==================== block 1
`src/rtl/firebird7_in_gate1_ijtag_pkg.sv`:
```
// Shared IJTAG definitions for the gate1 TDR access controller.
package firebird7_in_gate1_ijtag_pkg;

  localparam int TDR_ACC_MAX_LEN = 32;

  typedef enum logic [2:0] {
    ST_IDLE    = 3'd0,
    ST_CAPTURE = 3'd1,
    ST_SHIFT   = 3'd2,
    ST_UPDATE  = 3'd3,
    ST_DONE    = 3'd4
  } tdr_acc_state_e;

endpackage

```
`src/rtl/firebird7_in_gate1_tdr_access_ctrl.sv`:
```
// Runs one capture/shift/update access into a single IJTAG TDR segment and
// returns the bits scanned out on so as a parallel response.
module firebird7_in_gate1_tdr_access_ctrl
  import firebird7_in_gate1_ijtag_pkg::*;
#(
  parameter int MAX_LEN = TDR_ACC_MAX_LEN,
  parameter int LEN_W   = $clog2(MAX_LEN + 1)
) (
  input  logic               ijtag_tck,
  input  logic               ijtag_reset,
  input  logic               req_valid,
  output logic               req_ready,
  input  logic [LEN_W-1:0]   req_len,
  input  logic [MAX_LEN-1:0] req_wdata,
  input  logic               req_noupd,
  output logic               rsp_valid,
  output logic [MAX_LEN-1:0] rsp_rdata,
  output logic               busy,
  output logic               ijtag_sel,
  output logic               ijtag_ce,
  output logic               ijtag_se,
  output logic               ijtag_ue,
  output logic               ijtag_si,
  input  logic               ijtag_so
);

  localparam int IDX_W = (MAX_LEN > 1) ? $clog2(MAX_LEN) : 1;
  localparam logic [LEN_W-1:0] MAX_LEN_L = LEN_W'(MAX_LEN);
  localparam logic [LEN_W-1:0] LEN_ONE   = LEN_W'(1);

  tdr_acc_state_e     state_q, state_d;
  logic [LEN_W-1:0]   len_q, len_d;
  logic [LEN_W-1:0]   cnt_q, cnt_d;
  logic [MAX_LEN-1:0] wdata_q, wdata_d;
  logic [MAX_LEN-1:0] rdata_q, rdata_d;
  logic               noupd_q, noupd_d;
  logic               sel_q, sel_d, ce_q, ce_d, se_q, se_d, ue_q, ue_d, si_q, si_d;
  logic               rspValid_q, rspValid_d, busy_q, busy_d;
  logic [LEN_W-1:0]   lenClamped;
  logic [IDX_W-1:0]   cntIdx, siIdx;

  assign lenClamped = (req_len > MAX_LEN_L) ? MAX_LEN_L : req_len;
  assign cntIdx     = cnt_q[IDX_W-1:0];
  assign siIdx      = cnt_d[IDX_W-1:0];

  // State, datapath and all segment controls are registered together.
  always_ff @(posedge ijtag_tck) begin
    if (ijtag_reset) begin
      state_q    <= ST_IDLE;
      len_q      <= '0;
      cnt_q      <= '0;
      wdata_q    <= '0;
      rdata_q    <= '0;
      noupd_q    <= 1'b0;
      sel_q      <= 1'b0;
      ce_q       <= 1'b0;
      se_q       <= 1'b0;
      ue_q       <= 1'b0;
      si_q       <= 1'b0;
      rspValid_q <= 1'b0;
      busy_q     <= 1'b0;
    end else begin
      state_q    <= state_d;
      len_q      <= len_d;
      cnt_q      <= cnt_d;
      wdata_q    <= wdata_d;
      rdata_q    <= rdata_d;
      noupd_q    <= noupd_d;
      sel_q      <= sel_d;
      ce_q       <= ce_d;
      se_q       <= se_d;
      ue_q       <= ue_d;
      si_q       <= si_d;
      rspValid_q <= rspValid_d;
      busy_q     <= busy_d;
    end
  end

  // Next-state and datapath; cnt holds on the last shift so it stays below MAX_LEN.
  always_comb begin
    state_d = state_q;
    len_d   = len_q;
    cnt_d   = cnt_q;
    wdata_d = wdata_q;
    rdata_d = rdata_q;
    noupd_d = noupd_q;
    unique case (state_q)
      ST_IDLE: begin
        if (req_valid) begin
          len_d   = lenClamped;
          wdata_d = req_wdata;
          noupd_d = req_noupd;
          rdata_d = '0;
          cnt_d   = '0;
          state_d = ST_CAPTURE;
        end
      end
      ST_CAPTURE: begin
        if (len_q == '0) state_d = noupd_q ? ST_DONE : ST_UPDATE;
        else             state_d = ST_SHIFT;
      end
      ST_SHIFT: begin
        rdata_d[cntIdx] = ijtag_so;
        if (cnt_q == len_q - LEN_ONE) state_d = noupd_q ? ST_DONE : ST_UPDATE;
        else                          cnt_d   = cnt_q + LEN_ONE;
      end
      ST_UPDATE: state_d = ST_DONE;
      ST_DONE:   state_d = ST_IDLE;
      default:   state_d = ST_IDLE;
    endcase
  end

  // Outputs are decoded from the next state so the registered controls line up with it.
  always_comb begin
    sel_d      = (state_d == ST_CAPTURE) || (state_d == ST_SHIFT) || (state_d == ST_UPDATE);
    ce_d       = (state_d == ST_CAPTURE);
    se_d       = (state_d == ST_SHIFT);
    ue_d       = (state_d == ST_UPDATE);
    si_d       = (state_d == ST_SHIFT) ? wdata_d[siIdx] : 1'b0;
    rspValid_d = (state_d == ST_DONE);
    busy_d     = sel_d;
  end

  assign req_ready = (state_q == ST_IDLE);
  assign rsp_valid = rspValid_q;
  assign rsp_rdata = rdata_q;
  assign busy      = busy_q;
  assign ijtag_sel = sel_q;
  assign ijtag_ce  = ce_q;
  assign ijtag_se  = se_q;
  assign ijtag_ue  = ue_q;
  assign ijtag_si  = si_q;

endmodule

```
`config.mk`:
```
export PLATFORM = sky130hd
export DESIGN_NAME = firebird7_in_gate1_tdr_access_ctrl
export DESIGN_NICKNAME = d
export VERILOG_FILES = /design/src/rtl/firebird7_in_gate1_ijtag_pkg.sv /design/src/rtl/firebird7_in_gate1_tdr_access_ctrl.sv
export SDC_FILE = /design/constraint.sdc
export NUM_CORES = 1
export LEC_CHECK = 0
export CORE_UTILIZATION = 52
export CTS_CLUSTER_SIZE = 8
export DETAILED_ROUTE_END_ITERATION = 10
export MAX_ROUTING_LAYER = met4
export PLACE_DENSITY = 0.8
export SYNTH_ARGS = -nofsm -noshare
export SYNTH_HDL_FRONTEND = slang
export SYNTH_SLANG_ARGS = --single-unit
```
`constraint.sdc`:
```
create_clock -name ijtag_tck -period 3.7 [get_ports ijtag_tck]
set_clock_uncertainty 0.15 [all_clocks]
set_input_delay 0.555 -clock ijtag_tck [delete_from_list [all_inputs] [get_ports ijtag_tck]]
set_output_delay 0.555 -clock ijtag_tck [all_outputs]
set_load 0.05 [all_outputs]
```
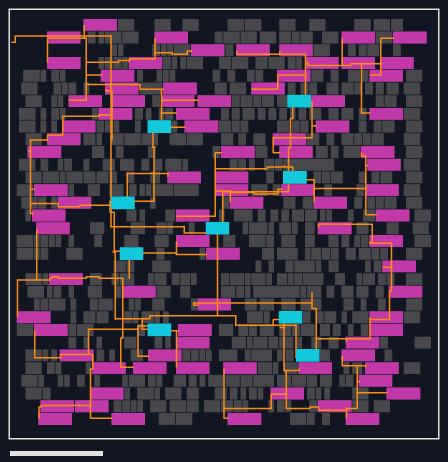
(block_1/clock_wires.png)
Bar = 20 µm.
[cyan] clock-net drivers | count: 9
[magenta] flip-flops | count: 86
[orange] clock wires | length: 1,050 µm
flops lie	all over the die
routed clock nets	10

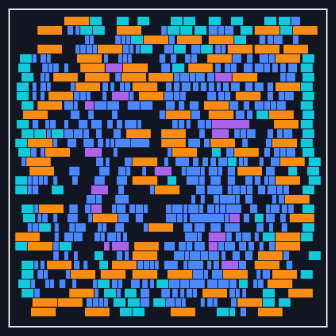
(block_1/class_map.png)
color	class	cells	share of their area
cyan	remaining buffers and delay cells	90	17%
orange	registers	86	34%
blue	remaining logic cells	400	45%
purple	clock drivers and dummy loads	16	4.0%

==> impl_metrics.json <==
{
  "hold_end": "ijtag_se",
  "drive_gt1_share_pct": 7.09,
  "wl_met1_mm": 4.79,
  "final_common_cell": "nand2_1",
  "drtIter0Drc": 235,
  "gp_congestion": 0.894,
  "cts_buffers": 9,
  "ys_sh_mux_pct": 2.25,
  "layout.cells.non_filler": 694,
  "fa_ha_area_share_pct": 1.50,
  "nNonClkInverters": 8,
  "seq_share_pct": 33.1,
  "synth_area_per_cell_um2": 7.90,
  "yosys_area_um2": 4170,
  "ys_cells": 528,
  "fp_util_pct": 54.0,
  "buffer_area_share_pct": 16.8,
  "cpMaxStageDelayCell": "o41ai_1",
  "grt_antenna_before_repair": 0,
  "xor_area_share_pct": 1.68,
  "die_y_um": 91.6,
  "drt_wl_total_mm": 11.0,
  "track_usage_pct": 28.5,
  "warnings": 29,
  "reg2regPathDepth": 11,
  "vias": 4067,
  "grt_pass1_vias": 3917,
  "r2r_end": "ijtag_si",
  "cts_tree": "built",
  "fmax_mhz": 298,
  "area_delta_synth_final_pct": 24.8,
  "vias_per_cell": 5.86,
  "r2r-start": "len_q[0]",
  "ff_latch_area_um2": 1720,
  "yosysMostFrequentCell": "nand2_1",
  "powerComb_mw": 0.562,
  "worst-setup-path-type": "flop to flop",
  "outcome": "finished clean",
  "nWellTaps": 102,
  "io_buffers": 82,
  "dp_hpwl_mm": 7.53,
  "synth_cells": 528,
  "pwr-share-clk_pct": 30.2
}

==================== block 2
`config.mk`:
```
export PLATFORM = sky130hd
export DESIGN_NAME = pc_gen
export DESIGN_NICKNAME = d
export VERILOG_FILES = /design/src/rtl/holysoc_pkg.sv /design/src/rtl/pc_next_sel.sv /design/src/rtl/pc_gen.sv
export SDC_FILE = /design/constraint.sdc
export NUM_CORES = 1
export LEC_CHECK = 0
export CORE_ASPECT_RATIO = 1.25
export CORE_MARGIN = 5
export CORE_UTILIZATION = 37
export DETAILED_ROUTE_END_ITERATION = 16
export MAX_ROUTING_LAYER = met4
export PLACE_DENSITY_LB_ADDON = 0.08
export SYNTH_ARGS = -nofsm -noshare
export SYNTH_HDL_FRONTEND = slang
export SYNTH_SLANG_ARGS = --single-unit
```
`constraint.sdc`:
```
create_clock -name clk -period 2.24 [get_ports clk]
set_input_delay 0.224 -clock clk [delete_from_list [all_inputs] [get_ports clk]]
set_output_delay 0.224 -clock clk [all_outputs]
set_load 0.005 [all_outputs]
```
`src/rtl/holysoc_pkg.sv`:
```
`default_nettype none
// ============================================================================
// Module   : holysoc_pkg
// Purpose  : Shared encodings for the HolySoC front end: PC next-address
//            select codes and the pc_gen state enumeration.
// Revision : 1.0 - initial release
// ============================================================================
package holysoc_pkg;

   // Next-address select encodings presented on addr_sel
   localparam logic [1:0] PCSEL_PLUS4  = 2'b00;
   localparam logic [1:0] PCSEL_BRANCH = 2'b01;
   localparam logic [1:0] PCSEL_JALR   = 2'b10;
   localparam logic [1:0] PCSEL_TRAP   = 2'b11;

   // pc_gen control states
   typedef enum logic [1:0] {
      S_RESET = 2'b00,
      S_RUN   = 2'b01,
      S_HALT  = 2'b10
   } pcgen_state_t;

endpackage : holysoc_pkg
`default_nettype wire

```
`src/rtl/pc_next_sel.sv`:
```
`default_nettype none
// ============================================================================
// Module   : pc_next_sel
// Purpose  : Combinational next-PC selector with target alignment check.
//            A misaligned branch/JALR target is replaced by the trap vector.
// Revision : 1.0 - initial release
// ============================================================================
module pc_next_sel
   import holysoc_pkg::*;
#(
   parameter int XLEN   = 32,
   parameter int IALIGN = 4
) (
   input  logic [1:0]      addr_sel_i,
   input  logic [XLEN-1:0] pc_plus4_i,
   input  logic [XLEN-1:0] branch_target_i,
   input  logic [XLEN-1:0] alu_result_i,
   input  logic [XLEN-1:0] trap_vector_i,
   output logic [XLEN-1:0] next_o,
   output logic [XLEN-1:0] target_o,
   output logic            misalign_hit_o
);

   logic [XLEN-1:0] w_trap_base;
   logic [XLEN-1:0] w_jalr_target;
   logic [XLEN-1:0] w_target;
   logic            w_bad_align;

   // Trap base is always word aligned; JALR drops bit 0 of the sum
   assign w_trap_base   = trap_vector_i & ~XLEN'(3);
   assign w_jalr_target = alu_result_i  & ~XLEN'(1);
   assign w_target      = (addr_sel_i == PCSEL_JALR) ? w_jalr_target : branch_target_i;
   assign target_o      = w_target;

   // Only the low bit matters for 2-byte alignment; any other value means 4
   generate
      if (IALIGN == 2) begin : g_ialign2
         assign w_bad_align = w_target[0];
      end else begin : g_ialign4
         assign w_bad_align = |w_target[1:0];
      end
   endgenerate

   // Next-address mux; misaligned redirects fall through to the trap base
   always_comb begin
      next_o         = pc_plus4_i;
      misalign_hit_o = 1'b0;
      case (addr_sel_i)
         PCSEL_PLUS4: next_o = pc_plus4_i;
         PCSEL_BRANCH,
         PCSEL_JALR: begin
            misalign_hit_o = w_bad_align;
            next_o         = w_bad_align ? w_trap_base : w_target;
         end
         PCSEL_TRAP:  next_o = w_trap_base;
         default:     next_o = pc_plus4_i;
      endcase
   end

endmodule : pc_next_sel
`default_nettype wire

```
`src/rtl/pc_gen.sv`:
```
`default_nettype none
// ============================================================================
// Module   : pc_gen
// Purpose  : Program-counter generator for the HolySoC front end. Holds the
//            PC, advances it under a fetch valid/ready handshake with stall
//            and halt control, and flags misaligned redirect targets.
// Revision : 1.0 - initial release
// ============================================================================
module pc_gen
   import holysoc_pkg::*;
#(
   parameter int              XLEN         = 32,
   parameter logic [XLEN-1:0] RESET_VECTOR = '0,
   parameter int              IALIGN       = 4
) (
   input  logic            clk,
   input  logic            rst_n,
   input  logic [1:0]      addr_sel,
   input  logic [XLEN-1:0] branch_target,
   input  logic [XLEN-1:0] alu_result,
   input  logic [XLEN-1:0] trap_vector,
   input  logic            stall,
   input  logic            halt,
   input  logic            resume,
   input  logic            fetch_ready,
   output logic [XLEN-1:0] pc,
   output logic [XLEN-1:0] pc_plus4,
   output logic            fetch_valid,
   output logic            misaligned,
   output logic [XLEN-1:0] misaligned_addr,
   output logic            halted
);

   pcgen_state_t    state_q, state_d;
   logic [XLEN-1:0] pc_q, pc_d;
   logic            mis_q, mis_d;
   logic [XLEN-1:0] mis_addr_q, mis_addr_d;

   logic [XLEN-1:0] w_next;
   logic [XLEN-1:0] w_target;
   logic            w_hit;

   assign pc_plus4 = pc_q + XLEN'(4);

   pc_next_sel #(
      .XLEN   (XLEN),
      .IALIGN (IALIGN)
   ) u_next_sel (
      .addr_sel_i      (addr_sel),
      .pc_plus4_i      (pc_plus4),
      .branch_target_i (branch_target),
      .alu_result_i    (alu_result),
      .trap_vector_i   (trap_vector),
      .next_o          (w_next),
      .target_o        (w_target),
      .misalign_hit_o  (w_hit)
   );

   // Next-state logic: halt beats stall/backpressure, which beats advance
   always_comb begin
      state_d    = state_q;
      pc_d       = pc_q;
      mis_d      = 1'b0;
      mis_addr_d = mis_addr_q;
      case (state_q)
         S_RESET: state_d = S_RUN;
         S_RUN: begin
            if (halt) begin
               state_d = S_HALT;
            end else if (fetch_ready && !stall) begin
               pc_d = w_next;
               if (w_hit) begin
                  mis_d      = 1'b1;
                  mis_addr_d = w_target;
               end
            end
         end
         S_HALT: begin
            if (resume) state_d = S_RUN;
         end
         default: state_d = S_RESET;
      endcase
   end

   // State, PC and misalign registers; reset overrides everything at the edge
   always_ff @(posedge clk) begin
      if (!rst_n) begin
         state_q    <= S_RESET;
         pc_q       <= RESET_VECTOR;
         mis_q      <= 1'b0;
         mis_addr_q <= '0;
      end else begin
         state_q    <= state_d;
         pc_q       <= pc_d;
         mis_q      <= mis_d;
         mis_addr_q <= mis_addr_d;
      end
   end

   assign pc              = pc_q;
   assign fetch_valid     = (state_q == S_RUN);
   assign halted          = (state_q == S_HALT);
   assign misaligned      = mis_q;
   assign misaligned_addr = mis_addr_q;

endmodule : pc_gen
`default_nettype wire

```
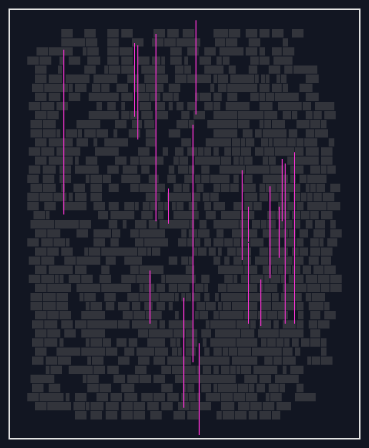
(block_2/m4.png)
longest straight run	70.7 µm
nets with wire on the layer	19

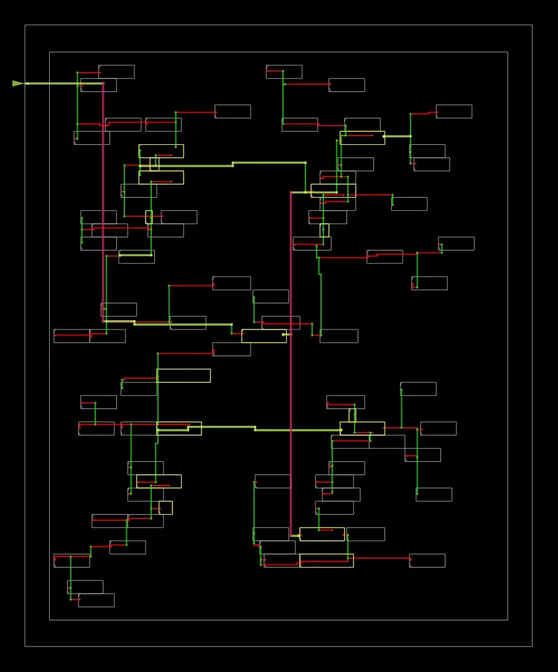
(block_2/clock_nets.png)
clk sinks: 67
Flops: 67

==> impl_metrics.json <==
{
  "outcome": "finished with violations",
  "violations": "negative setup slack",
  "synthTopCellsByArea": "dfxtp_1, mux2_2, mux2i_1",
  "use_met3_pct": 5.84,
  "powerComb_mw": 0.650,
  "cts_resized": 107,
  "cpMaxStageDelayCell": "or4_4",
  "end_kind": "primary output",
  "dp_cells": 870,
  "ys_top_cells_by_count": "dfxtp_1, nor2_1, mux2i_1, nand2_1, clkbuf_1",
  "period_needed_ns": 2.31,
  "netSwitchingPower_mw": 0.812,
  "dr.pass1.iters": 5,
  "tightest_slew_ns": 0.411,
  "edf_count": 0,
  "die_y_um": 128,
  "aoi_share_pct": 19.4,
  "seq_cell_power_mw": 1.23,
  "n_fill_cell": 870,
  "seq_power_share_pct": 36.3,
  "cts_tree": "built",
  "yosysTopAreaCell": "dfxtp_1",
  "gp_congestion": 0.937,
  "setup_violations": 6,
  "gr-total-overflow": 0,
  "fin_ws_ns": -0.0731
}

==================== block 3
==> block_3/m4.png <==
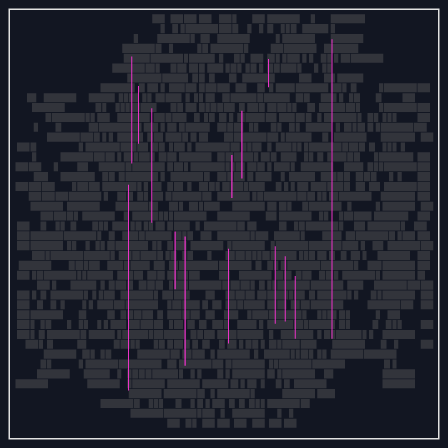
==> block_3/route_heat.png <==
The die is cut into 24 by 24 equal tiles; dark blue is low, red is high, scaled to the fullest tile. Values are wire area over tile area, all layers added.
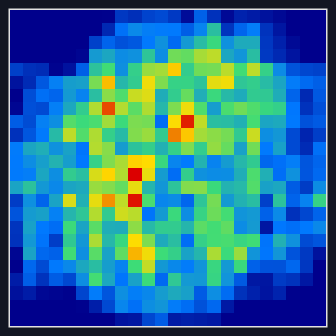
==> block_3/clock_nets.png <==
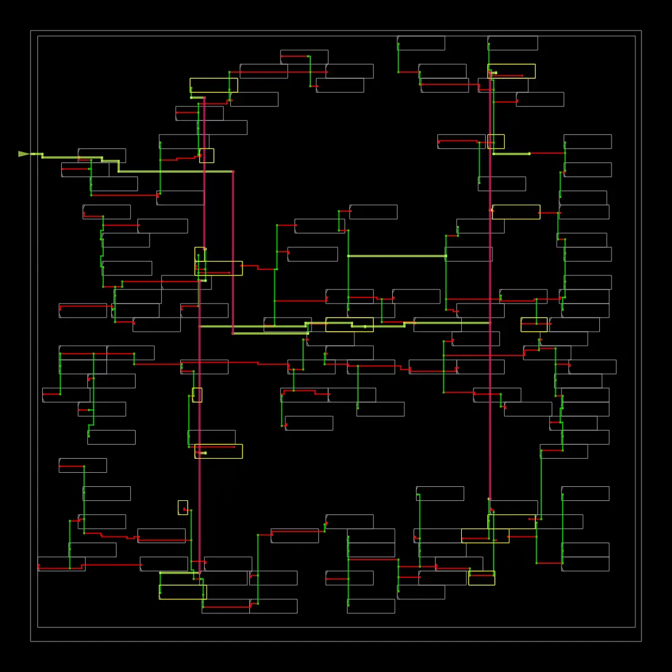
[src/rtl/cv_smoother_pkg.sv]
// ============================================================================
// Module      : cv_smoother_pkg
// Description : Shared constants, FSM state type and frequency clamp helper
//               for the CV smoother.
// Revision    : 1.0 - initial release
// ============================================================================
`default_nettype none

package cv_smoother_pkg;

    localparam int unsigned c_samplerate      = 48000;
    // fpga_clock cycles per audio sample at 72 MHz
    localparam int unsigned c_sample_interval = 1500;

    localparam logic [15:0] c_freq_min_default = 16'd1;
    localparam logic [15:0] c_freq_max_default = 16'd24000;

    typedef enum logic [2:0] {
        ST_IDLE    = 3'd0,
        ST_CAPTURE = 3'd1,
        ST_FILT0   = 3'd2,
        ST_FILT1   = 3'd3,
        ST_OUTPUT  = 3'd4
    } state_t;

    function automatic logic [15:0] clamp_u16(input logic [15:0] v,
                                              input logic [15:0] lo,
                                              input logic [15:0] hi);
        if (v < lo)      return lo;
        else if (v > hi) return hi;
        else             return v;
    endfunction

endpackage

`default_nettype wire

[src/rtl/cv_iir_channel.sv]
// ============================================================================
// Module      : cv_iir_channel
// Description : One-pole IIR low-pass (coefficient 2^-FILTER_SHIFT) with a
//               preload path that seeds the accumulator from the input.
// Revision    : 1.0 - initial release
// ============================================================================
`default_nettype none

module cv_iir_channel #(
    parameter int unsigned FILTER_SHIFT = 3,
    parameter int unsigned DATA_W       = 16
) (
    input  logic              i_clock,
    input  logic              i_rstn,
    input  logic              i_en,
    input  logic              i_preload,
    input  logic [DATA_W-1:0] i_x,
    output logic [DATA_W-1:0] o_y
);

    localparam int unsigned c_acc_w = DATA_W + FILTER_SHIFT;

    logic [c_acc_w-1:0] r_acc;
    logic [c_acc_w-1:0] w_x_ext;
    logic [c_acc_w-1:0] w_step;
    logic [c_acc_w-1:0] w_load;

    assign w_x_ext = {{FILTER_SHIFT{1'b0}}, i_x};
    assign w_load  = {i_x, {FILTER_SHIFT{1'b0}}};
    // acc never exceeds max(x)<<SHIFT, so the true result always fits and the
    // modular intermediate (acc + x may wrap) resolves to the exact value.
    assign w_step  = r_acc + w_x_ext - (r_acc >> FILTER_SHIFT);

    always_ff @(posedge i_clock or negedge i_rstn) begin
        if (!i_rstn) begin
            r_acc <= '0;
        end else if (i_en) begin
            r_acc <= i_preload ? w_load : w_step;
        end
    end

    assign o_y = r_acc[c_acc_w-1:FILTER_SHIFT];

endmodule

`default_nettype wire

[src/rtl/cv_smoother.sv]
// ============================================================================
// Module      : cv_smoother
// Description : Synchronises the ADC frame strobe, IIR-filters both CV
//               channels, clamps frequency and presents registered outputs.
// Revision    : 1.0 - initial release
// ============================================================================
`default_nettype none

module cv_smoother
    import cv_smoother_pkg::*;
#(
    parameter int unsigned FILTER_SHIFT = 3,
    parameter logic [15:0] FREQ_MIN     = c_freq_min_default,
    parameter logic [15:0] FREQ_MAX     = c_freq_max_default,
    parameter logic [15:0] FREQ_RESET   = 16'd1000,
    parameter logic [15:0] SCALE_RESET  = 16'd0
) (
    input  logic        i_clock,
    input  logic        i_rstn,
    input  logic [15:0] i_data0,
    input  logic [15:0] i_data1,
    input  logic        i_data_received,
    output logic [15:0] o_frequency,
    output logic [15:0] o_harmonic_scale,
    output logic        o_valid,
    output logic        o_overrun
);

    logic [1:0]  r_sync;
    logic        r_sync_prev;
    logic        r_pending;
    logic        r_primed;
    logic [15:0] r_x0;
    logic [15:0] r_x1;
    logic [15:0] r_frequency;
    logic [15:0] r_scale;
    logic        r_valid;
    logic        r_overrun;
    state_t      r_state;
    state_t      w_state_next;

    logic        w_edge;
    logic        w_pending_clear;
    logic        w_capture;
    logic        w_filt0;
    logic        w_filt1;
    logic        w_output;
    logic [15:0] w_y0;
    logic [15:0] w_y1;

    assign w_edge = r_sync[1] & ~r_sync_prev;

    always_ff @(posedge i_clock or negedge i_rstn) begin
        if (!i_rstn) begin
            r_sync      <= 2'b00;
            r_sync_prev <= 1'b0;
            r_pending   <= 1'b0;
            r_overrun   <= 1'b0;
        end else begin
            r_sync      <= {r_sync[0], i_data_received};
            r_sync_prev <= r_sync[1];
            // A new edge wins over the IDLE clear, so a frame is never lost.
            r_pending   <= w_edge | (r_pending & ~w_pending_clear);
            r_overrun   <= w_edge & r_pending & ~w_pending_clear;
        end
    end

    always_ff @(posedge i_clock or negedge i_rstn) begin
        if (!i_rstn) begin
            r_state <= ST_IDLE;
        end else begin
            r_state <= w_state_next;
        end
    end

    always_comb begin
        w_state_next    = r_state;
        w_pending_clear = 1'b0;
        w_capture       = 1'b0;
        w_filt0         = 1'b0;
        w_filt1         = 1'b0;
        w_output        = 1'b0;
        case (r_state)
            ST_IDLE: begin
                if (r_pending) begin
                    w_pending_clear = 1'b1;
                    w_state_next    = ST_CAPTURE;
                end
            end
            ST_CAPTURE: begin
                w_capture    = 1'b1;
                w_state_next = ST_FILT0;
            end
            ST_FILT0: begin
                w_filt0      = 1'b1;
                w_state_next = ST_FILT1;
            end
            ST_FILT1: begin
                w_filt1      = 1'b1;
                w_state_next = ST_OUTPUT;
            end
            ST_OUTPUT: begin
                w_output     = 1'b1;
                w_state_next = ST_IDLE;
            end
            default: w_state_next = ST_IDLE;
        endcase
    end

    always_ff @(posedge i_clock or negedge i_rstn) begin
        if (!i_rstn) begin
            r_x0        <= 16'd0;
            r_x1        <= 16'd0;
            r_primed    <= 1'b0;
            r_frequency <= FREQ_RESET;
            r_scale     <= SCALE_RESET;
            r_valid     <= 1'b0;
        end else begin
            r_valid <= w_output;
            if (w_capture) begin
                r_x0 <= i_data0;
                r_x1 <= i_data1;
            end
            if (w_filt1) begin
                r_primed <= 1'b1;
            end
            if (w_output) begin
                r_frequency <= clamp_u16(w_y0, FREQ_MIN, FREQ_MAX);
                r_scale     <= w_y1;
            end
        end
    end

    cv_iir_channel #(
        .FILTER_SHIFT (FILTER_SHIFT),
        .DATA_W       (16)
    ) u_iir_freq (
        .i_clock   (i_clock),
        .i_rstn    (i_rstn),
        .i_en      (w_filt0),
        .i_preload (~r_primed),
        .i_x       (r_x0),
        .o_y       (w_y0)
    );

    cv_iir_channel #(
        .FILTER_SHIFT (FILTER_SHIFT),
        .DATA_W       (16)
    ) u_iir_scale (
        .i_clock   (i_clock),
        .i_rstn    (i_rstn),
        .i_en      (w_filt1),
        .i_preload (~r_primed),
        .i_x       (r_x1),
        .o_y       (w_y1)
    );

    assign o_frequency      = r_frequency;
    assign o_harmonic_scale = r_scale;
    assign o_valid          = r_valid;
    assign o_overrun        = r_overrun;

endmodule

`default_nettype wire

[config.mk]
export PLATFORM = sky130hd
export DESIGN_NAME = cv_smoother
export DESIGN_NICKNAME = d
export VERILOG_FILES = /design/src/rtl/cv_smoother_pkg.sv /design/src/rtl/cv_iir_channel.sv /design/src/rtl/cv_smoother.sv
export SDC_FILE = /design/constraint.sdc
export NUM_CORES = 1
export LEC_CHECK = 0
export CAP_MARGIN = 30
export CORE_UTILIZATION = 53
export DETAILED_ROUTE_END_ITERATION = 6
export GPL_ROUTABILITY_DRIVEN = 0
export PLACE_DENSITY = 0.82
export SLEW_MARGIN = 20
export SYNTH_ARGS = -nofsm -noshare
export SYNTH_HDL_FRONTEND = slang
export SYNTH_SLANG_ARGS = --single-unit
[constraint.sdc]
create_clock -name i_clock -period 2.86 [get_ports i_clock]
set_clock_uncertainty 0.05 [all_clocks]
set_input_delay 0.572 -clock i_clock [delete_from_list [all_inputs] [get_ports i_clock]]
set_output_delay 0.572 -clock i_clock [all_outputs]
set_load 0.01 [all_outputs]
==> impl_metrics.json <==
{
  "dp_cells": 1063,
  "gr-total-overflow": 0,
  "use_met3_pct": 3.00,
  "edf_count": 0,
  "setup_violations": 1,
  "tns_ns": -0.000537,
  "worstSetupStartpoint": "u_iir_freq.r_acc[5]",
  "cpMaxStageDelayCell": "fa_1",
  "violations": "negative setup slack",
  "outcome": "finished with violations",
  "end_kind": "flop",
  "root_buffer": "clkbuf_16",
  "fin_ws_ns": -0.000537,
  "xor_area_share_pct": 2.33
}
## Picture notes: block_3/m4.png
share of all routed wire	2.1%
wire length on this layer	385 µm
nets with wire on the layer	12

## Picture notes: block_3/route_heat.png
mean over tiles	0.21
fullest tile	0.67
tiles over half the peak	19%
nearly empty tiles	14%
densest ninth of the die	center

## Picture notes: block_3/clock_nets.png
Insertion Delay late pin: 0.36 ns
CTS Buf Count: 9


==================== block 4
## src/rtl/seq_bit_serializer.sv

```systemverilog
// Parallel-to-serial front end for the 1101 sequence detector.
// A one-word holding register lets consecutive words stream with no idle bit between them.
module seq_bit_serializer #(
  parameter int WIDTH      = 8,
  parameter bit MSB_FIRST  = 1'b1,
  parameter bit IDLE_LEVEL = 1'b0
) (
  input  logic             clk,
  input  logic             rst,
  input  logic [WIDTH-1:0] s_data,
  input  logic             s_valid,
  output logic             s_ready,
  output logic             ser_out,
  output logic             ser_valid,
  output logic             busy,
  output logic             word_done
);

  localparam int CW = $clog2(WIDTH);
  localparam logic [CW-1:0] LAST = CW'(WIDTH - 1);

  typedef enum logic {IDLE, SHIFT} state_t;

  state_t           state, state_n;
  logic [WIDTH-1:0] hold;
  logic [WIDTH-1:0] shreg;
  logic             hold_full;
  logic [CW-1:0]    cnt;
  logic             accept;
  logic             load;
  logic             last_bit;

  assign accept   = s_valid && !hold_full;
  assign last_bit = (state == SHIFT) && (cnt == LAST);

  // A held word moves into the shifter either from idle or right after the last bit, so words chain gap-free
  always_comb begin
    state_n = state;
    load    = 1'b0;
    case (state)
      IDLE: begin
        if (hold_full) begin
          load    = 1'b1;
          state_n = SHIFT;
        end
      end
      SHIFT: begin
        if (last_bit) begin
          if (hold_full) load = 1'b1;
          else           state_n = IDLE;
        end
      end
      default: state_n = IDLE;
    endcase
  end

  always_ff @(posedge clk or posedge rst) begin
    if (rst) state <= IDLE;
    else     state <= state_n;
  end

  // Accept and transfer never coincide: accept needs hold empty, transfer needs it full
  always_ff @(posedge clk or posedge rst) begin
    if (rst) begin
      hold      <= '0;
      hold_full <= 1'b0;
    end else begin
      if (accept) hold <= s_data;
      if (load)        hold_full <= 1'b0;
      else if (accept) hold_full <= 1'b1;
    end
  end

  always_ff @(posedge clk or posedge rst) begin
    if (rst) begin
      shreg <= '0;
      cnt   <= '0;
    end else if (load) begin
      shreg <= hold;
      cnt   <= '0;
    end else if (last_bit) begin
      cnt   <= '0;
    end else if (state == SHIFT) begin
      shreg <= MSB_FIRST ? {shreg[WIDTH-2:0], 1'b0} : {1'b0, shreg[WIDTH-1:1]};
      cnt   <= cnt + 1'b1;
    end
  end

  assign s_ready   = !hold_full;
  assign ser_valid = (state == SHIFT);
  assign ser_out   = (state == SHIFT) ? (MSB_FIRST ? shreg[WIDTH-1] : shreg[0]) : IDLE_LEVEL;
  assign busy      = (state == SHIFT) || hold_full;
  assign word_done = last_bit;

endmodule

```

## config.mk

```make
export PLATFORM = sky130hd
export DESIGN_NAME = seq_bit_serializer
export DESIGN_NICKNAME = d
export VERILOG_FILES = /design/src/rtl/seq_bit_serializer.sv
export SDC_FILE = /design/constraint.sdc
export NUM_CORES = 1
export LEC_CHECK = 0
export CAP_MARGIN = 20
export CELL_PAD_IN_SITES_DETAIL_PLACEMENT = 0
export CELL_PAD_IN_SITES_GLOBAL_PLACEMENT = 1
export CORE_ASPECT_RATIO = 1.4
export CORE_MARGIN = 3
export CORE_UTILIZATION = 42
export DETAILED_ROUTE_END_ITERATION = 10
export GPL_TIMING_DRIVEN = 0
export PLACE_DENSITY = 0.81
export SLEW_MARGIN = 30
export SYNTH_ARGS = -nofsm -noshare
export SYNTH_HDL_FRONTEND = slang
export SYNTH_SLANG_ARGS = --single-unit
```

## constraint.sdc

```tcl
create_clock -name clk -period 2 [get_ports clk]
set_input_delay 0.3 -clock clk [delete_from_list [all_inputs] [get_ports clk]]
set_output_delay 0.3 -clock clk [all_outputs]
set_load 0.02 [all_outputs]
```

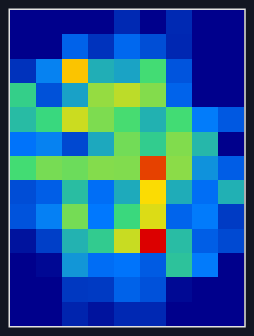
(block_4/route_heat.png)
The die is cut into 9 by 13 equal tiles; dark blue is low, red is high, scaled to the fullest tile. Values are wire area over tile area, all layers added.
nearly empty tiles	25%
emptiest ninth of the die	north-east
mean over tiles	0.080

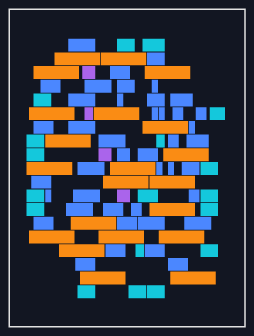
(block_4/class_map.png)
color	class	cells	share of their area
purple	clock drivers and dummy loads	4	2.4%
blue	remaining logic cells	42	37%
orange	registers	21	46%
cyan	remaining buffers and delay cells	18	15%

==> impl_metrics.json <==
{
  "outcome": "finished clean",
  "use_met2_pct": 18.6,
  "power.total_mw": 1.72,
  "final_cell_area_um2": 1170,
  "switching_share_pct": 30.7,
  "coreArea_um2": 2070,
  "fin_hold_ws_ns": 0.425,
  "yosys_area_um2": 966,
  "r2r-start": "cnt[0]",
  "powerComb_mw": 0.794,
  "r2r_end": "shreg[1]",
  "reg2regPathDepth": 5,
  "wl_met3_um": 47,
  "seq_share_pct": 44.9,
  "drtIter0Drc": 2,
  "p_leak_nw": 0.560,
  "io_buffers": 15,
  "xor_area_share_pct": 0,
  "period_used_pct": 96.7,
  "yosysTopAreaCell": "dfrtp_1",
  "nWellTaps": 21,
  "worst-setup-path-type": "flop to primary output",
  "ys_cells": 66,
  "ys_sh_mux_pct": 31.6,
  "final_common_cell": "dfrtp_1",
  "slew-limit-headroom_pct": 47.9,
  "slew_viol_final": 0,
  "cp_cell_sequence": "buf_6 -> inv_1 -> clkdlybuf4s50_1",
  "intPower_mw": 1.19,
  "nNonClkInverters": 4,
  "grt-busiest-layer": "met2",
  "layout.cells.non_filler": 106,
  "vias_per_cell": 5.35,
  "flops": 21,
  "cts_tree": "built",
  "edf_count": 0,
  "comb_share_pct": 34.5,
  "powerClk_mw": 0.200,
  "gp_congestion": 0.713,
  "yosys_most_used_dff": "dfrtp_1",
  "synth_cell_types": 15,
  "rows": 19
}
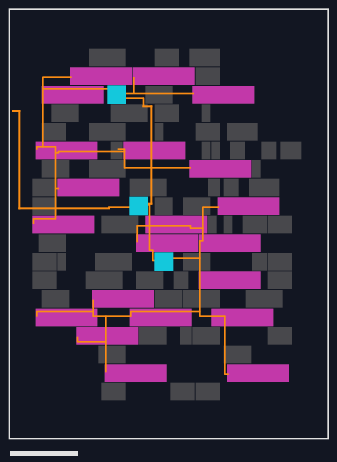
(block_4/clock_wires.png)
Bar = 10 µm.
[magenta] flip-flops | count: 21
[orange] clock wires | length: 232 µm
[cyan] clock-net drivers | count: 3
routed clock nets	4


==================== block 5
===== config.mk =====
export PLATFORM = sky130hd
export DESIGN_NAME = text_rom_arbiter
export DESIGN_NICKNAME = d
export VERILOG_FILES = /design/src/rtl/text_pkg.sv /design/src/rtl/arb_pick.sv /design/src/rtl/text_rom_arbiter.sv
export SDC_FILE = /design/constraint.sdc
export NUM_CORES = 1
export LEC_CHECK = 0
export CORE_UTILIZATION = 45
export DETAILED_ROUTE_END_ITERATION = 7
export PLACE_DENSITY = 0.9
export SLEW_MARGIN = 5
export SYNTH_ARGS = -nofsm -noshare
export SYNTH_HDL_FRONTEND = slang
export SYNTH_SLANG_ARGS = --single-unit

===== constraint.sdc =====
create_clock -name clk_in -period 2.42 [get_ports clk_in]
set_input_delay 0.484 -clock clk_in [delete_from_list [all_inputs] [get_ports clk_in]]
set_output_delay 0.484 -clock clk_in [all_outputs]
set_load 0.01 [all_outputs]

===== src/rtl/text_pkg.sv =====
// Shared definitions for the text ROM arbiter and its renderers.
// Holds ROM latency, per-image word indices and the read tag type.
package text_pkg;

  localparam int TEXT_ROM_LATENCY = 2;
  localparam int TEXT_IDX_W       = 3;

  // Word indices in the score panel image
  localparam int WORD_SCORE = 0;
  localparam int WORD_LEVEL = 1;
  localparam int WORD_LINES = 2;
  localparam int WORD_NEXT  = 3;
  localparam int WORD_HOLD  = 4;

  // Word indices in the menu image
  localparam int WORD_RESUME = 0;
  localparam int WORD_QUIT   = 1;
  localparam int WORD_PLAY   = 2;
  localparam int WORD_AGAIN  = 3;

  // Word indices in the banner image
  localparam int WORD_START     = 0;
  localparam int WORD_PAUSED    = 1;
  localparam int WORD_GAME_OVER = 2;

  typedef struct packed {
    logic                  valid;
    logic [TEXT_IDX_W-1:0] index;
  } text_tag_t;

endpackage


===== src/rtl/arb_pick.sv =====
// Combinational priority picker starting its search at a pointer.
// Returns a one-hot winner, its encoded index and an any-winner flag.
module arb_pick
  import text_pkg::*;
#(
  parameter int N = 4
) (
  input  logic [N-1:0]          req_i,
  input  logic [TEXT_IDX_W-1:0] start_i,
  output logic [N-1:0]          gnt_o,
  output logic [TEXT_IDX_W-1:0] idx_o,
  output logic                  any_o
);

  // Scan N slots from start_i, wrapping modulo N, first hit wins
  always_comb begin
    int j;
    logic found;
    j     = 0;
    found = 1'b0;
    gnt_o = '0;
    idx_o = '0;
    for (int k = 0; k < N; k++) begin
      j = int'(start_i) + k;
      if (j >= N) j = j - N;
      if (!found && req_i[j]) begin
        found    = 1'b1;
        gnt_o[j] = 1'b1;
        idx_o    = TEXT_IDX_W'(j);
      end
    end
    any_o = found;
  end

endmodule


===== src/rtl/text_rom_arbiter.sv =====
// Shares one glyph ROM port among NUM_REQ text renderers.
// Round-robin when TEXT_ARB_RR_EN is defined, else fixed priority.
module text_rom_arbiter
  import text_pkg::*;
#(
  parameter int NUM_REQ     = 4,
  parameter int ADDR_WIDTH  = 15,
  parameter int ROM_LATENCY = TEXT_ROM_LATENCY,
  parameter int CNT_WIDTH   = 16
) (
  input  logic                          clk_in,
  input  logic                          rst_in,
  input  logic [NUM_REQ-1:0]            req_valid_in,
  input  logic [NUM_REQ*ADDR_WIDTH-1:0] req_addr_in,
  output logic [NUM_REQ-1:0]            grant_out,
  output logic [ADDR_WIDTH-1:0]         rom_addr_out,
  input  logic                          rom_data_in,
  output logic [NUM_REQ-1:0]            rsp_valid_out,
  output logic [NUM_REQ-1:0]            rsp_data_out,
  output logic [CNT_WIDTH-1:0]          conflict_count_out
);

  logic [NUM_REQ-1:0]    pick_oh;
  logic [TEXT_IDX_W-1:0] pick_idx;
  logic                  pick_any;
  logic [TEXT_IDX_W-1:0] start;
  logic [ADDR_WIDTH-1:0] pick_addr;
  logic                  multi;

  logic [NUM_REQ-1:0]    grant_q;
  logic [TEXT_IDX_W-1:0] idx_q;
  logic [ADDR_WIDTH-1:0] addr_q;
  text_tag_t             tag_q [ROM_LATENCY];
  text_tag_t             last;
  logic [NUM_REQ-1:0]    rsp_q;
  logic [NUM_REQ-1:0]    rsp_valid_d;
  logic [NUM_REQ-1:0]    rsp_data_d;
  logic [CNT_WIDTH-1:0]  cnt_q;

  arb_pick #(
    .N(NUM_REQ)
  ) u_pick (
    .req_i  (req_valid_in),
    .start_i(start),
    .gnt_o  (pick_oh),
    .idx_o  (pick_idx),
    .any_o  (pick_any)
  );

`ifdef TEXT_ARB_RR_EN
  logic [TEXT_IDX_W-1:0] ptr_q;

  // Pointer moves to the slot after the last winner
  always_ff @(posedge clk_in) begin
    if (rst_in) begin
      ptr_q <= '0;
    end else if (pick_any) begin
      if (pick_idx == TEXT_IDX_W'(NUM_REQ - 1))
        ptr_q <= '0;
      else
        ptr_q <= pick_idx + 1'b1;
    end
  end

  assign start = ptr_q;
`else
  assign start = '0;
`endif

  assign pick_addr =
    req_addr_in[int'(pick_idx)*ADDR_WIDTH +: ADDR_WIDTH];

  // Two or more bits set: clearing the lowest leaves something
  assign multi =
    |(req_valid_in & (req_valid_in - NUM_REQ'(1)));

  // Register winner; address holds on idle to keep the ROM quiet
  always_ff @(posedge clk_in) begin
    if (rst_in) begin
      grant_q <= '0;
      idx_q   <= '0;
      addr_q  <= '0;
    end else begin
      grant_q <= pick_oh;
      if (pick_any) begin
        idx_q  <= pick_idx;
        addr_q <= pick_addr;
      end
    end
  end

  // Tag pipeline matches ROM latency behind the registered grant
  always_ff @(posedge clk_in) begin
    if (rst_in) begin
      for (int i = 0; i < ROM_LATENCY; i++)
        tag_q[i] <= '0;
    end else begin
      tag_q[0] <= '{valid: |grant_q, index: idx_q};
      for (int i = 1; i < ROM_LATENCY; i++)
        tag_q[i] <= tag_q[i-1];
    end
  end

  assign last = tag_q[ROM_LATENCY-1];

  // Route ROM data to the tagged requester; other bits hold
  always_comb begin
    rsp_valid_d = '0;
    rsp_data_d  = rsp_q;
    for (int i = 0; i < NUM_REQ; i++) begin
      if (last.valid && last.index == TEXT_IDX_W'(i)) begin
        rsp_valid_d[i] = 1'b1;
        rsp_data_d[i]  = rom_data_in;
      end
    end
  end

  // Hold each requester's last pixel
  always_ff @(posedge clk_in) begin
    if (rst_in) rsp_q <= '0;
    else        rsp_q <= rsp_data_d;
  end

  // Saturating count of contended cycles
  always_ff @(posedge clk_in) begin
    if (rst_in)
      cnt_q <= '0;
    else if (multi && cnt_q != '1)
      cnt_q <= cnt_q + 1'b1;
  end

  assign grant_out          = grant_q;
  assign rom_addr_out       = addr_q;
  assign rsp_valid_out      = rsp_valid_d;
  assign rsp_data_out       = rsp_data_d;
  assign conflict_count_out = cnt_q;

endmodule


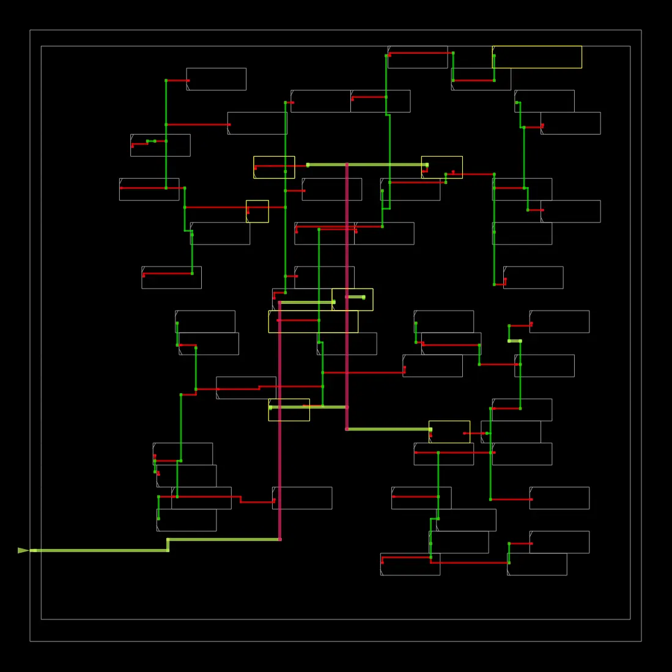
(block_5/clock_nets.png)
clk sinks: 47
Flops: 47

==> impl_metrics.json <==
{
  "ys_top_cells_by_count": "dfxtp_1, nand2_1, o211ai_1, nand3_1, inv_1",
  "power.total_mw": 1.89,
  "routed.top_layer": "met4",
  "cts_setup_buffers": 0,
  "p_leak_nw": 1.39,
  "htree_levels": 2,
  "ff_latch_area_um2": 941,
  "dieArea_um2": 5690,
  "max_stage_delay_ns": 0.49,
  "die_y_um": 75.4,
  "period_used_pct": 92.3,
  "grt_antenna_before_repair": 0,
  "cts_resized": 0,
  "gp_congestion": 0.856,
  "top_logic_kind": "AND-OR/OR-AND gates",
  "grt-busiest-layer": "met2",
  "outcome": "finished clean",
  "synth_area_per_cell_um2": 8.20,
  "aoi_share_pct": 25.6,
  "start_kind": "flop",
  "drtIter0Drc": 257,
  "min-delay-start": "tag_q[0][0]",
  "end_kind": "primary output",
  "cp-endpoint": "rsp_data_out[0]",
  "syn_nets": 364,
  "post-route-util_pct": 73.5,
  "biggestCellCategory": "logic gates",
  "track_usage_pct": 26.6,
  "yosys_most_used_dff": "dfxtp_1",
  "hold_depth": 1,
  "hold_viol": 0,
  "layout.nets": 472,
  "clock_path_buffers": 2,
  "top_power_group": "sequential cells",
  "use_met2_pct": 47.2,
  "synthTopCellsByArea": "dfxtp_1, o211ai_1, a32o_1",
  "cts_hold_buffers": 0,
  "edf_count": 0,
  "rows": 26,
  "yosys_area_um2": 2430,
  "intPower_mw": 1.44,
  "drt_wl_total_mm": 7.26
}

==================== block 6
==> block_6/route_heat.png <==
The die is cut into 15 by 15 equal tiles; dark blue is low, red is high, scaled to the fullest tile. Values are wire area over tile area, all layers added.
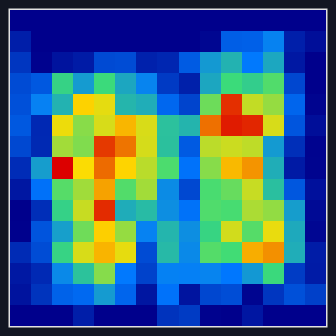
==> block_6/m4.png <==
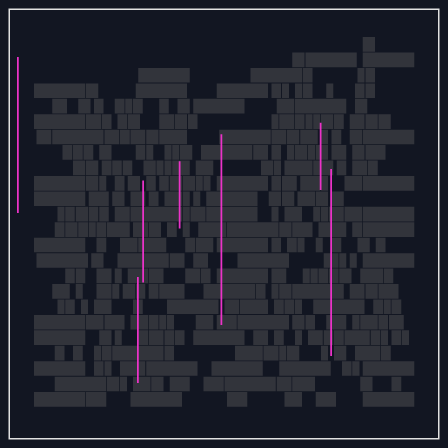
File: src/rtl/pwm_ctrl_pkg.sv
`default_nettype none
// ============================================================================
// Module      : pwm_ctrl_pkg
// Description : Shared types and default timing for the PWM control front end.
//               Holds the debounce FSM state encoding and the default
//               debounce / auto-repeat timing (100 MHz system clock).
// Revision    : 1.0 - initial release
// ============================================================================
package pwm_ctrl_pkg;

    // Debounce FSM states. The two upper states are the "button held" half,
    // which is what the debounced level output reports.
    typedef enum logic [1:0] {
        IDLE            = 2'd0,
        CONFIRM_PRESS   = 2'd1,
        PRESSED         = 2'd2,
        CONFIRM_RELEASE = 2'd3
    } debounce_state_t;

    // 10 ms debounce window, 500 ms before the first repeat, 200 ms between repeats
    localparam int DEF_DEBOUNCE_CYCLES = 1_000_000;
    localparam int DEF_REPEAT_DELAY    = 50_000_000;
    localparam int DEF_REPEAT_PERIOD   = 20_000_000;

endpackage : pwm_ctrl_pkg
`default_nettype wire

File: src/rtl/debounce_channel.sv
`default_nettype none
// ============================================================================
// Module      : debounce_channel
// Description : One push-button channel: 2-flop synchroniser, debounce FSM
//               with saturating confirm counter, and an unregistered
//               single-cycle press pulse for the parent to register.
//               Optional macro AUTO_REPEAT_EN adds a hold counter that emits
//               extra pulses while the button stays pressed.
// Ports       : clk       - system clock, rising edge
//               rst_n     - asynchronous active-low reset
//               i_btn_raw - raw asynchronous button, active-high
//               o_level   - debounced level (registered FSM state decode)
//               o_pulse   - combinational pulse; high in the cycle before the
//                           accepting (or repeating) clock edge
// Revision    : 1.0 - initial release
// ============================================================================
module debounce_channel
    import pwm_ctrl_pkg::*;
#(
    parameter int DEBOUNCE_CYCLES = DEF_DEBOUNCE_CYCLES
`ifdef AUTO_REPEAT_EN
    ,
    parameter int REPEAT_DELAY    = DEF_REPEAT_DELAY,
    parameter int REPEAT_PERIOD   = DEF_REPEAT_PERIOD
`endif
) (
    input  logic clk,
    input  logic rst_n,
    input  logic i_btn_raw,
    output logic o_level,
    output logic o_pulse
);

    localparam int               c_cnt_w    = $clog2(DEBOUNCE_CYCLES + 1);
    localparam logic [c_cnt_w-1:0] c_cnt_last = c_cnt_w'(DEBOUNCE_CYCLES - 1);
    localparam logic [c_cnt_w-1:0] c_cnt_max  = c_cnt_w'(DEBOUNCE_CYCLES);

    logic                 r_sync1;
    logic                 r_sync2;
    debounce_state_t      r_state;
    logic [c_cnt_w-1:0]   r_cnt;
    logic [c_cnt_w-1:0]   w_cnt_inc;
    logic                 w_accept;
    logic                 w_release_done;
    logic                 w_repeat;

    // Saturating increment: the counter must never wrap back into range.
    assign w_cnt_inc = (r_cnt == c_cnt_max) ? r_cnt : r_cnt + 1'b1;

    // The edge that would move the count to DEBOUNCE_CYCLES is the accepting edge.
    assign w_accept       = (r_state == CONFIRM_PRESS)   &&  r_sync2 && (r_cnt == c_cnt_last);
    assign w_release_done = (r_state == CONFIRM_RELEASE) && !r_sync2 && (r_cnt == c_cnt_last);

    always_ff @(posedge clk or negedge rst_n) begin
        if (!rst_n) begin
            r_sync1 <= 1'b0;
            r_sync2 <= 1'b0;
            r_state <= IDLE;
            r_cnt   <= '0;
        end else begin
            r_sync1 <= i_btn_raw;
            r_sync2 <= r_sync1;
            case (r_state)
                IDLE: begin
                    if (r_sync2) begin
                        r_state <= CONFIRM_PRESS;
                        r_cnt   <= c_cnt_w'(1);
                    end
                end
                CONFIRM_PRESS: begin
                    if (!r_sync2) begin
                        r_state <= IDLE;
                        r_cnt   <= '0;
                    end else if (w_accept) begin
                        r_state <= PRESSED;
                        r_cnt   <= '0;
                    end else begin
                        r_cnt   <= w_cnt_inc;
                    end
                end
                PRESSED: begin
                    if (!r_sync2) begin
                        r_state <= CONFIRM_RELEASE;
                        r_cnt   <= c_cnt_w'(1);
                    end
                end
                CONFIRM_RELEASE: begin
                    if (r_sync2) begin
                        r_state <= PRESSED;
                        r_cnt   <= '0;
                    end else if (w_release_done) begin
                        r_state <= IDLE;
                        r_cnt   <= '0;
                    end else begin
                        r_cnt   <= w_cnt_inc;
                    end
                end
                default: begin
                    r_state <= IDLE;
                    r_cnt   <= '0;
                end
            endcase
        end
    end

`ifdef AUTO_REPEAT_EN
    localparam int c_hold_top = (REPEAT_DELAY > REPEAT_PERIOD) ? REPEAT_DELAY : REPEAT_PERIOD;
    localparam int c_hold_w   = $clog2(c_hold_top + 1);

    logic [c_hold_w-1:0] r_hold;
    logic                r_repeating;
    logic                w_hold_hit;

    // Before the first repeat the hold count is compared against the initial
    // delay; afterwards against the repeat period. The count restarts at each hit.
    assign w_hold_hit = (r_state == PRESSED) &&
                        (r_hold == (r_repeating ? c_hold_w'(REPEAT_PERIOD - 1)
                                                : c_hold_w'(REPEAT_DELAY - 1)));

    // Counts only while PRESSED: CONFIRM_RELEASE freezes it so a release
    // glitch resumes the hold where it left off; reaching IDLE clears it.
    always_ff @(posedge clk or negedge rst_n) begin
        if (!rst_n) begin
            r_hold      <= '0;
            r_repeating <= 1'b0;
        end else if (w_release_done || (r_state == IDLE)) begin
            r_hold      <= '0;
            r_repeating <= 1'b0;
        end else if (r_state == PRESSED) begin
            if (w_hold_hit) begin
                r_hold      <= '0;
                r_repeating <= 1'b1;
            end else begin
                r_hold      <= r_hold + 1'b1;
            end
        end
    end

    assign w_repeat = w_hold_hit;
`else
    assign w_repeat = 1'b0;
`endif

    assign o_level = (r_state == PRESSED) || (r_state == CONFIRM_RELEASE);
    assign o_pulse = w_accept | w_repeat;

endmodule : debounce_channel
`default_nettype wire

File: src/rtl/duty_button_debouncer.sv
`default_nettype none
// ============================================================================
// Module      : duty_button_debouncer
// Description : Turns two raw duty up/down push-buttons into clean,
//               registered, mutually exclusive single-cycle step pulses for
//               the downstream PWM generator.
//               Optional macro AUTO_REPEAT_EN: a held button keeps stepping
//               (first repeat after REPEAT_DELAY, then every REPEAT_PERIOD).
// Ports       : clk           - system clock (100 MHz), rising edge
//               rst_n         - asynchronous active-low reset
//               btn_inc_raw   - raw "duty up" button, active-high
//               btn_dec_raw   - raw "duty down" button, active-high
//               increase_duty - one-cycle pulse per accepted up step
//               decrease_duty - one-cycle pulse per accepted down step
//               inc_level     - debounced up-button level
//               dec_level     - debounced down-button level
// Revision    : 1.0 - initial release
// ============================================================================
module duty_button_debouncer
    import pwm_ctrl_pkg::*;
#(
    parameter int DEBOUNCE_CYCLES = DEF_DEBOUNCE_CYCLES,
    parameter int REPEAT_DELAY    = DEF_REPEAT_DELAY,
    parameter int REPEAT_PERIOD   = DEF_REPEAT_PERIOD
) (
    input  logic clk,
    input  logic rst_n,
    input  logic btn_inc_raw,
    input  logic btn_dec_raw,
    output logic increase_duty,
    output logic decrease_duty,
    output logic inc_level,
    output logic dec_level
);

    logic w_inc_pulse;
    logic w_dec_pulse;
    logic r_increase_duty;
    logic r_decrease_duty;

    debounce_channel #(
        .DEBOUNCE_CYCLES (DEBOUNCE_CYCLES)
`ifdef AUTO_REPEAT_EN
        ,
        .REPEAT_DELAY    (REPEAT_DELAY),
        .REPEAT_PERIOD   (REPEAT_PERIOD)
`endif
    ) u_inc_channel (
        .clk       (clk),
        .rst_n     (rst_n),
        .i_btn_raw (btn_inc_raw),
        .o_level   (inc_level),
        .o_pulse   (w_inc_pulse)
    );

    debounce_channel #(
        .DEBOUNCE_CYCLES (DEBOUNCE_CYCLES)
`ifdef AUTO_REPEAT_EN
        ,
        .REPEAT_DELAY    (REPEAT_DELAY),
        .REPEAT_PERIOD   (REPEAT_PERIOD)
`endif
    ) u_dec_channel (
        .clk       (clk),
        .rst_n     (rst_n),
        .i_btn_raw (btn_dec_raw),
        .o_level   (dec_level),
        .o_pulse   (w_dec_pulse)
    );

    // Coinciding up/down steps are ambiguous, so both are dropped; the
    // channel FSMs are unaffected and keep advancing.
    always_ff @(posedge clk or negedge rst_n) begin
        if (!rst_n) begin
            r_increase_duty <= 1'b0;
            r_decrease_duty <= 1'b0;
        end else begin
            r_increase_duty <= w_inc_pulse & ~w_dec_pulse;
            r_decrease_duty <= w_dec_pulse & ~w_inc_pulse;
        end
    end

    assign increase_duty = r_increase_duty;
    assign decrease_duty = r_decrease_duty;

endmodule : duty_button_debouncer
`default_nettype wire
File: config.mk
export PLATFORM = sky130hd
export DESIGN_NAME = duty_button_debouncer
export DESIGN_NICKNAME = d
export VERILOG_FILES = /design/src/rtl/pwm_ctrl_pkg.sv /design/src/rtl/debounce_channel.sv /design/src/rtl/duty_button_debouncer.sv
export SDC_FILE = /design/constraint.sdc
export NUM_CORES = 1
export LEC_CHECK = 0
export ABC_CLOCK_PERIOD_IN_PS = 2750
export CORE_MARGIN = 4
export CORE_UTILIZATION = 61
export DETAILED_ROUTE_END_ITERATION = 16
export PLACE_DENSITY = 0.83
export SLEW_MARGIN = 5
export SYNTH_ARGS = -nofsm -noshare
export SYNTH_HDL_FRONTEND = slang
export SYNTH_SLANG_ARGS = --single-unit
File: constraint.sdc
create_clock -name clk -period 2.75 [get_ports clk]
set_input_delay 0.55 -clock clk [delete_from_list [all_inputs] [get_ports clk]]
set_output_delay 0.55 -clock clk [all_outputs]
set_load 0.02 [all_outputs]
==> impl_metrics.json <==
{
  "biggestCellCategory": "logic gates",
  "wl_met2_mm": 3.03,
  "htree_levels": 2,
  "ant_nets": 0,
  "synth_cells": 314,
  "layout.cells.non_filler": 372,
  "layout.nets": 327,
  "final_common_cell": "dfrtp_1",
  "dr.pass1.iters": 5,
  "power_density_nw_per_um2": 581,
  "period_needed_ns": 2.55,
  "drt_wl_total_mm": 6.15,
  "outcome": "finished clean",
  "synth_cell_types": 46,
  "simple_gate_area_share_pct": 25.7,
  "grt_antenna_before_repair": 0,
  "netSwitchingPower_mw": 0.593,
  "hold_viol": 0,
  "clock-sinks": 50,
  "yosysTopAreaCell": "dfrtp_1",
  "fmax_mhz": 393,
  "use_met1_pct": 29.9,
  "comb_area_um2": 1420,
  "buffer_area_share_pct": 3.68,
  "crit_buf_inv": 0,
  "vias_per_cell": 6.57
}
Notes on block_6/route_heat.png above:
nearly empty tiles	20%
emptiest ninth of the die	north
tiles over half the peak	27%
mean over tiles	0.17
fullest tile	0.56

Notes on block_6/m4.png above:
wire length on this layer	152 µm
nets with wire on the layer	7


==================== block 7
<file path="src/rtl/uart_tx_line_arbiter.sv">
// Round-robin arbiter that grants one text-line producer at a time and streams
// its latched line byte by byte (MSB byte first) into uart_tx_only under ready.
module uart_tx_line_arbiter #(
  parameter int N_REQ    = 2,
  parameter int LINE_LEN = 34,
  parameter int LW       = $clog2(LINE_LEN + 1)
) (
  input  logic                       i_clk_20mhz,
  input  logic                       i_rstn_20mhz,
  input  logic [N_REQ-1:0]           i_req_valid,
  input  logic [N_REQ*LINE_LEN*8-1:0] i_req_line,
  input  logic [N_REQ*LW-1:0]        i_req_len,
  output logic [N_REQ-1:0]           o_req_done,
  output logic [N_REQ-1:0]           o_grant,
  output logic                       o_busy,
  output logic [7:0]                 o_tx_data,
  output logic                       o_tx_valid,
  input  logic                       i_tx_ready
);

  localparam int RW = (N_REQ > 1) ? $clog2(N_REQ) : 1;
  localparam int LB = LINE_LEN * 8;

  typedef enum logic [1:0] {
    ST_IDLE = 2'd0,
    ST_SEND = 2'd1,
    ST_DONE = 2'd2
  } state_t;

  state_t            state_r, state_s;
  logic [RW-1:0]     rr_r, rr_s, gidx_r, gidx_s;
  logic [N_REQ-1:0]  grant_r, grant_s, done_r, done_s;
  logic [7:0]        data_r, data_s;
  logic [LB-1:0]     line_r, line_s;
  logic [LW-1:0]     len_r, len_s, idx_r, idx_s;

  logic              found_s;
  logic [RW-1:0]     sel_s;
  logic [LB-1:0]     sel_line_s;
  logic [LW-1:0]     sel_len_s, eff_len_s;

  // Byte idx of a line, counting down from the most significant byte.
  function automatic logic [7:0] line_byte(input logic [LB-1:0] line, input logic [LW-1:0] idx);
    logic [7:0] b;
    b = 8'h00;
    for (int i = 0; i < LINE_LEN; i++) begin
      if (idx == LW'(i)) begin
        b = line[(LINE_LEN-1-i)*8 +: 8];
      end else begin
        b = b;
      end
    end
    return b;
  endfunction

  // Round-robin pick: first valid requester at or after the rr pointer, wrapping.
  always_comb begin
    logic [RW:0] cand;
    found_s    = 1'b0;
    sel_s      = '0;
    sel_line_s = '0;
    sel_len_s  = '0;
    for (int i = 0; i < N_REQ; i++) begin
      cand = {1'b0, rr_r} + (RW+1)'(i);
      if (cand >= (RW+1)'(N_REQ)) begin
        cand = cand - (RW+1)'(N_REQ);
      end else begin
        cand = cand;
      end
      if (!found_s && i_req_valid[RW'(cand)]) begin
        found_s = 1'b1;
        sel_s   = RW'(cand);
      end else begin
        found_s = found_s;
      end
    end
    for (int k = 0; k < N_REQ; k++) begin
      if (sel_s == RW'(k)) begin
        sel_line_s = i_req_line[k*LB +: LB];
        sel_len_s  = i_req_len[k*LW +: LW];
      end else begin
        sel_len_s  = sel_len_s;
      end
    end
    eff_len_s = (sel_len_s > LW'(LINE_LEN)) ? LW'(LINE_LEN) : sel_len_s;
  end

  // Next-state and datapath updates for the grant/send/done sequence.
  always_comb begin
    state_s = state_r;
    rr_s    = rr_r;
    gidx_s  = gidx_r;
    grant_s = grant_r;
    done_s  = '0;
    data_s  = data_r;
    line_s  = line_r;
    len_s   = len_r;
    idx_s   = idx_r;
    case (state_r)
      ST_IDLE: begin
        if (found_s) begin
          gidx_s  = sel_s;
          grant_s = N_REQ'(1) << sel_s;
          line_s  = sel_line_s;
          len_s   = eff_len_s;
          idx_s   = '0;
          data_s  = line_byte(sel_line_s, '0);
          if (eff_len_s != '0) begin
            state_s = ST_SEND;
          end else begin
            state_s = ST_DONE;
            done_s  = N_REQ'(1) << sel_s;
          end
        end else begin
          state_s = ST_IDLE;
        end
      end
      ST_SEND: begin
        // Data only advances on an accepted byte, so a stall holds the current byte.
        if (i_tx_ready) begin
          idx_s = idx_r + LW'(1);
          if (idx_r == len_r - LW'(1)) begin
            state_s = ST_DONE;
            done_s  = grant_r;
          end else begin
            data_s = line_byte(line_r, idx_r + LW'(1));
          end
        end else begin
          state_s = ST_SEND;
        end
      end
      ST_DONE: begin
        grant_s = '0;
        rr_s    = (gidx_r == RW'(N_REQ-1)) ? '0 : gidx_r + RW'(1);
        state_s = ST_IDLE;
      end
      default: begin
        grant_s = '0;
        state_s = ST_IDLE;
      end
    endcase
  end

  // State and datapath registers.
  always_ff @(posedge i_clk_20mhz or negedge i_rstn_20mhz) begin
    if (!i_rstn_20mhz) begin
      state_r <= ST_IDLE;
      rr_r    <= '0;
      gidx_r  <= '0;
      grant_r <= '0;
      done_r  <= '0;
      data_r  <= 8'h00;
      line_r  <= '0;
      len_r   <= '0;
      idx_r   <= '0;
    end else begin
      state_r <= state_s;
      rr_r    <= rr_s;
      gidx_r  <= gidx_s;
      grant_r <= grant_s;
      done_r  <= done_s;
      data_r  <= data_s;
      line_r  <= line_s;
      len_r   <= len_s;
      idx_r   <= idx_s;
    end
  end

  assign o_grant    = grant_r;
  assign o_req_done = done_r;
  assign o_tx_data  = data_r;
  assign o_busy     = (state_r != ST_IDLE);
  assign o_tx_valid = (state_r == ST_SEND) && i_tx_ready;

endmodule
</file>
<file path="config.mk">
export PLATFORM = sky130hd
export DESIGN_NAME = uart_tx_line_arbiter
export DESIGN_NICKNAME = d
export VERILOG_FILES = /design/src/rtl/uart_tx_line_arbiter.sv
export SDC_FILE = /design/constraint.sdc
export NUM_CORES = 1
export LEC_CHECK = 0
export ABC_AREA = 1
export CORE_MARGIN = 10
export CORE_UTILIZATION = 30
export CTS_CLUSTER_SIZE = 14
export DETAILED_ROUTE_END_ITERATION = 12
export GPL_ROUTABILITY_DRIVEN = 1
export HOLD_SLACK_MARGIN = 0.15
export PLACE_DENSITY = 0.58
export SLEW_MARGIN = 10
export SYNTH_ARGS = -nofsm -noshare
export SYNTH_HDL_FRONTEND = slang
export SYNTH_SLANG_ARGS = --single-unit
</file>
<file path="constraint.sdc">
create_clock -name i_clk_20mhz -period 3.1 [get_ports i_clk_20mhz]
set_clock_uncertainty 0.2 [all_clocks]
set_input_delay 0.62 -clock i_clk_20mhz [delete_from_list [all_inputs] [get_ports i_clk_20mhz]]
set_output_delay 0.62 -clock i_clk_20mhz [all_outputs]
set_load 0.02 [all_outputs]
</file>
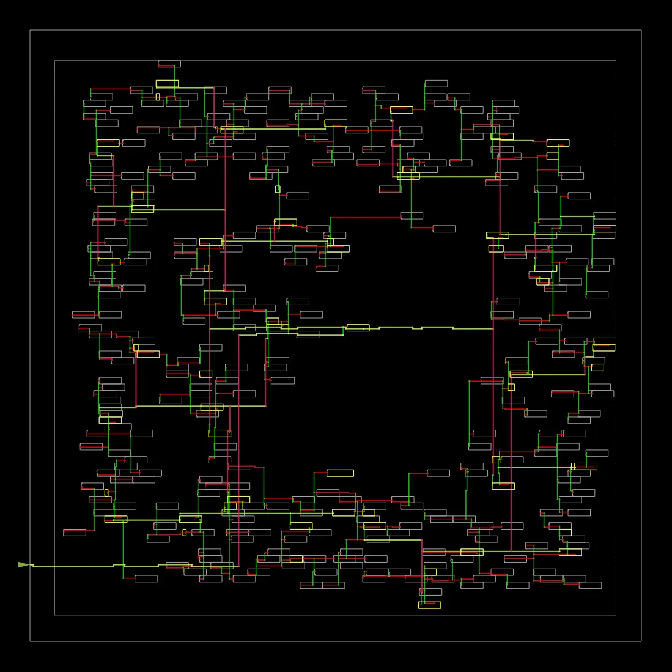
(block_7/clock_nets.png)
Insertion Delay late pin: 0.55 ns
clk pwr: 4.26 mW

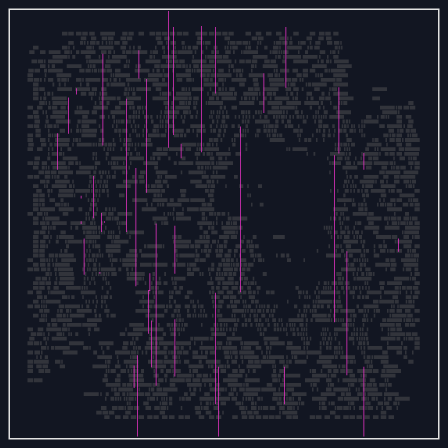
(block_7/m4.png)
nets with wire on the layer	27
main direction	vertical
share of all routed wire	2.0%
wire length on this layer	1,490 µm
longest straight run	97.9 µm

==> impl_metrics.json <==
{
  "cp.arrival_ns": 4.37,
  "setup_violations": 8,
  "yosys_most_used_dff": "dfrtp_1",
  "use_met1_pct": 26.3,
  "fp_util_pct": 30.5,
  "fin_hold_ws_ns": 0.268,
  "ff_latch_area_um2": 7510,
  "comb_area_um2": 7960,
  "power.total_mw": 24.7,
  "cp_top_family": "simple AND/OR/NAND/NOR gates",
  "xor_area_share_pct": 0.535,
  "final-clk-cell-share_pct": 4.61,
  "powerComb_mw": 13.0,
  "outcome": "finished with violations",
  "end_kind": "flop",
  "vias_per_cell": 4.89,
  "layout.nets": 3421,
  "clock_buffers": 52,
  "worstSetupStartpoint": "idx_r[0]",
  "rows": 84,
  "wl_per_cell_um": 20.8,
  "critPathMostFrequentCell": "nand2_1",
  "cp_max_fo": 8,
  "warnings": 35,
  "slew-limit-headroom_pct": 29.7,
  "cts_resized": 52,
  "synth_cells": 2203,
  "yosysTopAreaCell": "dfrtp_1",
  "gr-total-overflow": 0,
  "drt_wl_total_mm": 74.3,
  "grt_pass1_wl_mm": 111,
  "clock_path_buffers": 3,
  "drtIter0Drc": 1176,
  "max_stage_delay_ns": 0.45,
  "fin_ws_ns": -1.04,
  "ant_nets": 0,
  "violations": "negative setup slack"
}

==================== block 8
### config.mk
export PLATFORM = sky130hd
export DESIGN_NAME = dec_host_sequencer_flat
export DESIGN_NICKNAME = d
export VERILOG_FILES = /design/src/rtl/dec_host_sequencer_if.sv /design/src/rtl/dec_host_sequencer.sv /design/src/flat_wrapper.sv
export SDC_FILE = /design/constraint.sdc
export NUM_CORES = 1
export LEC_CHECK = 0
export ABC_CLOCK_PERIOD_IN_PS = 8950
export CORE_ASPECT_RATIO = 1.4
export CORE_UTILIZATION = 45
export CTS_CLUSTER_DIAMETER = 40
export DETAILED_ROUTE_END_ITERATION = 8
export PLACE_DENSITY = 0.75
export SLEW_MARGIN = 15
export SYNTH_ARGS = -nofsm -noshare
export SYNTH_HDL_FRONTEND = slang
export SYNTH_SLANG_ARGS = --single-unit
### constraint.sdc
create_clock -name clk -period 8.95 [get_ports clk]
set_clock_uncertainty 0.05 [all_clocks]
set_input_delay 1.79 -clock clk [delete_from_list [all_inputs] [get_ports clk]]
set_output_delay 1.79 -clock clk [all_outputs]
set_load 0.05 [all_outputs]
### src/rtl/dec_host_sequencer_if.sv
// DEC input handshake and result strobe shared
// by the host sequencer and the accelerator.
interface dec_host_sequencer_if #(
  parameter int NUM_FEATURE = 8,
  parameter int ID_W        = 12
);
  logic                     dec_valid;
  logic [1:0]               dec_mode;
  logic [8*NUM_FEATURE-1:0] dec_data;
  logic [ID_W-1:0]          dec_id;
  logic                     dec_ready;
  logic                     dec_out_valid;

  modport master (
    output dec_valid,
    output dec_mode,
    output dec_data,
    output dec_id,
    input  dec_ready,
    input  dec_out_valid
  );

  modport slave (
    input  dec_valid,
    input  dec_mode,
    input  dec_data,
    input  dec_id,
    output dec_ready,
    output dec_out_valid
  );
endinterface

### src/rtl/dec_host_sequencer.sv
// Host sequencer: streams node tables and feature
// rows into DEC, then waits for every result.
module dec_host_sequencer #(
  parameter int NUM_FEATURE = 8,
  parameter int ID_W        = 12,
  parameter int TBL_AW      = 10
) (
  input  logic                     clk,
  input  logic                     rst_n,
  input  logic                     start,
  input  logic                     cfg_load_tables,
  input  logic [7:0]               cfg_num_node,
  input  logic [ID_W-1:0]          cfg_num_data,
  output logic                     tbl_rd_en,
  output logic [TBL_AW-1:0]        tbl_addr,
  input  logic [7:0]               tbl_rdata,
  output logic                     dat_rd_en,
  output logic [ID_W-1:0]          dat_addr,
  input  logic [8*NUM_FEATURE-1:0] dat_rdata,
  dec_host_sequencer_if.master     dec,
  output logic                     busy,
  output logic                     done
);
  localparam int DW = 8*NUM_FEATURE;

  typedef enum logic [2:0] {
    IDLE, FEA, THD, CHD, DATA, DRAIN
  } state_t;

  typedef struct packed {
    logic [1:0]      mode;
    logic [DW-1:0]   data;
    logic [ID_W-1:0] id;
  } beat_t;

  state_t state, state_nxt;

  logic [7:0]        n_q;
  logic [ID_W-1:0]   d_q;
  logic [ID_W-1:0]   idx;
  logic [ID_W-1:0]   res_cnt;
  logic [ID_W-1:0]   total;
  logic [TBL_AW-1:0] tbl_base;
  logic [1:0]        mode_cur;
  logic              rd_state;
  logic              issue;
  logic              last;

  logic              rf_vld;
  logic [1:0]        rf_mode;
  logic [ID_W-1:0]   rf_idx;

  beat_t             q0, q1, nb;
  logic [1:0]        cnt;
  logic              pop;
  logic [2:0]        occ;

  assign pop = (cnt != 2'd0) && dec.dec_ready;
  // occupancy at the next edge, counting the beat leaving now
  assign occ = {1'b0, cnt} + {2'b00, rf_vld}
             - {2'b00, pop};

  always_comb begin
    state_nxt = state;
    total     = '0;
    tbl_base  = '0;
    mode_cur  = 2'd0;
    rd_state  = 1'b0;
    done      = 1'b0;
    issue     = 1'b0;
    last      = 1'b0;
    unique case (state)
      FEA: begin
        total    = ID_W'(n_q);
        rd_state = 1'b1;
      end
      THD: begin
        total    = ID_W'(n_q);
        tbl_base = TBL_AW'('h100);
        mode_cur = 2'd1;
        rd_state = 1'b1;
      end
      CHD: begin
        total    = ID_W'({n_q, 1'b0});
        tbl_base = TBL_AW'('h200);
        mode_cur = 2'd2;
        rd_state = 1'b1;
      end
      DATA: begin
        total    = d_q;
        mode_cur = 2'd3;
        rd_state = 1'b1;
      end
      default: ;
    endcase
    issue = rd_state && (total != '0)
         && (occ < 3'd2);
    last  = issue && (idx == total - 1'b1);
    unique case (state)
      IDLE:
        if (start)
          state_nxt = cfg_load_tables ? FEA : DATA;
      FEA:
        if (last) state_nxt = THD;
      THD:
        if (last) state_nxt = CHD;
      CHD:
        if (last) state_nxt = DATA;
      DATA:
        if (last || total == '0)
          state_nxt = DRAIN;
      DRAIN:
        if (cnt == 2'd0 && !rf_vld
            && res_cnt == d_q) begin
          done      = 1'b1;
          state_nxt = IDLE;
        end
      default: state_nxt = IDLE;
    endcase
  end

  assign busy      = (state != IDLE);
  assign tbl_rd_en = issue && (state != DATA);
  assign dat_rd_en = issue && (state == DATA);
  assign tbl_addr  = tbl_rd_en
                   ? tbl_base + TBL_AW'(idx) : '0;
  assign dat_addr  = dat_rd_en ? idx : '0;

  always_comb begin
    nb      = '0;
    nb.mode = rf_mode;
    if (rf_mode == 2'd3) begin
      nb.data = dat_rdata;
      nb.id   = rf_idx;
    end else begin
      nb.data[7:0]  = tbl_rdata;
      nb.data[15:8] = rf_idx[7:0];
      if (rf_mode == 2'd2)
        nb.data[16] = rf_idx[8];
    end
  end

  assign dec.dec_valid = (cnt != 2'd0);
  assign dec.dec_mode  = q0.mode;
  assign dec.dec_data  = q0.data;
  assign dec.dec_id    = q0.id;

  always_ff @(posedge clk or negedge rst_n) begin
    if (!rst_n) begin
      state   <= IDLE;
      n_q     <= '0;
      d_q     <= '0;
      idx     <= '0;
      res_cnt <= '0;
      rf_vld  <= 1'b0;
      rf_mode <= 2'd0;
      rf_idx  <= '0;
      q0      <= '0;
      q1      <= '0;
      cnt     <= 2'd0;
    end else begin
      state <= state_nxt;
      if (state == IDLE && start) begin
        n_q     <= cfg_num_node;
        d_q     <= cfg_num_data;
        res_cnt <= '0;
      end else if (busy && dec.dec_out_valid
                   && res_cnt != d_q) begin
        res_cnt <= res_cnt + 1'b1;
      end
      if (last)
        idx <= '0;
      else if (issue)
        idx <= idx + 1'b1;
      rf_vld  <= issue;
      rf_mode <= mode_cur;
      rf_idx  <= idx;
      case ({rf_vld, pop})
        2'b10: begin
          if (cnt == 2'd0) q0 <= nb;
          else             q1 <= nb;
          cnt <= cnt + 2'd1;
        end
        2'b01: begin
          q0  <= q1;
          cnt <= cnt - 2'd1;
        end
        2'b11: begin
          if (cnt == 2'd1) begin
            q0 <= nb;
          end else begin
            q0 <= q1;
            q1 <= nb;
          end
        end
        default: ;
      endcase
    end
  end
endmodule

### src/flat_wrapper.sv
// flat-port wrapper written by rule: the top's interface ports become plain ports
module dec_host_sequencer_flat 
#(
  parameter int NUM_FEATURE = 8,
  parameter int ID_W        = 12,
  parameter int TBL_AW      = 10
)
  (clk, rst_n, start, cfg_load_tables, cfg_num_node, cfg_num_data, tbl_rd_en, tbl_addr, tbl_rdata, dat_rd_en, dat_addr, dat_rdata, busy, done, dec_dec_valid, dec_dec_mode, dec_dec_data, dec_dec_id, dec_dec_ready, dec_dec_out_valid);
  dec_host_sequencer_if #(.NUM_FEATURE(NUM_FEATURE), .ID_W(ID_W)) dec_i ();
  input  logic clk;
  input  logic rst_n;
  input  logic start;
  input  logic cfg_load_tables;
  input  logic [7:0] cfg_num_node;
  input  logic [ID_W-1:0] cfg_num_data;
  output logic tbl_rd_en;
  output logic [TBL_AW-1:0] tbl_addr;
  input  logic [7:0] tbl_rdata;
  output logic dat_rd_en;
  output logic [ID_W-1:0] dat_addr;
  input  logic [8*NUM_FEATURE-1:0] dat_rdata;
  output logic busy;
  output logic done;
  output wire logic [$bits(dec_i.dec_valid)-1:0] dec_dec_valid;
  output wire logic [$bits(dec_i.dec_mode)-1:0] dec_dec_mode;
  output wire logic [$bits(dec_i.dec_data)-1:0] dec_dec_data;
  output wire logic [$bits(dec_i.dec_id)-1:0] dec_dec_id;
  input wire logic [$bits(dec_i.dec_ready)-1:0] dec_dec_ready;
  input wire logic [$bits(dec_i.dec_out_valid)-1:0] dec_dec_out_valid;
  assign dec_dec_valid = dec_i.dec_valid;
  assign dec_dec_mode = dec_i.dec_mode;
  assign dec_dec_data = dec_i.dec_data;
  assign dec_dec_id = dec_i.dec_id;
  assign dec_i.dec_ready = dec_dec_ready;
  assign dec_i.dec_out_valid = dec_dec_out_valid;
  dec_host_sequencer #(.NUM_FEATURE(NUM_FEATURE), .ID_W(ID_W), .TBL_AW(TBL_AW)) u_core (.clk(clk), .rst_n(rst_n), .start(start), .cfg_load_tables(cfg_load_tables), .cfg_num_node(cfg_num_node), .cfg_num_data(cfg_num_data), .tbl_rd_en(tbl_rd_en), .tbl_addr(tbl_addr), .tbl_rdata(tbl_rdata), .dat_rd_en(dat_rd_en), .dat_addr(dat_addr), .dat_rdata(dat_rdata), .dec(dec_i), .busy(busy), .done(done));
endmodule
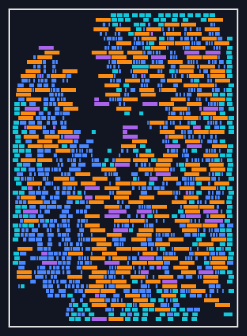
(block_8/class_map.png)
color	class	cells	share of their area
orange	registers	220	41%
blue	remaining logic cells	771	36%
cyan	remaining buffers and delay cells	216	16%
purple	clock drivers and dummy loads	50	7.0%

==> impl_metrics.json <==
{
  "intPower_mw": 2.51,
  "simple_gate_area_share_pct": 16.8,
  "dieArea_um2": 24300,
  "hold_path_class": "flop to flop",
  "critPathMostFrequentCell": "clkdlybuf4s50_1",
  "max-cap-violations": 0,
  "layout.nets": 1347,
  "synth_area_per_cell_um2": 9.84,
  "r2r-start": "u_core.cnt[1]",
  "outcome": "finished clean",
  "ff_latch_area_um2": 5510,
  "seq_share_pct": 40.0,
  "biggestCellCategory": "flip-flops and latches",
  "post-place-ws_ns": 1.47,
  "top_logic_kind": "simple AND/OR/NAND/NOR gates",
  "root_buffer": "clkbuf_16"
}

==================== block 9
==> block_9/ff_map.png <==
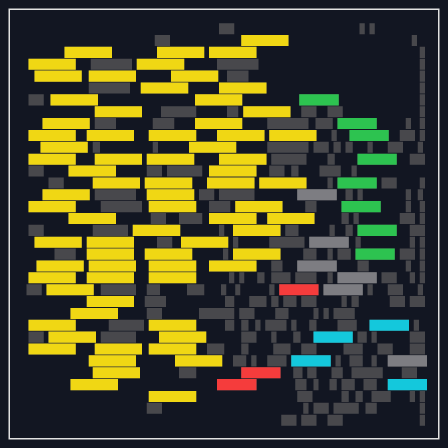
==> block_9/class_map.png <==
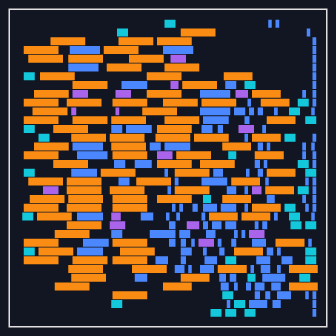
==> src/rtl/brq_pkg.sv <==
`default_nettype none
// ============================================================================
// Module      : brq_pkg
// Description : Shared types and widths for the branch resolution queue.
// Revision    : 1.0 - initial release
// ============================================================================
package brq_pkg;

    localparam int BRQ_GHR_WIDTH = 8;
    localparam int BRQ_STAT_W    = 16;

    // Default-width form of one in-flight prediction record.
    typedef struct packed {
        logic                     pred_taken;
        logic [BRQ_GHR_WIDTH-1:0] index;
    } brq_entry_t;

endpackage
`default_nettype wire

==> src/rtl/branch_resolution_queue_if.sv <==
`default_nettype none
// ============================================================================
// Module      : branch_resolution_queue_if
// Description : Allocate / resolve / predictor-update bundle of the queue.
// Revision    : 1.0 - initial release
// ============================================================================
interface branch_resolution_queue_if
    import brq_pkg::*;
#(
    parameter int GHR_WIDTH = BRQ_GHR_WIDTH
) ();

    logic                 alloc_valid;
    logic                 alloc_pred_taken;
    logic [GHR_WIDTH-1:0] alloc_index;
    logic                 alloc_ready;
    logic                 resolve_valid;
    logic                 resolve_taken;
    logic                 resolve_ready;
    logic                 upd_valid;
    logic                 upd_taken;
    logic [GHR_WIDTH-1:0] upd_index;
    logic                 mispredict;

    modport master (
        output alloc_valid, alloc_pred_taken, alloc_index,
        output resolve_valid, resolve_taken,
        input  alloc_ready, resolve_ready,
        input  upd_valid, upd_taken, upd_index, mispredict
    );

    modport slave (
        input  alloc_valid, alloc_pred_taken, alloc_index,
        input  resolve_valid, resolve_taken,
        output alloc_ready, resolve_ready,
        output upd_valid, upd_taken, upd_index, mispredict
    );

endinterface
`default_nettype wire

==> src/rtl/brq_sat_counter.sv <==
`default_nettype none
// ============================================================================
// Module      : brq_sat_counter
// Description : Saturating up-counter with enable, async active-low reset.
// Revision    : 1.0 - initial release
// ============================================================================
module brq_sat_counter
    import brq_pkg::*;
#(
    parameter int WIDTH = BRQ_STAT_W
) (
    input  wire logic             clk,
    input  wire logic             rst_n,
    input  wire logic             i_en,
    output logic      [WIDTH-1:0] o_value
);

    logic [WIDTH-1:0] r_value;

    always_ff @(posedge clk or negedge rst_n) begin
        if (!rst_n) begin
            r_value <= '0;
        end else if (i_en && (r_value != '1)) begin
            r_value <= r_value + 1'b1;
        end
    end

    assign o_value = r_value;

endmodule
`default_nettype wire

==> src/rtl/branch_resolution_queue.sv <==
`default_nettype none
// ============================================================================
// Module      : branch_resolution_queue
// Description : In-order in-flight branch tracker; drives predictor updates
//               and squashes wrong-path entries on a misprediction.
//               Optional statistics counters enabled by BRQ_STATS_EN.
// Revision    : 1.0 - initial release
// ============================================================================
module branch_resolution_queue
    import brq_pkg::*;
#(
    parameter  int DEPTH     = 8,
    parameter  int GHR_WIDTH = BRQ_GHR_WIDTH,
    localparam int PTR_W     = $clog2(DEPTH)
) (
    input  wire logic                  clk,
    input  wire logic                  rst_n,
    branch_resolution_queue_if.slave   bus,
    output logic      [PTR_W:0]        count,
    output logic      [BRQ_STAT_W-1:0] stat_resolved,
    output logic      [BRQ_STAT_W-1:0] stat_mispred
);

    typedef struct packed {
        logic                 pred_taken;
        logic [GHR_WIDTH-1:0] index;
    } entry_t;

    localparam logic [PTR_W:0] C_FULL = (PTR_W+1)'(DEPTH);

    entry_t           r_mem [DEPTH];
    logic [PTR_W-1:0] r_head;
    logic [PTR_W-1:0] r_tail;
    logic [PTR_W:0]   r_count;

    entry_t w_head;
    logic   w_alloc_fire;
    logic   w_resolve_fire;
    logic   w_squash;

    assign bus.alloc_ready   = (r_count != C_FULL);
    assign bus.resolve_ready = (r_count != '0);
    assign w_alloc_fire      = bus.alloc_valid && bus.alloc_ready;
    assign w_resolve_fire    = bus.resolve_valid && bus.resolve_ready;
    assign w_head            = r_mem[r_head];
    assign w_squash          = w_resolve_fire && (w_head.pred_taken != bus.resolve_taken);
    assign count             = r_count;

    // Contents carry no reset; validity is defined by r_count alone.
    always_ff @(posedge clk) begin
        if (w_alloc_fire && !w_squash) begin
            r_mem[r_tail] <= '{pred_taken: bus.alloc_pred_taken, index: bus.alloc_index};
        end
    end

    always_ff @(posedge clk or negedge rst_n) begin
        if (!rst_n) begin
            r_head         <= '0;
            r_tail         <= '0;
            r_count        <= '0;
            bus.upd_valid  <= 1'b0;
            bus.upd_taken  <= 1'b0;
            bus.upd_index  <= '0;
            bus.mispredict <= 1'b0;
        end else begin
            bus.upd_valid  <= w_resolve_fire;
            bus.mispredict <= w_squash;
            if (w_resolve_fire) begin
                bus.upd_taken <= bus.resolve_taken;
                bus.upd_index <= w_head.index;
                r_head        <= r_head + 1'b1;
            end

            // A mispredict drops every younger entry, including a same-cycle alloc.
            if (w_squash) begin
                r_tail  <= r_head + 1'b1;
                r_count <= '0;
            end else begin
                if (w_alloc_fire) begin
                    r_tail <= r_tail + 1'b1;
                end
                case ({w_alloc_fire, w_resolve_fire})
                    2'b10:   r_count <= r_count + 1'b1;
                    2'b01:   r_count <= r_count - 1'b1;
                    default: r_count <= r_count;
                endcase
            end
        end
    end

`ifdef BRQ_STATS_EN
    brq_sat_counter #(.WIDTH(BRQ_STAT_W)) u_stat_resolved (
        .clk     (clk),
        .rst_n   (rst_n),
        .i_en    (w_resolve_fire),
        .o_value (stat_resolved)
    );

    brq_sat_counter #(.WIDTH(BRQ_STAT_W)) u_stat_mispred (
        .clk     (clk),
        .rst_n   (rst_n),
        .i_en    (w_squash),
        .o_value (stat_mispred)
    );
`else
    assign stat_resolved = '0;
    assign stat_mispred  = '0;
`endif

endmodule
`default_nettype wire
==> src/flat_wrapper.sv <==
// flat-port wrapper written by rule: the top's interface ports become plain ports
module branch_resolution_queue_flat import brq_pkg::*;
#(
    parameter  int DEPTH     = 8,
    parameter  int GHR_WIDTH = BRQ_GHR_WIDTH,
    localparam int PTR_W     = $clog2(DEPTH)
)
  (clk, rst_n, count, stat_resolved, stat_mispred, bus_alloc_valid, bus_alloc_pred_taken, bus_alloc_index, bus_resolve_valid, bus_resolve_taken, bus_alloc_ready, bus_resolve_ready, bus_upd_valid, bus_upd_taken, bus_upd_index, bus_mispredict);
  branch_resolution_queue_if #(.GHR_WIDTH(GHR_WIDTH)) bus_i ();
  input  wire logic clk;
  input  wire logic rst_n;
  output logic      [PTR_W:0] count;
  output logic      [BRQ_STAT_W-1:0] stat_resolved;
  output logic      [BRQ_STAT_W-1:0] stat_mispred;
  input wire logic [$bits(bus_i.alloc_valid)-1:0] bus_alloc_valid;
  input wire logic [$bits(bus_i.alloc_pred_taken)-1:0] bus_alloc_pred_taken;
  input wire logic [$bits(bus_i.alloc_index)-1:0] bus_alloc_index;
  input wire logic [$bits(bus_i.resolve_valid)-1:0] bus_resolve_valid;
  input wire logic [$bits(bus_i.resolve_taken)-1:0] bus_resolve_taken;
  output wire logic [$bits(bus_i.alloc_ready)-1:0] bus_alloc_ready;
  output wire logic [$bits(bus_i.resolve_ready)-1:0] bus_resolve_ready;
  output wire logic [$bits(bus_i.upd_valid)-1:0] bus_upd_valid;
  output wire logic [$bits(bus_i.upd_taken)-1:0] bus_upd_taken;
  output wire logic [$bits(bus_i.upd_index)-1:0] bus_upd_index;
  output wire logic [$bits(bus_i.mispredict)-1:0] bus_mispredict;
  assign bus_i.alloc_valid = bus_alloc_valid;
  assign bus_i.alloc_pred_taken = bus_alloc_pred_taken;
  assign bus_i.alloc_index = bus_alloc_index;
  assign bus_i.resolve_valid = bus_resolve_valid;
  assign bus_i.resolve_taken = bus_resolve_taken;
  assign bus_alloc_ready = bus_i.alloc_ready;
  assign bus_resolve_ready = bus_i.resolve_ready;
  assign bus_upd_valid = bus_i.upd_valid;
  assign bus_upd_taken = bus_i.upd_taken;
  assign bus_upd_index = bus_i.upd_index;
  assign bus_mispredict = bus_i.mispredict;
  branch_resolution_queue #(.DEPTH(DEPTH), .GHR_WIDTH(GHR_WIDTH)) u_core (.clk(clk), .rst_n(rst_n), .bus(bus_i), .count(count), .stat_resolved(stat_resolved), .stat_mispred(stat_mispred));
endmodule
==> config.mk <==
export PLATFORM = sky130hd
export DESIGN_NAME = branch_resolution_queue_flat
export DESIGN_NICKNAME = d
export VERILOG_FILES = /design/src/rtl/brq_pkg.sv /design/src/rtl/branch_resolution_queue_if.sv /design/src/rtl/brq_sat_counter.sv /design/src/rtl/branch_resolution_queue.sv /design/src/flat_wrapper.sv
export SDC_FILE = /design/constraint.sdc
export NUM_CORES = 1
export LEC_CHECK = 0
export CAP_MARGIN = 20
export CELL_PAD_IN_SITES_DETAIL_PLACEMENT = 1
export CELL_PAD_IN_SITES_GLOBAL_PLACEMENT = 1
export CORE_MARGIN = 2
export CORE_UTILIZATION = 45
export CTS_CLUSTER_SIZE = 28
export DETAILED_ROUTE_END_ITERATION = 16
export MAX_ROUTING_LAYER = met4
export PLACE_DENSITY = 0.87
export SYNTH_ARGS = -nofsm -noshare
export SYNTH_HDL_FRONTEND = slang
export SYNTH_SLANG_ARGS = --single-unit
==> constraint.sdc <==
create_clock -name clk -period 6.1 [get_ports clk]
set_input_delay 0.915 -clock clk [delete_from_list [all_inputs] [get_ports clk]]
set_output_delay 0.915 -clock clk [all_outputs]
set_load 0.05 [all_outputs]
==> impl_metrics.json <==
{
  "gp_congestion": 0.822,
  "tightest_slew_ns": 1.04,
  "root_buffer": "clkbuf_8",
  "outcome": "finished clean",
  "worst_ep_required_time_ns": 6.11,
  "hold_path_class": "flop to flop",
  "clock_latency_ns": 0.38,
  "r2r-start": "u_core.r_head[0]",
  "largest_reg_flops": 72,
  "clock_path_buffers": 2,
  "final_cell_area_um2": 4470,
  "warnings": 26,
  "buffer_area_share_pct": 7.22,
  "ant_nets": 0,
  "clkTransAtPathRegs_ns": 0.09
}
Notes on block_9/ff_map.png above:
color	name in the netlist	sequential cells
green	`u_core.bus.upd_index`	8
cyan	`u_core.count`	4
yellow	`u_core.r_mem`	72
red	`u_core.r_tail`	3

Notes on block_9/class_map.png above:
color	class	cells	share of their area
purple	clock drivers and dummy loads	16	4.2%
blue	remaining logic cells	138	26%
orange	registers	93	62%
cyan	remaining buffers and delay cells	33	7.4%


==================== block 10
### config.mk
export PLATFORM = sky130hd
export DESIGN_NAME = cond_exec_unit
export DESIGN_NICKNAME = d
export VERILOG_FILES = /design/src/rtl/cond_exec_unit.sv
export SDC_FILE = /design/constraint.sdc
export NUM_CORES = 1
export LEC_CHECK = 0
export CORE_MARGIN = 2
export CORE_UTILIZATION = 48
export DETAILED_ROUTE_END_ITERATION = 10
export PLACE_DENSITY = 0.84
export SLEW_MARGIN = 20
export SYNTH_ARGS = -nofsm -noshare
export SYNTH_HDL_FRONTEND = slang
export SYNTH_SLANG_ARGS = --single-unit
### constraint.sdc
create_clock -name clk_i -period 3.3 [get_ports clk_i]
set_input_delay 0.495 -clock clk_i [delete_from_list [all_inputs] [get_ports clk_i]]
set_output_delay 0.495 -clock clk_i [all_outputs]
set_load 0.05 [all_outputs]
### src/rtl/cond_exec_unit.sv
// -----------------------------------------------------------------------------
// cond_exec_unit
//
// Conditional-execution unit for the EX stage. It holds NUM_CTX banked NZCV
// flag registers, evaluates the ARM condition field of the EX instruction
// against the bank selected by ctx_i, and gates the flag, register, memory
// and PC writes with the result. Register/memory write enables and the valid
// bit travel through a PIPE_DEPTH-deep, stall/flush-aware pipe.
//
// Ports:
//   clk_i          in   clock
//   rst_i          in   asynchronous active-high reset
//   valid_i        in   EX holds a real instruction
//   cond_i         in   ARM condition field
//   ctx_i          in   flag bank read and written this cycle
//   alu_flags_i    in   ALU result flags {N,Z,C,V}
//   flag_write_i   in   bit1 updates {N,Z}, bit0 updates {C,V}
//   pcs_i          in   decoded PC write request
//   reg_write_i    in   decoded register write request
//   mem_write_i    in   decoded memory write request
//   stall_i        in   EX instruction held and re-presented next cycle
//   flush_i        in   EX instruction killed
//   flags_load_i   in   direct load of bank ctx_i (MSR / context restore)
//   flags_data_i   in   value for flags_load_i
//   pc_src_o       out  branch taken (combinational)
//   cond_ex_o      out  condition passed (combinational)
//   flags_o        out  current contents of bank ctx_i
//   reg_write_o    out  gated register write enable after PIPE_DEPTH stages
//   mem_write_o    out  gated memory write enable after PIPE_DEPTH stages
//   valid_o        out  gated valid after PIPE_DEPTH stages
// -----------------------------------------------------------------------------
module cond_exec_unit #(
  parameter int NUM_CTX    = 2,
  parameter int PIPE_DEPTH = 1,
  // Derived from NUM_CTX; not meant to be overridden.
  parameter int CW         = (NUM_CTX > 1) ? $clog2(NUM_CTX) : 1
) (
  input  logic          clk_i,
  input  logic          rst_i,
  input  logic          valid_i,
  input  logic [3:0]    cond_i,
  input  logic [CW-1:0] ctx_i,
  input  logic [3:0]    alu_flags_i,
  input  logic [1:0]    flag_write_i,
  input  logic          pcs_i,
  input  logic          reg_write_i,
  input  logic          mem_write_i,
  input  logic          stall_i,
  input  logic          flush_i,
  input  logic          flags_load_i,
  input  logic [3:0]    flags_data_i,
  output logic          pc_src_o,
  output logic          cond_ex_o,
  output logic [3:0]    flags_o,
  output logic          reg_write_o,
  output logic          mem_write_o,
  output logic          valid_o
);

  // ARM condition evaluation; flags are ordered {N,Z,C,V}.
  function automatic logic f_cond_pass(input logic [3:0] cond, input logic [3:0] flags);
    logic n, z, c, v;
    n = flags[3];
    z = flags[2];
    c = flags[1];
    v = flags[0];
    case (cond)
      4'h0:    f_cond_pass = z;                  // EQ
      4'h1:    f_cond_pass = !z;                 // NE
      4'h2:    f_cond_pass = c;                  // CS
      4'h3:    f_cond_pass = !c;                 // CC
      4'h4:    f_cond_pass = n;                  // MI
      4'h5:    f_cond_pass = !n;                 // PL
      4'h6:    f_cond_pass = v;                  // VS
      4'h7:    f_cond_pass = !v;                 // VC
      4'h8:    f_cond_pass = c && !z;            // HI
      4'h9:    f_cond_pass = !c || z;            // LS
      4'hA:    f_cond_pass = (n == v);           // GE
      4'hB:    f_cond_pass = (n != v);           // LT
      4'hC:    f_cond_pass = !z && (n == v);     // GT
      4'hD:    f_cond_pass = z || (n != v);      // LE
      4'hE:    f_cond_pass = 1'b1;               // AL
      default: f_cond_pass = 1'b0;               // never
    endcase
  endfunction

  logic [3:0] r_bank [NUM_CTX];
  logic [3:0] w_flags;
  logic       w_cond_pass;
  logic       w_go;
  logic [2:0] w_stage_in;   // {valid, reg_write, mem_write}
  logic       w_advance;

  // Bank read. A ctx_i beyond NUM_CTX matches no bank and reads as zero.
  // NOTE: every variable written in always_comb gets a default first so no
  // path through the block can leave it unassigned and infer a latch.
  always_comb begin
    w_flags = '0;
    for (int i = 0; i < NUM_CTX; i++) begin
      if (int'(ctx_i) == i) w_flags = r_bank[i];
    end
  end

  assign w_cond_pass = f_cond_pass(cond_i, w_flags);
  assign w_go        = valid_i && w_cond_pass && !stall_i && !flush_i;

  assign flags_o   = w_flags;
  assign cond_ex_o = w_cond_pass;
  assign pc_src_o  = pcs_i && w_go;

  // Flag banks. A direct load ignores go/stall/flush and wins over an ALU
  // update in the same cycle; an out-of-range ctx_i writes nothing.
  // NOTE: the bank array is a handful of flops, not a RAM, and must come out
  // of reset as all-zero, so every entry is cleared in the reset branch.
  always_ff @(posedge clk_i or posedge rst_i) begin
    if (rst_i) begin
      for (int i = 0; i < NUM_CTX; i++) r_bank[i] <= '0;
    end else begin
      for (int i = 0; i < NUM_CTX; i++) begin
        if (int'(ctx_i) == i) begin
          if (flags_load_i) begin
            r_bank[i] <= flags_data_i;
          end else begin
            // NOTE: non-blocking assignments for all sequential state so every
            // flop samples pre-edge values regardless of statement order.
            if (flag_write_i[1] && w_go) r_bank[i][3:2] <= alu_flags_i[3:2];
            if (flag_write_i[0] && w_go) r_bank[i][1:0] <= alu_flags_i[1:0];
          end
        end
      end
    end
  end

  // A flushed instruction has go=0, so stage 1 naturally receives a bubble.
  assign w_stage_in = {w_go, reg_write_i && w_go, mem_write_i && w_go};
  // Flush overrides stall: the pipe moves on whenever the EX slot is killed.
  assign w_advance  = flush_i || !stall_i;

  generate
    if (PIPE_DEPTH == 0) begin : g_comb
      assign valid_o     = w_stage_in[2];
      assign reg_write_o = w_stage_in[1];
      assign mem_write_o = w_stage_in[0];
    end else begin : g_pipe
      logic [2:0] r_pipe [PIPE_DEPTH];

      always_ff @(posedge clk_i or posedge rst_i) begin
        if (rst_i) begin
          for (int i = 0; i < PIPE_DEPTH; i++) r_pipe[i] <= '0;
        end else if (w_advance) begin
          r_pipe[0] <= w_stage_in;
          for (int i = 1; i < PIPE_DEPTH; i++) r_pipe[i] <= r_pipe[i-1];
        end
      end

      assign valid_o     = r_pipe[PIPE_DEPTH-1][2];
      assign reg_write_o = r_pipe[PIPE_DEPTH-1][1];
      assign mem_write_o = r_pipe[PIPE_DEPTH-1][0];
    end
  endgenerate

endmodule

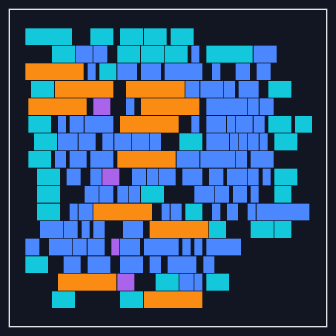
(block_10/class_map.png)
color	class	cells	share of their area
orange	registers	11	21%
cyan	remaining buffers and delay cells	35	27%
purple	clock drivers and dummy loads	4	2.0%
blue	remaining logic cells	93	50%

==> impl_metrics.json <==
{
  "outcome": "finished clean",
  "combPwrFrac_pct": 47.1,
  "drcViolationCount": 0,
  "postSynthSeqShare_pct": 28.3,
  "hold_path_class": "flop to flop",
  "area_delta_synth_final_pct": 38.9,
  "layout.nets": 168,
  "powerClk_mw": 0.0934,
  "die_w_um": 49.0,
  "gp_congestion": 0.809,
  "start_kind": "input pin",
  "yosys_area_um2": 972,
  "warnings": 26,
  "ys_sh_mux_pct": 10.6,
  "antenna_cells": 0,
  "max-cap-violations": 0,
  "aoi_share_pct": 23.7,
  "grt_pass1_vias": 930,
  "grt_start_max_net_pins": 19,
  "io_buffers": 32,
  "vias_per_cell": 5.63,
  "clock_latency_ns": 0.28,
  "placed_area_um2": 1320
}
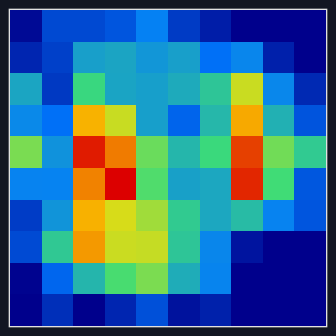
(block_10/route_heat.png)
The die is cut into 10 by 10 equal tiles; dark blue is low, red is high, scaled to the fullest tile. Values are wire area over tile area, all layers added.
tiles over half the peak	23%
mean over tiles	0.15
nearly empty tiles	15%
emptiest ninth of the die	south-east
fullest tile	0.44


==================== block 11
==> block_11/class_map.png <==
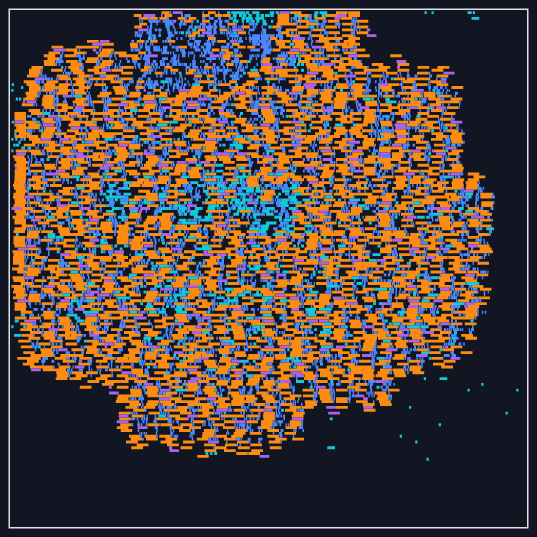
==> block_11/m4.png <==
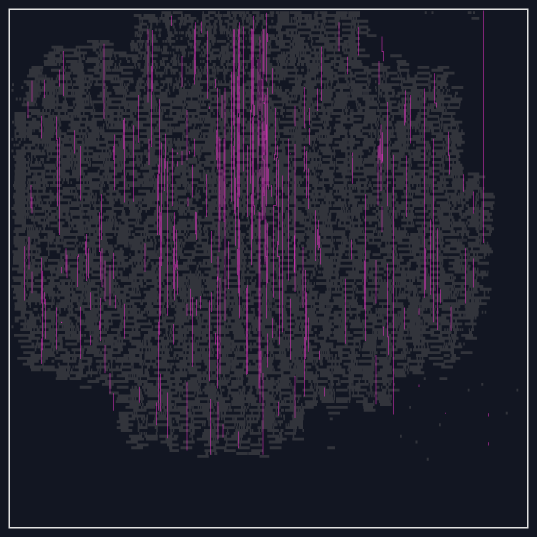
===== src/rtl/mips_dmem_mmio_pkg.sv =====
// Shared decode constants for the MIPS data-side memory and MMIO responder.
// Offsets are word indices taken from a[4:2] inside the MMIO half.
package mips_mmio_pkg;

    localparam int MMIO_SEL_BIT = 31;

    localparam logic [2:0] OFF_TXDATA  = 3'd0;
    localparam logic [2:0] OFF_STATUS  = 3'd1;
    localparam logic [2:0] OFF_CYCLE   = 3'd2;
    localparam logic [2:0] OFF_COMPARE = 3'd3;

    localparam int ST_FULL      = 0;
    localparam int ST_EMPTY     = 1;
    localparam int ST_MATCH     = 2;
    localparam int ST_OVF       = 3;
    localparam int ST_COUNT_LSB = 4;

endpackage


===== src/rtl/mips_dmem_mmio_tx_fifo.sv =====
// Transmit byte FIFO: registered storage, no fall-through, pop on valid && popReady.
// Handshake: a byte leaves when valid && popReady at a rising edge; dout is 0 while empty.
module mips_tx_fifo #(
    parameter int FIFO_DEPTH = 8,
    localparam int CW = $clog2(FIFO_DEPTH + 1)
) (
    input  logic          clk,
    input  logic          reset,
    input  logic          push,
    input  logic [7:0]    din,
    input  logic          popReady,
    output logic [7:0]    dout,
    output logic          valid,
    output logic          full,
    output logic          empty,
    output logic [CW-1:0] count,
    output logic          overflow
);

    localparam int PW = $clog2(FIFO_DEPTH);

    logic [7:0]    mem [FIFO_DEPTH];
    logic [PW-1:0] head;
    logic [PW-1:0] tail;
    logic          pop;
    logic          doPush;

    assign empty    = (count == '0);
    assign full     = (count == CW'(FIFO_DEPTH));
    assign valid    = !empty;
    assign dout     = empty ? 8'h00 : mem[head];
    assign pop      = valid && popReady;
    // A full FIFO still takes a byte if the head leaves on the same edge.
    assign doPush   = push && (!full || pop);
    assign overflow = push && full && !pop;

    always_ff @(posedge clk) begin
        if (doPush && !reset) begin
            mem[tail] <= din;
        end
    end

    always_ff @(posedge clk) begin
        if (reset) begin
            head  <= '0;
            tail  <= '0;
            count <= '0;
        end else begin
            if (doPush) begin
                tail <= tail + PW'(1);
            end
            if (pop) begin
                head <= head + PW'(1);
            end
            case ({doPush, pop})
                2'b10:   count <= count + CW'(1);
                2'b01:   count <= count - CW'(1);
                default: count <= count;
            endcase
        end
    end

endmodule


===== src/rtl/mips_dmem_mmio.sv =====
// Data-memory responder for the MIPS memory stage: word RAM in the low half,
// transmit FIFO plus cycle counter/compare MMIO in the high half.
module mips_dmem_mmio
    import mips_mmio_pkg::*;
#(
    parameter int RAM_WORDS  = 64,
    parameter int FIFO_DEPTH = 8
) (
    input  logic        clk,
    input  logic        reset,
    input  logic [31:0] a,
    input  logic [31:0] wd,
    input  logic        we,
    output logic [31:0] rd,
    output logic [7:0]  tx_data,
    output logic        tx_valid,
    input  logic        tx_ready,
    output logic        cmp_irq
);

    localparam int AW    = $clog2(RAM_WORDS);
    localparam int CNT_W = $clog2(FIFO_DEPTH + 1);

    logic [31:0]      ram [RAM_WORDS];
    logic [AW-1:0]    wordIdx;
    logic [2:0]       mmioOff;
    logic             isMmio;
    logic             ramWe;
    logic             txPush;
    logic             statusWr;
    logic             cycleWr;
    logic             compareWr;
    logic [31:0]      counter;
    logic [31:0]      compare;
    logic             match;
    logic             ovf;
    logic             fifoFull;
    logic             fifoEmpty;
    logic             fifoOvf;
    logic [CNT_W-1:0] fifoCount;
    logic [3:0]       countNib;
    logic [31:0]      statusWord;
    logic             unusedAddrBits;

    assign isMmio  = a[MMIO_SEL_BIT];
    assign mmioOff = a[4:2];
    assign wordIdx = a[AW+1:2];
    assign unusedAddrBits = ^{a[30:AW+2], a[1:0]};

    always_comb begin
        ramWe     = 1'b0;
        txPush    = 1'b0;
        statusWr  = 1'b0;
        cycleWr   = 1'b0;
        compareWr = 1'b0;
        if (we) begin
            if (!isMmio) begin
                ramWe = 1'b1;
            end else begin
                case (mmioOff)
                    OFF_TXDATA:  txPush    = 1'b1;
                    OFF_STATUS:  statusWr  = 1'b1;
                    OFF_CYCLE:   cycleWr   = 1'b1;
                    OFF_COMPARE: compareWr = 1'b1;
                    default:     ;
                endcase
            end
        end
    end

    // RAM keeps its contents across reset.
    always_ff @(posedge clk) begin
        if (ramWe) begin
            ram[wordIdx] <= wd;
        end
    end

    mips_tx_fifo #(.FIFO_DEPTH(FIFO_DEPTH)) u_txFifo (
        .clk      (clk),
        .reset    (reset),
        .push     (txPush),
        .din      (wd[7:0]),
        .popReady (tx_ready),
        .dout     (tx_data),
        .valid    (tx_valid),
        .full     (fifoFull),
        .empty    (fifoEmpty),
        .count    (fifoCount),
        .overflow (fifoOvf)
    );

    always_ff @(posedge clk) begin
        if (reset) begin
            counter <= '0;
            compare <= '0;
            match   <= 1'b0;
            ovf     <= 1'b0;
        end else begin
            counter <= cycleWr ? wd : counter + 32'd1;
            if (compareWr) begin
                compare <= wd;
            end
            // A STATUS write clears the sticky flags even on the edge that would set them.
            if (statusWr) begin
                match <= 1'b0;
                ovf   <= 1'b0;
            end else begin
                if (counter == compare) begin
                    match <= 1'b1;
                end
                if (fifoOvf) begin
                    ovf <= 1'b1;
                end
            end
        end
    end

    assign cmp_irq  = match;
    assign countNib = 4'(fifoCount);

    always_comb begin
        statusWord = '0;
        statusWord[ST_FULL]              = fifoFull;
        statusWord[ST_EMPTY]             = fifoEmpty;
        statusWord[ST_MATCH]             = match;
        statusWord[ST_OVF]               = ovf;
        statusWord[ST_COUNT_LSB +: 4]    = countNib;
    end

    always_comb begin
        rd = '0;
        if (!isMmio) begin
            rd = ram[wordIdx];
        end else begin
            case (mmioOff)
                OFF_STATUS:  rd = statusWord;
                OFF_CYCLE:   rd = counter;
                OFF_COMPARE: rd = compare;
                default:     rd = '0;
            endcase
        end
    end

endmodule


===== config.mk =====
export PLATFORM = sky130hd
export DESIGN_NAME = mips_dmem_mmio
export DESIGN_NICKNAME = d
export VERILOG_FILES = /design/src/rtl/mips_dmem_mmio_pkg.sv /design/src/rtl/mips_dmem_mmio_tx_fifo.sv /design/src/rtl/mips_dmem_mmio.sv
export SDC_FILE = /design/constraint.sdc
export NUM_CORES = 2
export LEC_CHECK = 0
export ABC_AREA = 1
export CAP_MARGIN = 10
export CORE_UTILIZATION = 38
export CTS_CLUSTER_DIAMETER = 50
export DETAILED_ROUTE_END_ITERATION = 16
export PLACE_DENSITY = 0.63
export SYNTH_ARGS = -nofsm -noshare
export SYNTH_HDL_FRONTEND = slang
export SYNTH_HIERARCHICAL = 1
export SYNTH_SLANG_ARGS = --single-unit

===== constraint.sdc =====
create_clock -name clk -period 3.9 [get_ports clk]
set_input_delay 0.78 -clock clk [delete_from_list [all_inputs] [get_ports clk]]
set_output_delay 0.78 -clock clk [all_outputs]
set_load 0.01 [all_outputs]

==> impl_metrics.json <==
{
  "outcome": "finished with violations",
  "violations": "negative setup slack",
  "dieArea_um2": 238000,
  "worstSetupStartpoint": "a[2]",
  "coreArea_um2": 235000,
  "nNonClkInverters": 236,
  "fmax_mhz": 248,
  "use_met3_pct": 4.90,
  "use_met2_pct": 37.5,
  "clock_path_buffers": 3,
  "power_density_nw_per_um2": 474,
  "biggestCellCategory": "flip-flops and latches",
  "wl_met2_mm": 132,
  "ys_ff": 2191,
  "comb_share_pct": 21.2,
  "setup_violations": 2,
  "p_leak_nw": 40.6,
  "vias": 64000,
  "buffer_area_share_pct": 7.61,
  "seq_power_share_pct": 50.9,
  "cp-endpoint": "rd[17]",
  "grt_antenna_before_repair": 27,
  "crit_buf_inv": 7,
  "largest_reg_flops": 2048,
  "end_kind": "primary output",
  "cts_setup_buffers": 16,
  "powerComb_mw": 4.63,
  "cts_resized": 169,
  "fin_ws_ns": -0.129,
  "max-vdd-ir-drop_uv": 477,
  "seq_cell_power_mw": 26.0,
  "gp_congestion": 0.898,
  "synthTopCellsByArea": "edfxtp_1, nand2_1, nand3_1",
  "slew-limit-headroom_pct": 12.0,
  "post-route-util_pct": 45.9,
  "yosysTopAreaCell": "edfxtp_1",
  "ys_cells": 8082,
  "reg2regPathDepth": 9,
  "drtIter0Drc": 8341,
  "final_layout_top_logic_cells": "nand2_1, edfxtp_1, nand3_1"
}
## Picture notes: block_11/class_map.png
color	class	cells	share of their area
orange	registers	2,191	63%
purple	clock drivers and dummy loads	415	6.7%
cyan	remaining buffers and delay cells	705	7.9%
blue	remaining logic cells	5,462	23%

## Picture notes: block_11/m4.png
wire length on this layer	12,800 µm
nets with wire on the layer	173
share of all routed wire	4.4%


==================== block 12
===== config.mk =====
export PLATFORM = sky130hd
export DESIGN_NAME = ascon_sequencer_flat
export DESIGN_NICKNAME = d
export VERILOG_FILES = /design/src/rtl/ascon_sequencer_pkg.sv /design/src/rtl/ascon_sequencer_if.sv /design/src/rtl/ascon_sequencer_round_counter.sv /design/src/rtl/ascon_sequencer.sv /design/src/flat_wrapper.sv
export SDC_FILE = /design/constraint.sdc
export NUM_CORES = 1
export LEC_CHECK = 0
export CAP_MARGIN = 20
export CORE_MARGIN = 2
export CORE_UTILIZATION = 44
export CTS_CLUSTER_SIZE = 8
export DETAILED_ROUTE_END_ITERATION = 6
export GPL_ROUTABILITY_DRIVEN = 0
export PLACE_DENSITY_LB_ADDON = 0.2
export SYNTH_ARGS = -nofsm -noshare
export SYNTH_HDL_FRONTEND = slang
export SYNTH_SLANG_ARGS = --single-unit
export TNS_END_PERCENT = 1

===== constraint.sdc =====
create_clock -name clk_i -period 2.1 [get_ports clk_i]
set_input_delay 0.21 -clock clk_i [delete_from_list [all_inputs] [get_ports clk_i]]
set_output_delay 0.21 -clock clk_i [all_outputs]
set_load 0.005 [all_outputs]

===== src/rtl/ascon_sequencer_pkg.sv =====
// Shared types and defaults for the ASCON-128 encryption sequencer.
package ascon_sequencer_pkg;

  localparam int ROUNDS_A_DEF = 12;
  localparam int ROUNDS_B_DEF = 6;
  localparam int ROUNDS_MAX   = 12;
  // Domain-separation word XORed into x4 between AD and PT.
  localparam logic [63:0] DSEP = 64'h1;

  typedef enum logic [3:0] {
    S_IDLE,
    S_INIT_LOAD,
    S_INIT_PERM,
    S_INIT_KEY,
    S_AD_WAIT,
    S_AD_PERM,
    S_DSEP,
    S_PT_WAIT,
    S_PT_PERM,
    S_FINAL_KEY,
    S_FINAL_PERM,
    S_TAG
  } seq_state_t;

endpackage


===== src/rtl/ascon_sequencer_if.sv =====
// Rate-block valid/ready handshake between the upstream buffer and the sequencer.
interface ascon_sequencer_if;
  logic block_valid;
  logic block_last;
  logic block_ready;

  modport master (output block_valid, output block_last, input block_ready);
  modport slave  (input block_valid, input block_last, output block_ready);
endinterface


===== src/rtl/ascon_sequencer_round_counter.sv =====
// Round counter for one permutation call: counts 0..N-1 and maps it onto the
// round-constant index so shorter permutations use the tail constants.
module ascon_sequencer_round_counter
  import ascon_sequencer_pkg::*;
#(
  parameter int ROUND_W = 4
) (
  input  logic               clk_i,
  input  logic               rst_i,
  input  logic               en_i,
  input  logic               clr_i,
  input  logic [ROUND_W-1:0] n_i,
  output logic [ROUND_W-1:0] idx_o,
  output logic               done_o
);

  logic [ROUND_W-1:0] cnt_q, cnt_d;

  always_comb begin
    done_o = en_i && (cnt_q == n_i - 1'b1);
    cnt_d  = cnt_q;
    if (clr_i || done_o) cnt_d = '0;
    else if (en_i)       cnt_d = cnt_q + 1'b1;
    idx_o = en_i ? (ROUND_W'(ROUNDS_MAX) - n_i + cnt_q) : '0;
  end

  always_ff @(posedge clk_i or negedge rst_i) begin
    if (!rst_i) cnt_q <= '0;
    else        cnt_q <= cnt_d;
  end

endmodule


===== src/rtl/ascon_sequencer.sv =====
// Control FSM for the ASCON-128 encryption datapath: init, AD, PT, final, tag.
module ascon_sequencer
  import ascon_sequencer_pkg::*;
#(
  parameter int ROUNDS_A = ROUNDS_A_DEF,
  parameter int ROUNDS_B = ROUNDS_B_DEF,
  parameter int ROUND_W  = 4
) (
  input  logic               clk_i,
  input  logic               rst_i,
  input  logic               start_i,
  input  logic               ad_empty_i,
  input  logic               abort_i,
  ascon_sequencer_if.slave   blk,
  output logic               assemble_o,
  output logic               clear_o,
  output logic               perm_en_o,
  output logic [ROUND_W-1:0] round_o,
  output logic               xor_data_o,
  output logic               xor_key_begin_o,
  output logic               xor_key_end_o,
  output logic               xor_dsep_o,
  output logic               cipher_valid_o,
  output logic               tag_valid_o,
  output logic               busy_o
);

  seq_state_t state_q, state_d;
  logic ad_empty_q, ad_empty_d;
  logic last_q, last_d;
  logic clr_pend_q, clr_pend_d;

  logic perm_a, perm_any, wait_st, aborting, rnd_done;
  logic [ROUND_W-1:0] n_sel;

  always_comb begin
    perm_a   = (state_q == S_INIT_PERM) || (state_q == S_FINAL_PERM);
    perm_any = perm_a || (state_q == S_AD_PERM) || (state_q == S_PT_PERM);
    wait_st  = (state_q == S_AD_WAIT) || (state_q == S_PT_WAIT);
    aborting = abort_i && (state_q != S_IDLE);
    n_sel    = perm_a ? ROUND_W'(ROUNDS_A) : ROUND_W'(ROUNDS_B);
  end

  ascon_sequencer_round_counter #(.ROUND_W(ROUND_W)) u_rnd (
    .clk_i  (clk_i),
    .rst_i  (rst_i),
    .en_i   (perm_any),
    .clr_i  (aborting),
    .n_i    (n_sel),
    .idx_o  (round_o),
    .done_o (rnd_done)
  );

  always_comb begin
    state_d    = state_q;
    ad_empty_d = ad_empty_q;
    last_d     = last_q;
    clr_pend_d = 1'b0;
    case (state_q)
      S_IDLE: if (start_i) begin
        state_d    = S_INIT_LOAD;
        ad_empty_d = ad_empty_i;
        last_d     = 1'b0;
      end
      S_INIT_LOAD:  state_d = S_INIT_PERM;
      S_INIT_PERM:  if (rnd_done) state_d = S_INIT_KEY;
      S_INIT_KEY:   state_d = ad_empty_q ? S_DSEP : S_AD_WAIT;
      S_AD_WAIT: if (blk.block_valid) begin
        last_d  = blk.block_last;
        state_d = S_AD_PERM;
      end
      S_AD_PERM:    if (rnd_done) state_d = last_q ? S_DSEP : S_AD_WAIT;
      S_DSEP:       state_d = S_PT_WAIT;
      S_PT_WAIT:    if (blk.block_valid) state_d = blk.block_last ? S_FINAL_KEY : S_PT_PERM;
      S_PT_PERM:    if (rnd_done) state_d = S_PT_WAIT;
      S_FINAL_KEY:  state_d = S_FINAL_PERM;
      S_FINAL_PERM: if (rnd_done) state_d = S_TAG;
      S_TAG:        state_d = S_IDLE;
      default:      state_d = S_IDLE;
    endcase
    // Abort wins over every transition; the clear pulse lands in the IDLE cycle.
    if (aborting) begin
      state_d    = S_IDLE;
      clr_pend_d = 1'b1;
    end
  end

  always_ff @(posedge clk_i or negedge rst_i) begin
    if (!rst_i) begin
      state_q    <= S_IDLE;
      ad_empty_q <= 1'b0;
      last_q     <= 1'b0;
      clr_pend_q <= 1'b0;
    end else begin
      state_q    <= state_d;
      ad_empty_q <= ad_empty_d;
      last_q     <= last_d;
      clr_pend_q <= clr_pend_d;
    end
  end

  always_comb begin
    blk.block_ready = wait_st;
    xor_data_o      = wait_st && blk.block_valid;
    cipher_valid_o  = (state_q == S_PT_WAIT) && blk.block_valid;
    assemble_o      = (state_q == S_INIT_LOAD);
    perm_en_o       = perm_any;
    xor_key_end_o   = (state_q == S_INIT_KEY);
    xor_key_begin_o = (state_q == S_FINAL_KEY);
    xor_dsep_o      = (state_q == S_DSEP);
    tag_valid_o     = (state_q == S_TAG);
    clear_o         = (state_q == S_TAG) || clr_pend_q;
    busy_o          = (state_q != S_IDLE);
  end

endmodule

===== src/flat_wrapper.sv =====
// flat-port wrapper written by rule: the top's interface ports become plain ports
module ascon_sequencer_flat import ascon_sequencer_pkg::*;
#(
  parameter int ROUNDS_A = ROUNDS_A_DEF,
  parameter int ROUNDS_B = ROUNDS_B_DEF,
  parameter int ROUND_W  = 4
)
  (clk_i, rst_i, start_i, ad_empty_i, abort_i, assemble_o, clear_o, perm_en_o, round_o, xor_data_o, xor_key_begin_o, xor_key_end_o, xor_dsep_o, cipher_valid_o, tag_valid_o, busy_o, blk_block_valid, blk_block_last, blk_block_ready);
  ascon_sequencer_if blk_i ();
  input  logic clk_i;
  input  logic rst_i;
  input  logic start_i;
  input  logic ad_empty_i;
  input  logic abort_i;
  output logic assemble_o;
  output logic clear_o;
  output logic perm_en_o;
  output logic [ROUND_W-1:0] round_o;
  output logic xor_data_o;
  output logic xor_key_begin_o;
  output logic xor_key_end_o;
  output logic xor_dsep_o;
  output logic cipher_valid_o;
  output logic tag_valid_o;
  output logic busy_o;
  input wire logic [$bits(blk_i.block_valid)-1:0] blk_block_valid;
  input wire logic [$bits(blk_i.block_last)-1:0] blk_block_last;
  output wire logic [$bits(blk_i.block_ready)-1:0] blk_block_ready;
  assign blk_i.block_valid = blk_block_valid;
  assign blk_i.block_last = blk_block_last;
  assign blk_block_ready = blk_i.block_ready;
  ascon_sequencer #(.ROUNDS_A(ROUNDS_A), .ROUNDS_B(ROUNDS_B), .ROUND_W(ROUND_W)) u_core (.clk_i(clk_i), .rst_i(rst_i), .start_i(start_i), .ad_empty_i(ad_empty_i), .abort_i(abort_i), .blk(blk_i), .assemble_o(assemble_o), .clear_o(clear_o), .perm_en_o(perm_en_o), .round_o(round_o), .xor_data_o(xor_data_o), .xor_key_begin_o(xor_key_begin_o), .xor_key_end_o(xor_key_end_o), .xor_dsep_o(xor_dsep_o), .cipher_valid_o(cipher_valid_o), .tag_valid_o(tag_valid_o), .busy_o(busy_o));
endmodule

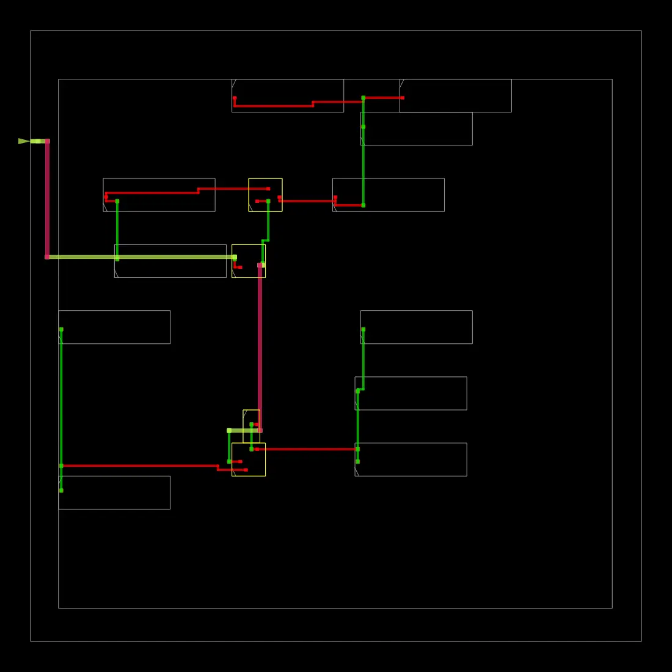
(block_12/clock_nets.png)
Insertion Delay late pin: 0.27 ns
CTS Buf Count: 3
clk pwr: 0.147 mW

==> impl_metrics.json <==
{
  "ant_nets": 0,
  "setup_violations": 5,
  "coreArea_um2": 1980,
  "vias_per_cell": 5.47,
  "outcome": "finished with violations",
  "violations": "negative setup slack",
  "drt_wl_total_mm": 2.30,
  "drcViolationCount": 0,
  "htree_levels": 1,
  "period_needed_ns": 2.25,
  "yosysWarningCount": 0,
  "worst-setup-path-type": "flop to primary output",
  "use_met2_pct": 33.1,
  "post-route-util_pct": 67.9,
  "intPower_mw": 1.01,
  "placed_area_um2": 1230,
  "crit_cells": 7,
  "dieArea_um2": 2520,
  "edf_count": 0,
  "comb_share_pct": 48.1,
  "root_buffer": "clkbuf_4",
  "ff_latch_area_um2": 275,
  "use_met1_pct": 24.1,
  "clock_skew_ns": 0.00197,
  "clkTransAtPathRegs_ns": 0.07,
  "yosysMostFrequentCell": "nor2_1",
  "synth_cells": 108,
  "fin_ws_ns": -0.148,
  "powerComb_mw": 1.18,
  "max-vdd-ir-drop_uv": 654,
  "fp_util_pct": 47.5,
  "cts_tree": "built",
  "yosys_area_um2": 941
}
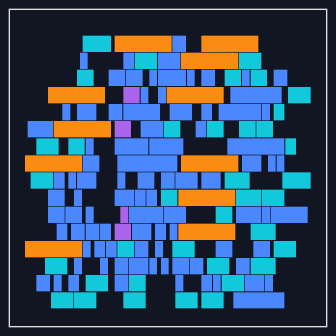
(block_12/class_map.png)
color	class	cells	share of their area
blue	remaining logic cells	89	51%
orange	registers	11	21%
purple	clock drivers and dummy loads	4	2.0%
cyan	remaining buffers and delay cells	37	26%



==> notes/layouts.md <==
Pictures saved along the way, in no particular order.

Met4 routing.
Plate I
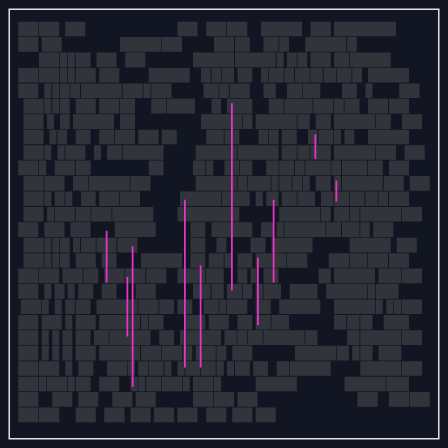
Plate II
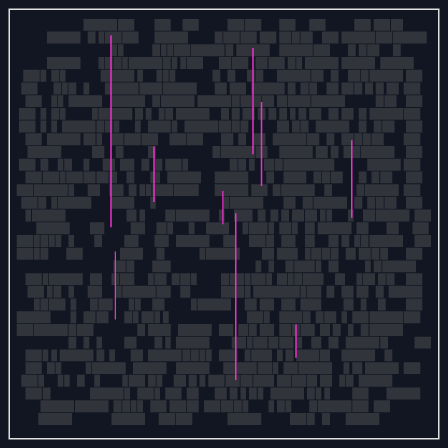
Plate III
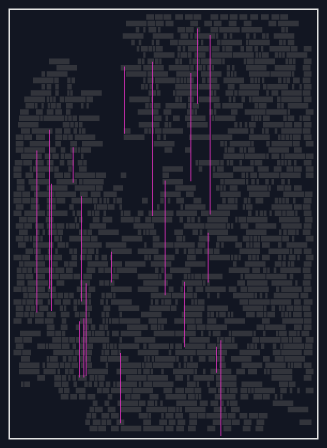
Plate II -> block 1
Plate I -> block 5
Plate III -> block 8


==> layout pictures side by side <==
Wiring heat map.
(a)
The die is cut into 24 by 24 equal tiles; dark blue is low, red is high, scaled to the fullest tile. Values are wire area over tile area, all layers added.
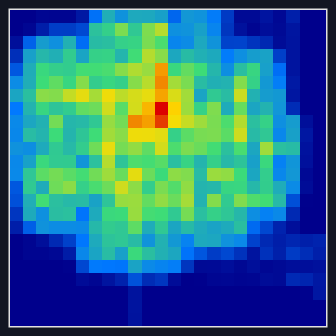
(b)
The die is cut into 21 by 26 equal tiles; dark blue is low, red is high, scaled to the fullest tile. Values are wire area over tile area, all layers added.
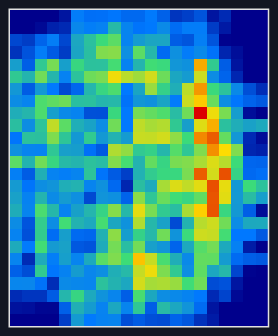
(c)
The die is cut into 25 by 25 equal tiles; dark blue is low, red is high, scaled to the fullest tile. Values are wire area over tile area, all layers added.
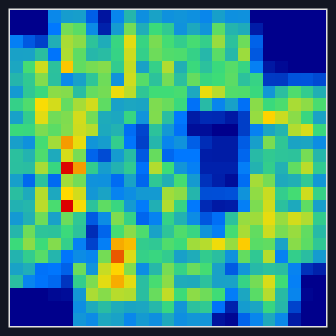
(d)
The die is cut into 26 by 37 equal tiles; dark blue is low, red is high, scaled to the fullest tile. Values are wire area over tile area, all layers added.
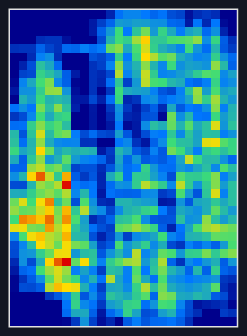
(e)
The die is cut into 18 by 18 equal tiles; dark blue is low, red is high, scaled to the fullest tile. Values are wire area over tile area, all layers added.
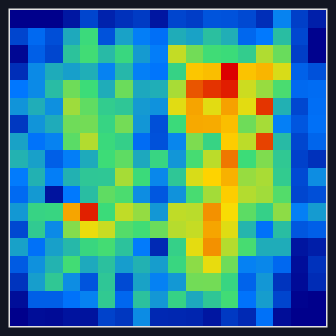
(f)
The die is cut into 15 by 15 equal tiles; dark blue is low, red is high, scaled to the fullest tile. Values are wire area over tile area, all layers added.
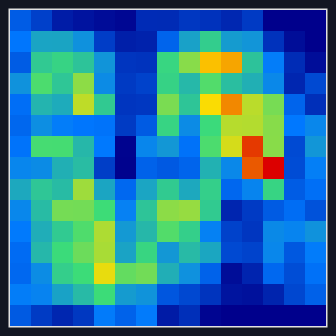
For block 11, see (a).
For block 5, see (f).
For block 1, see (e).
For block 7, see (c).
For block 8, see (d).
For block 2, see (b).

Power and IR drop assume default switching activity.
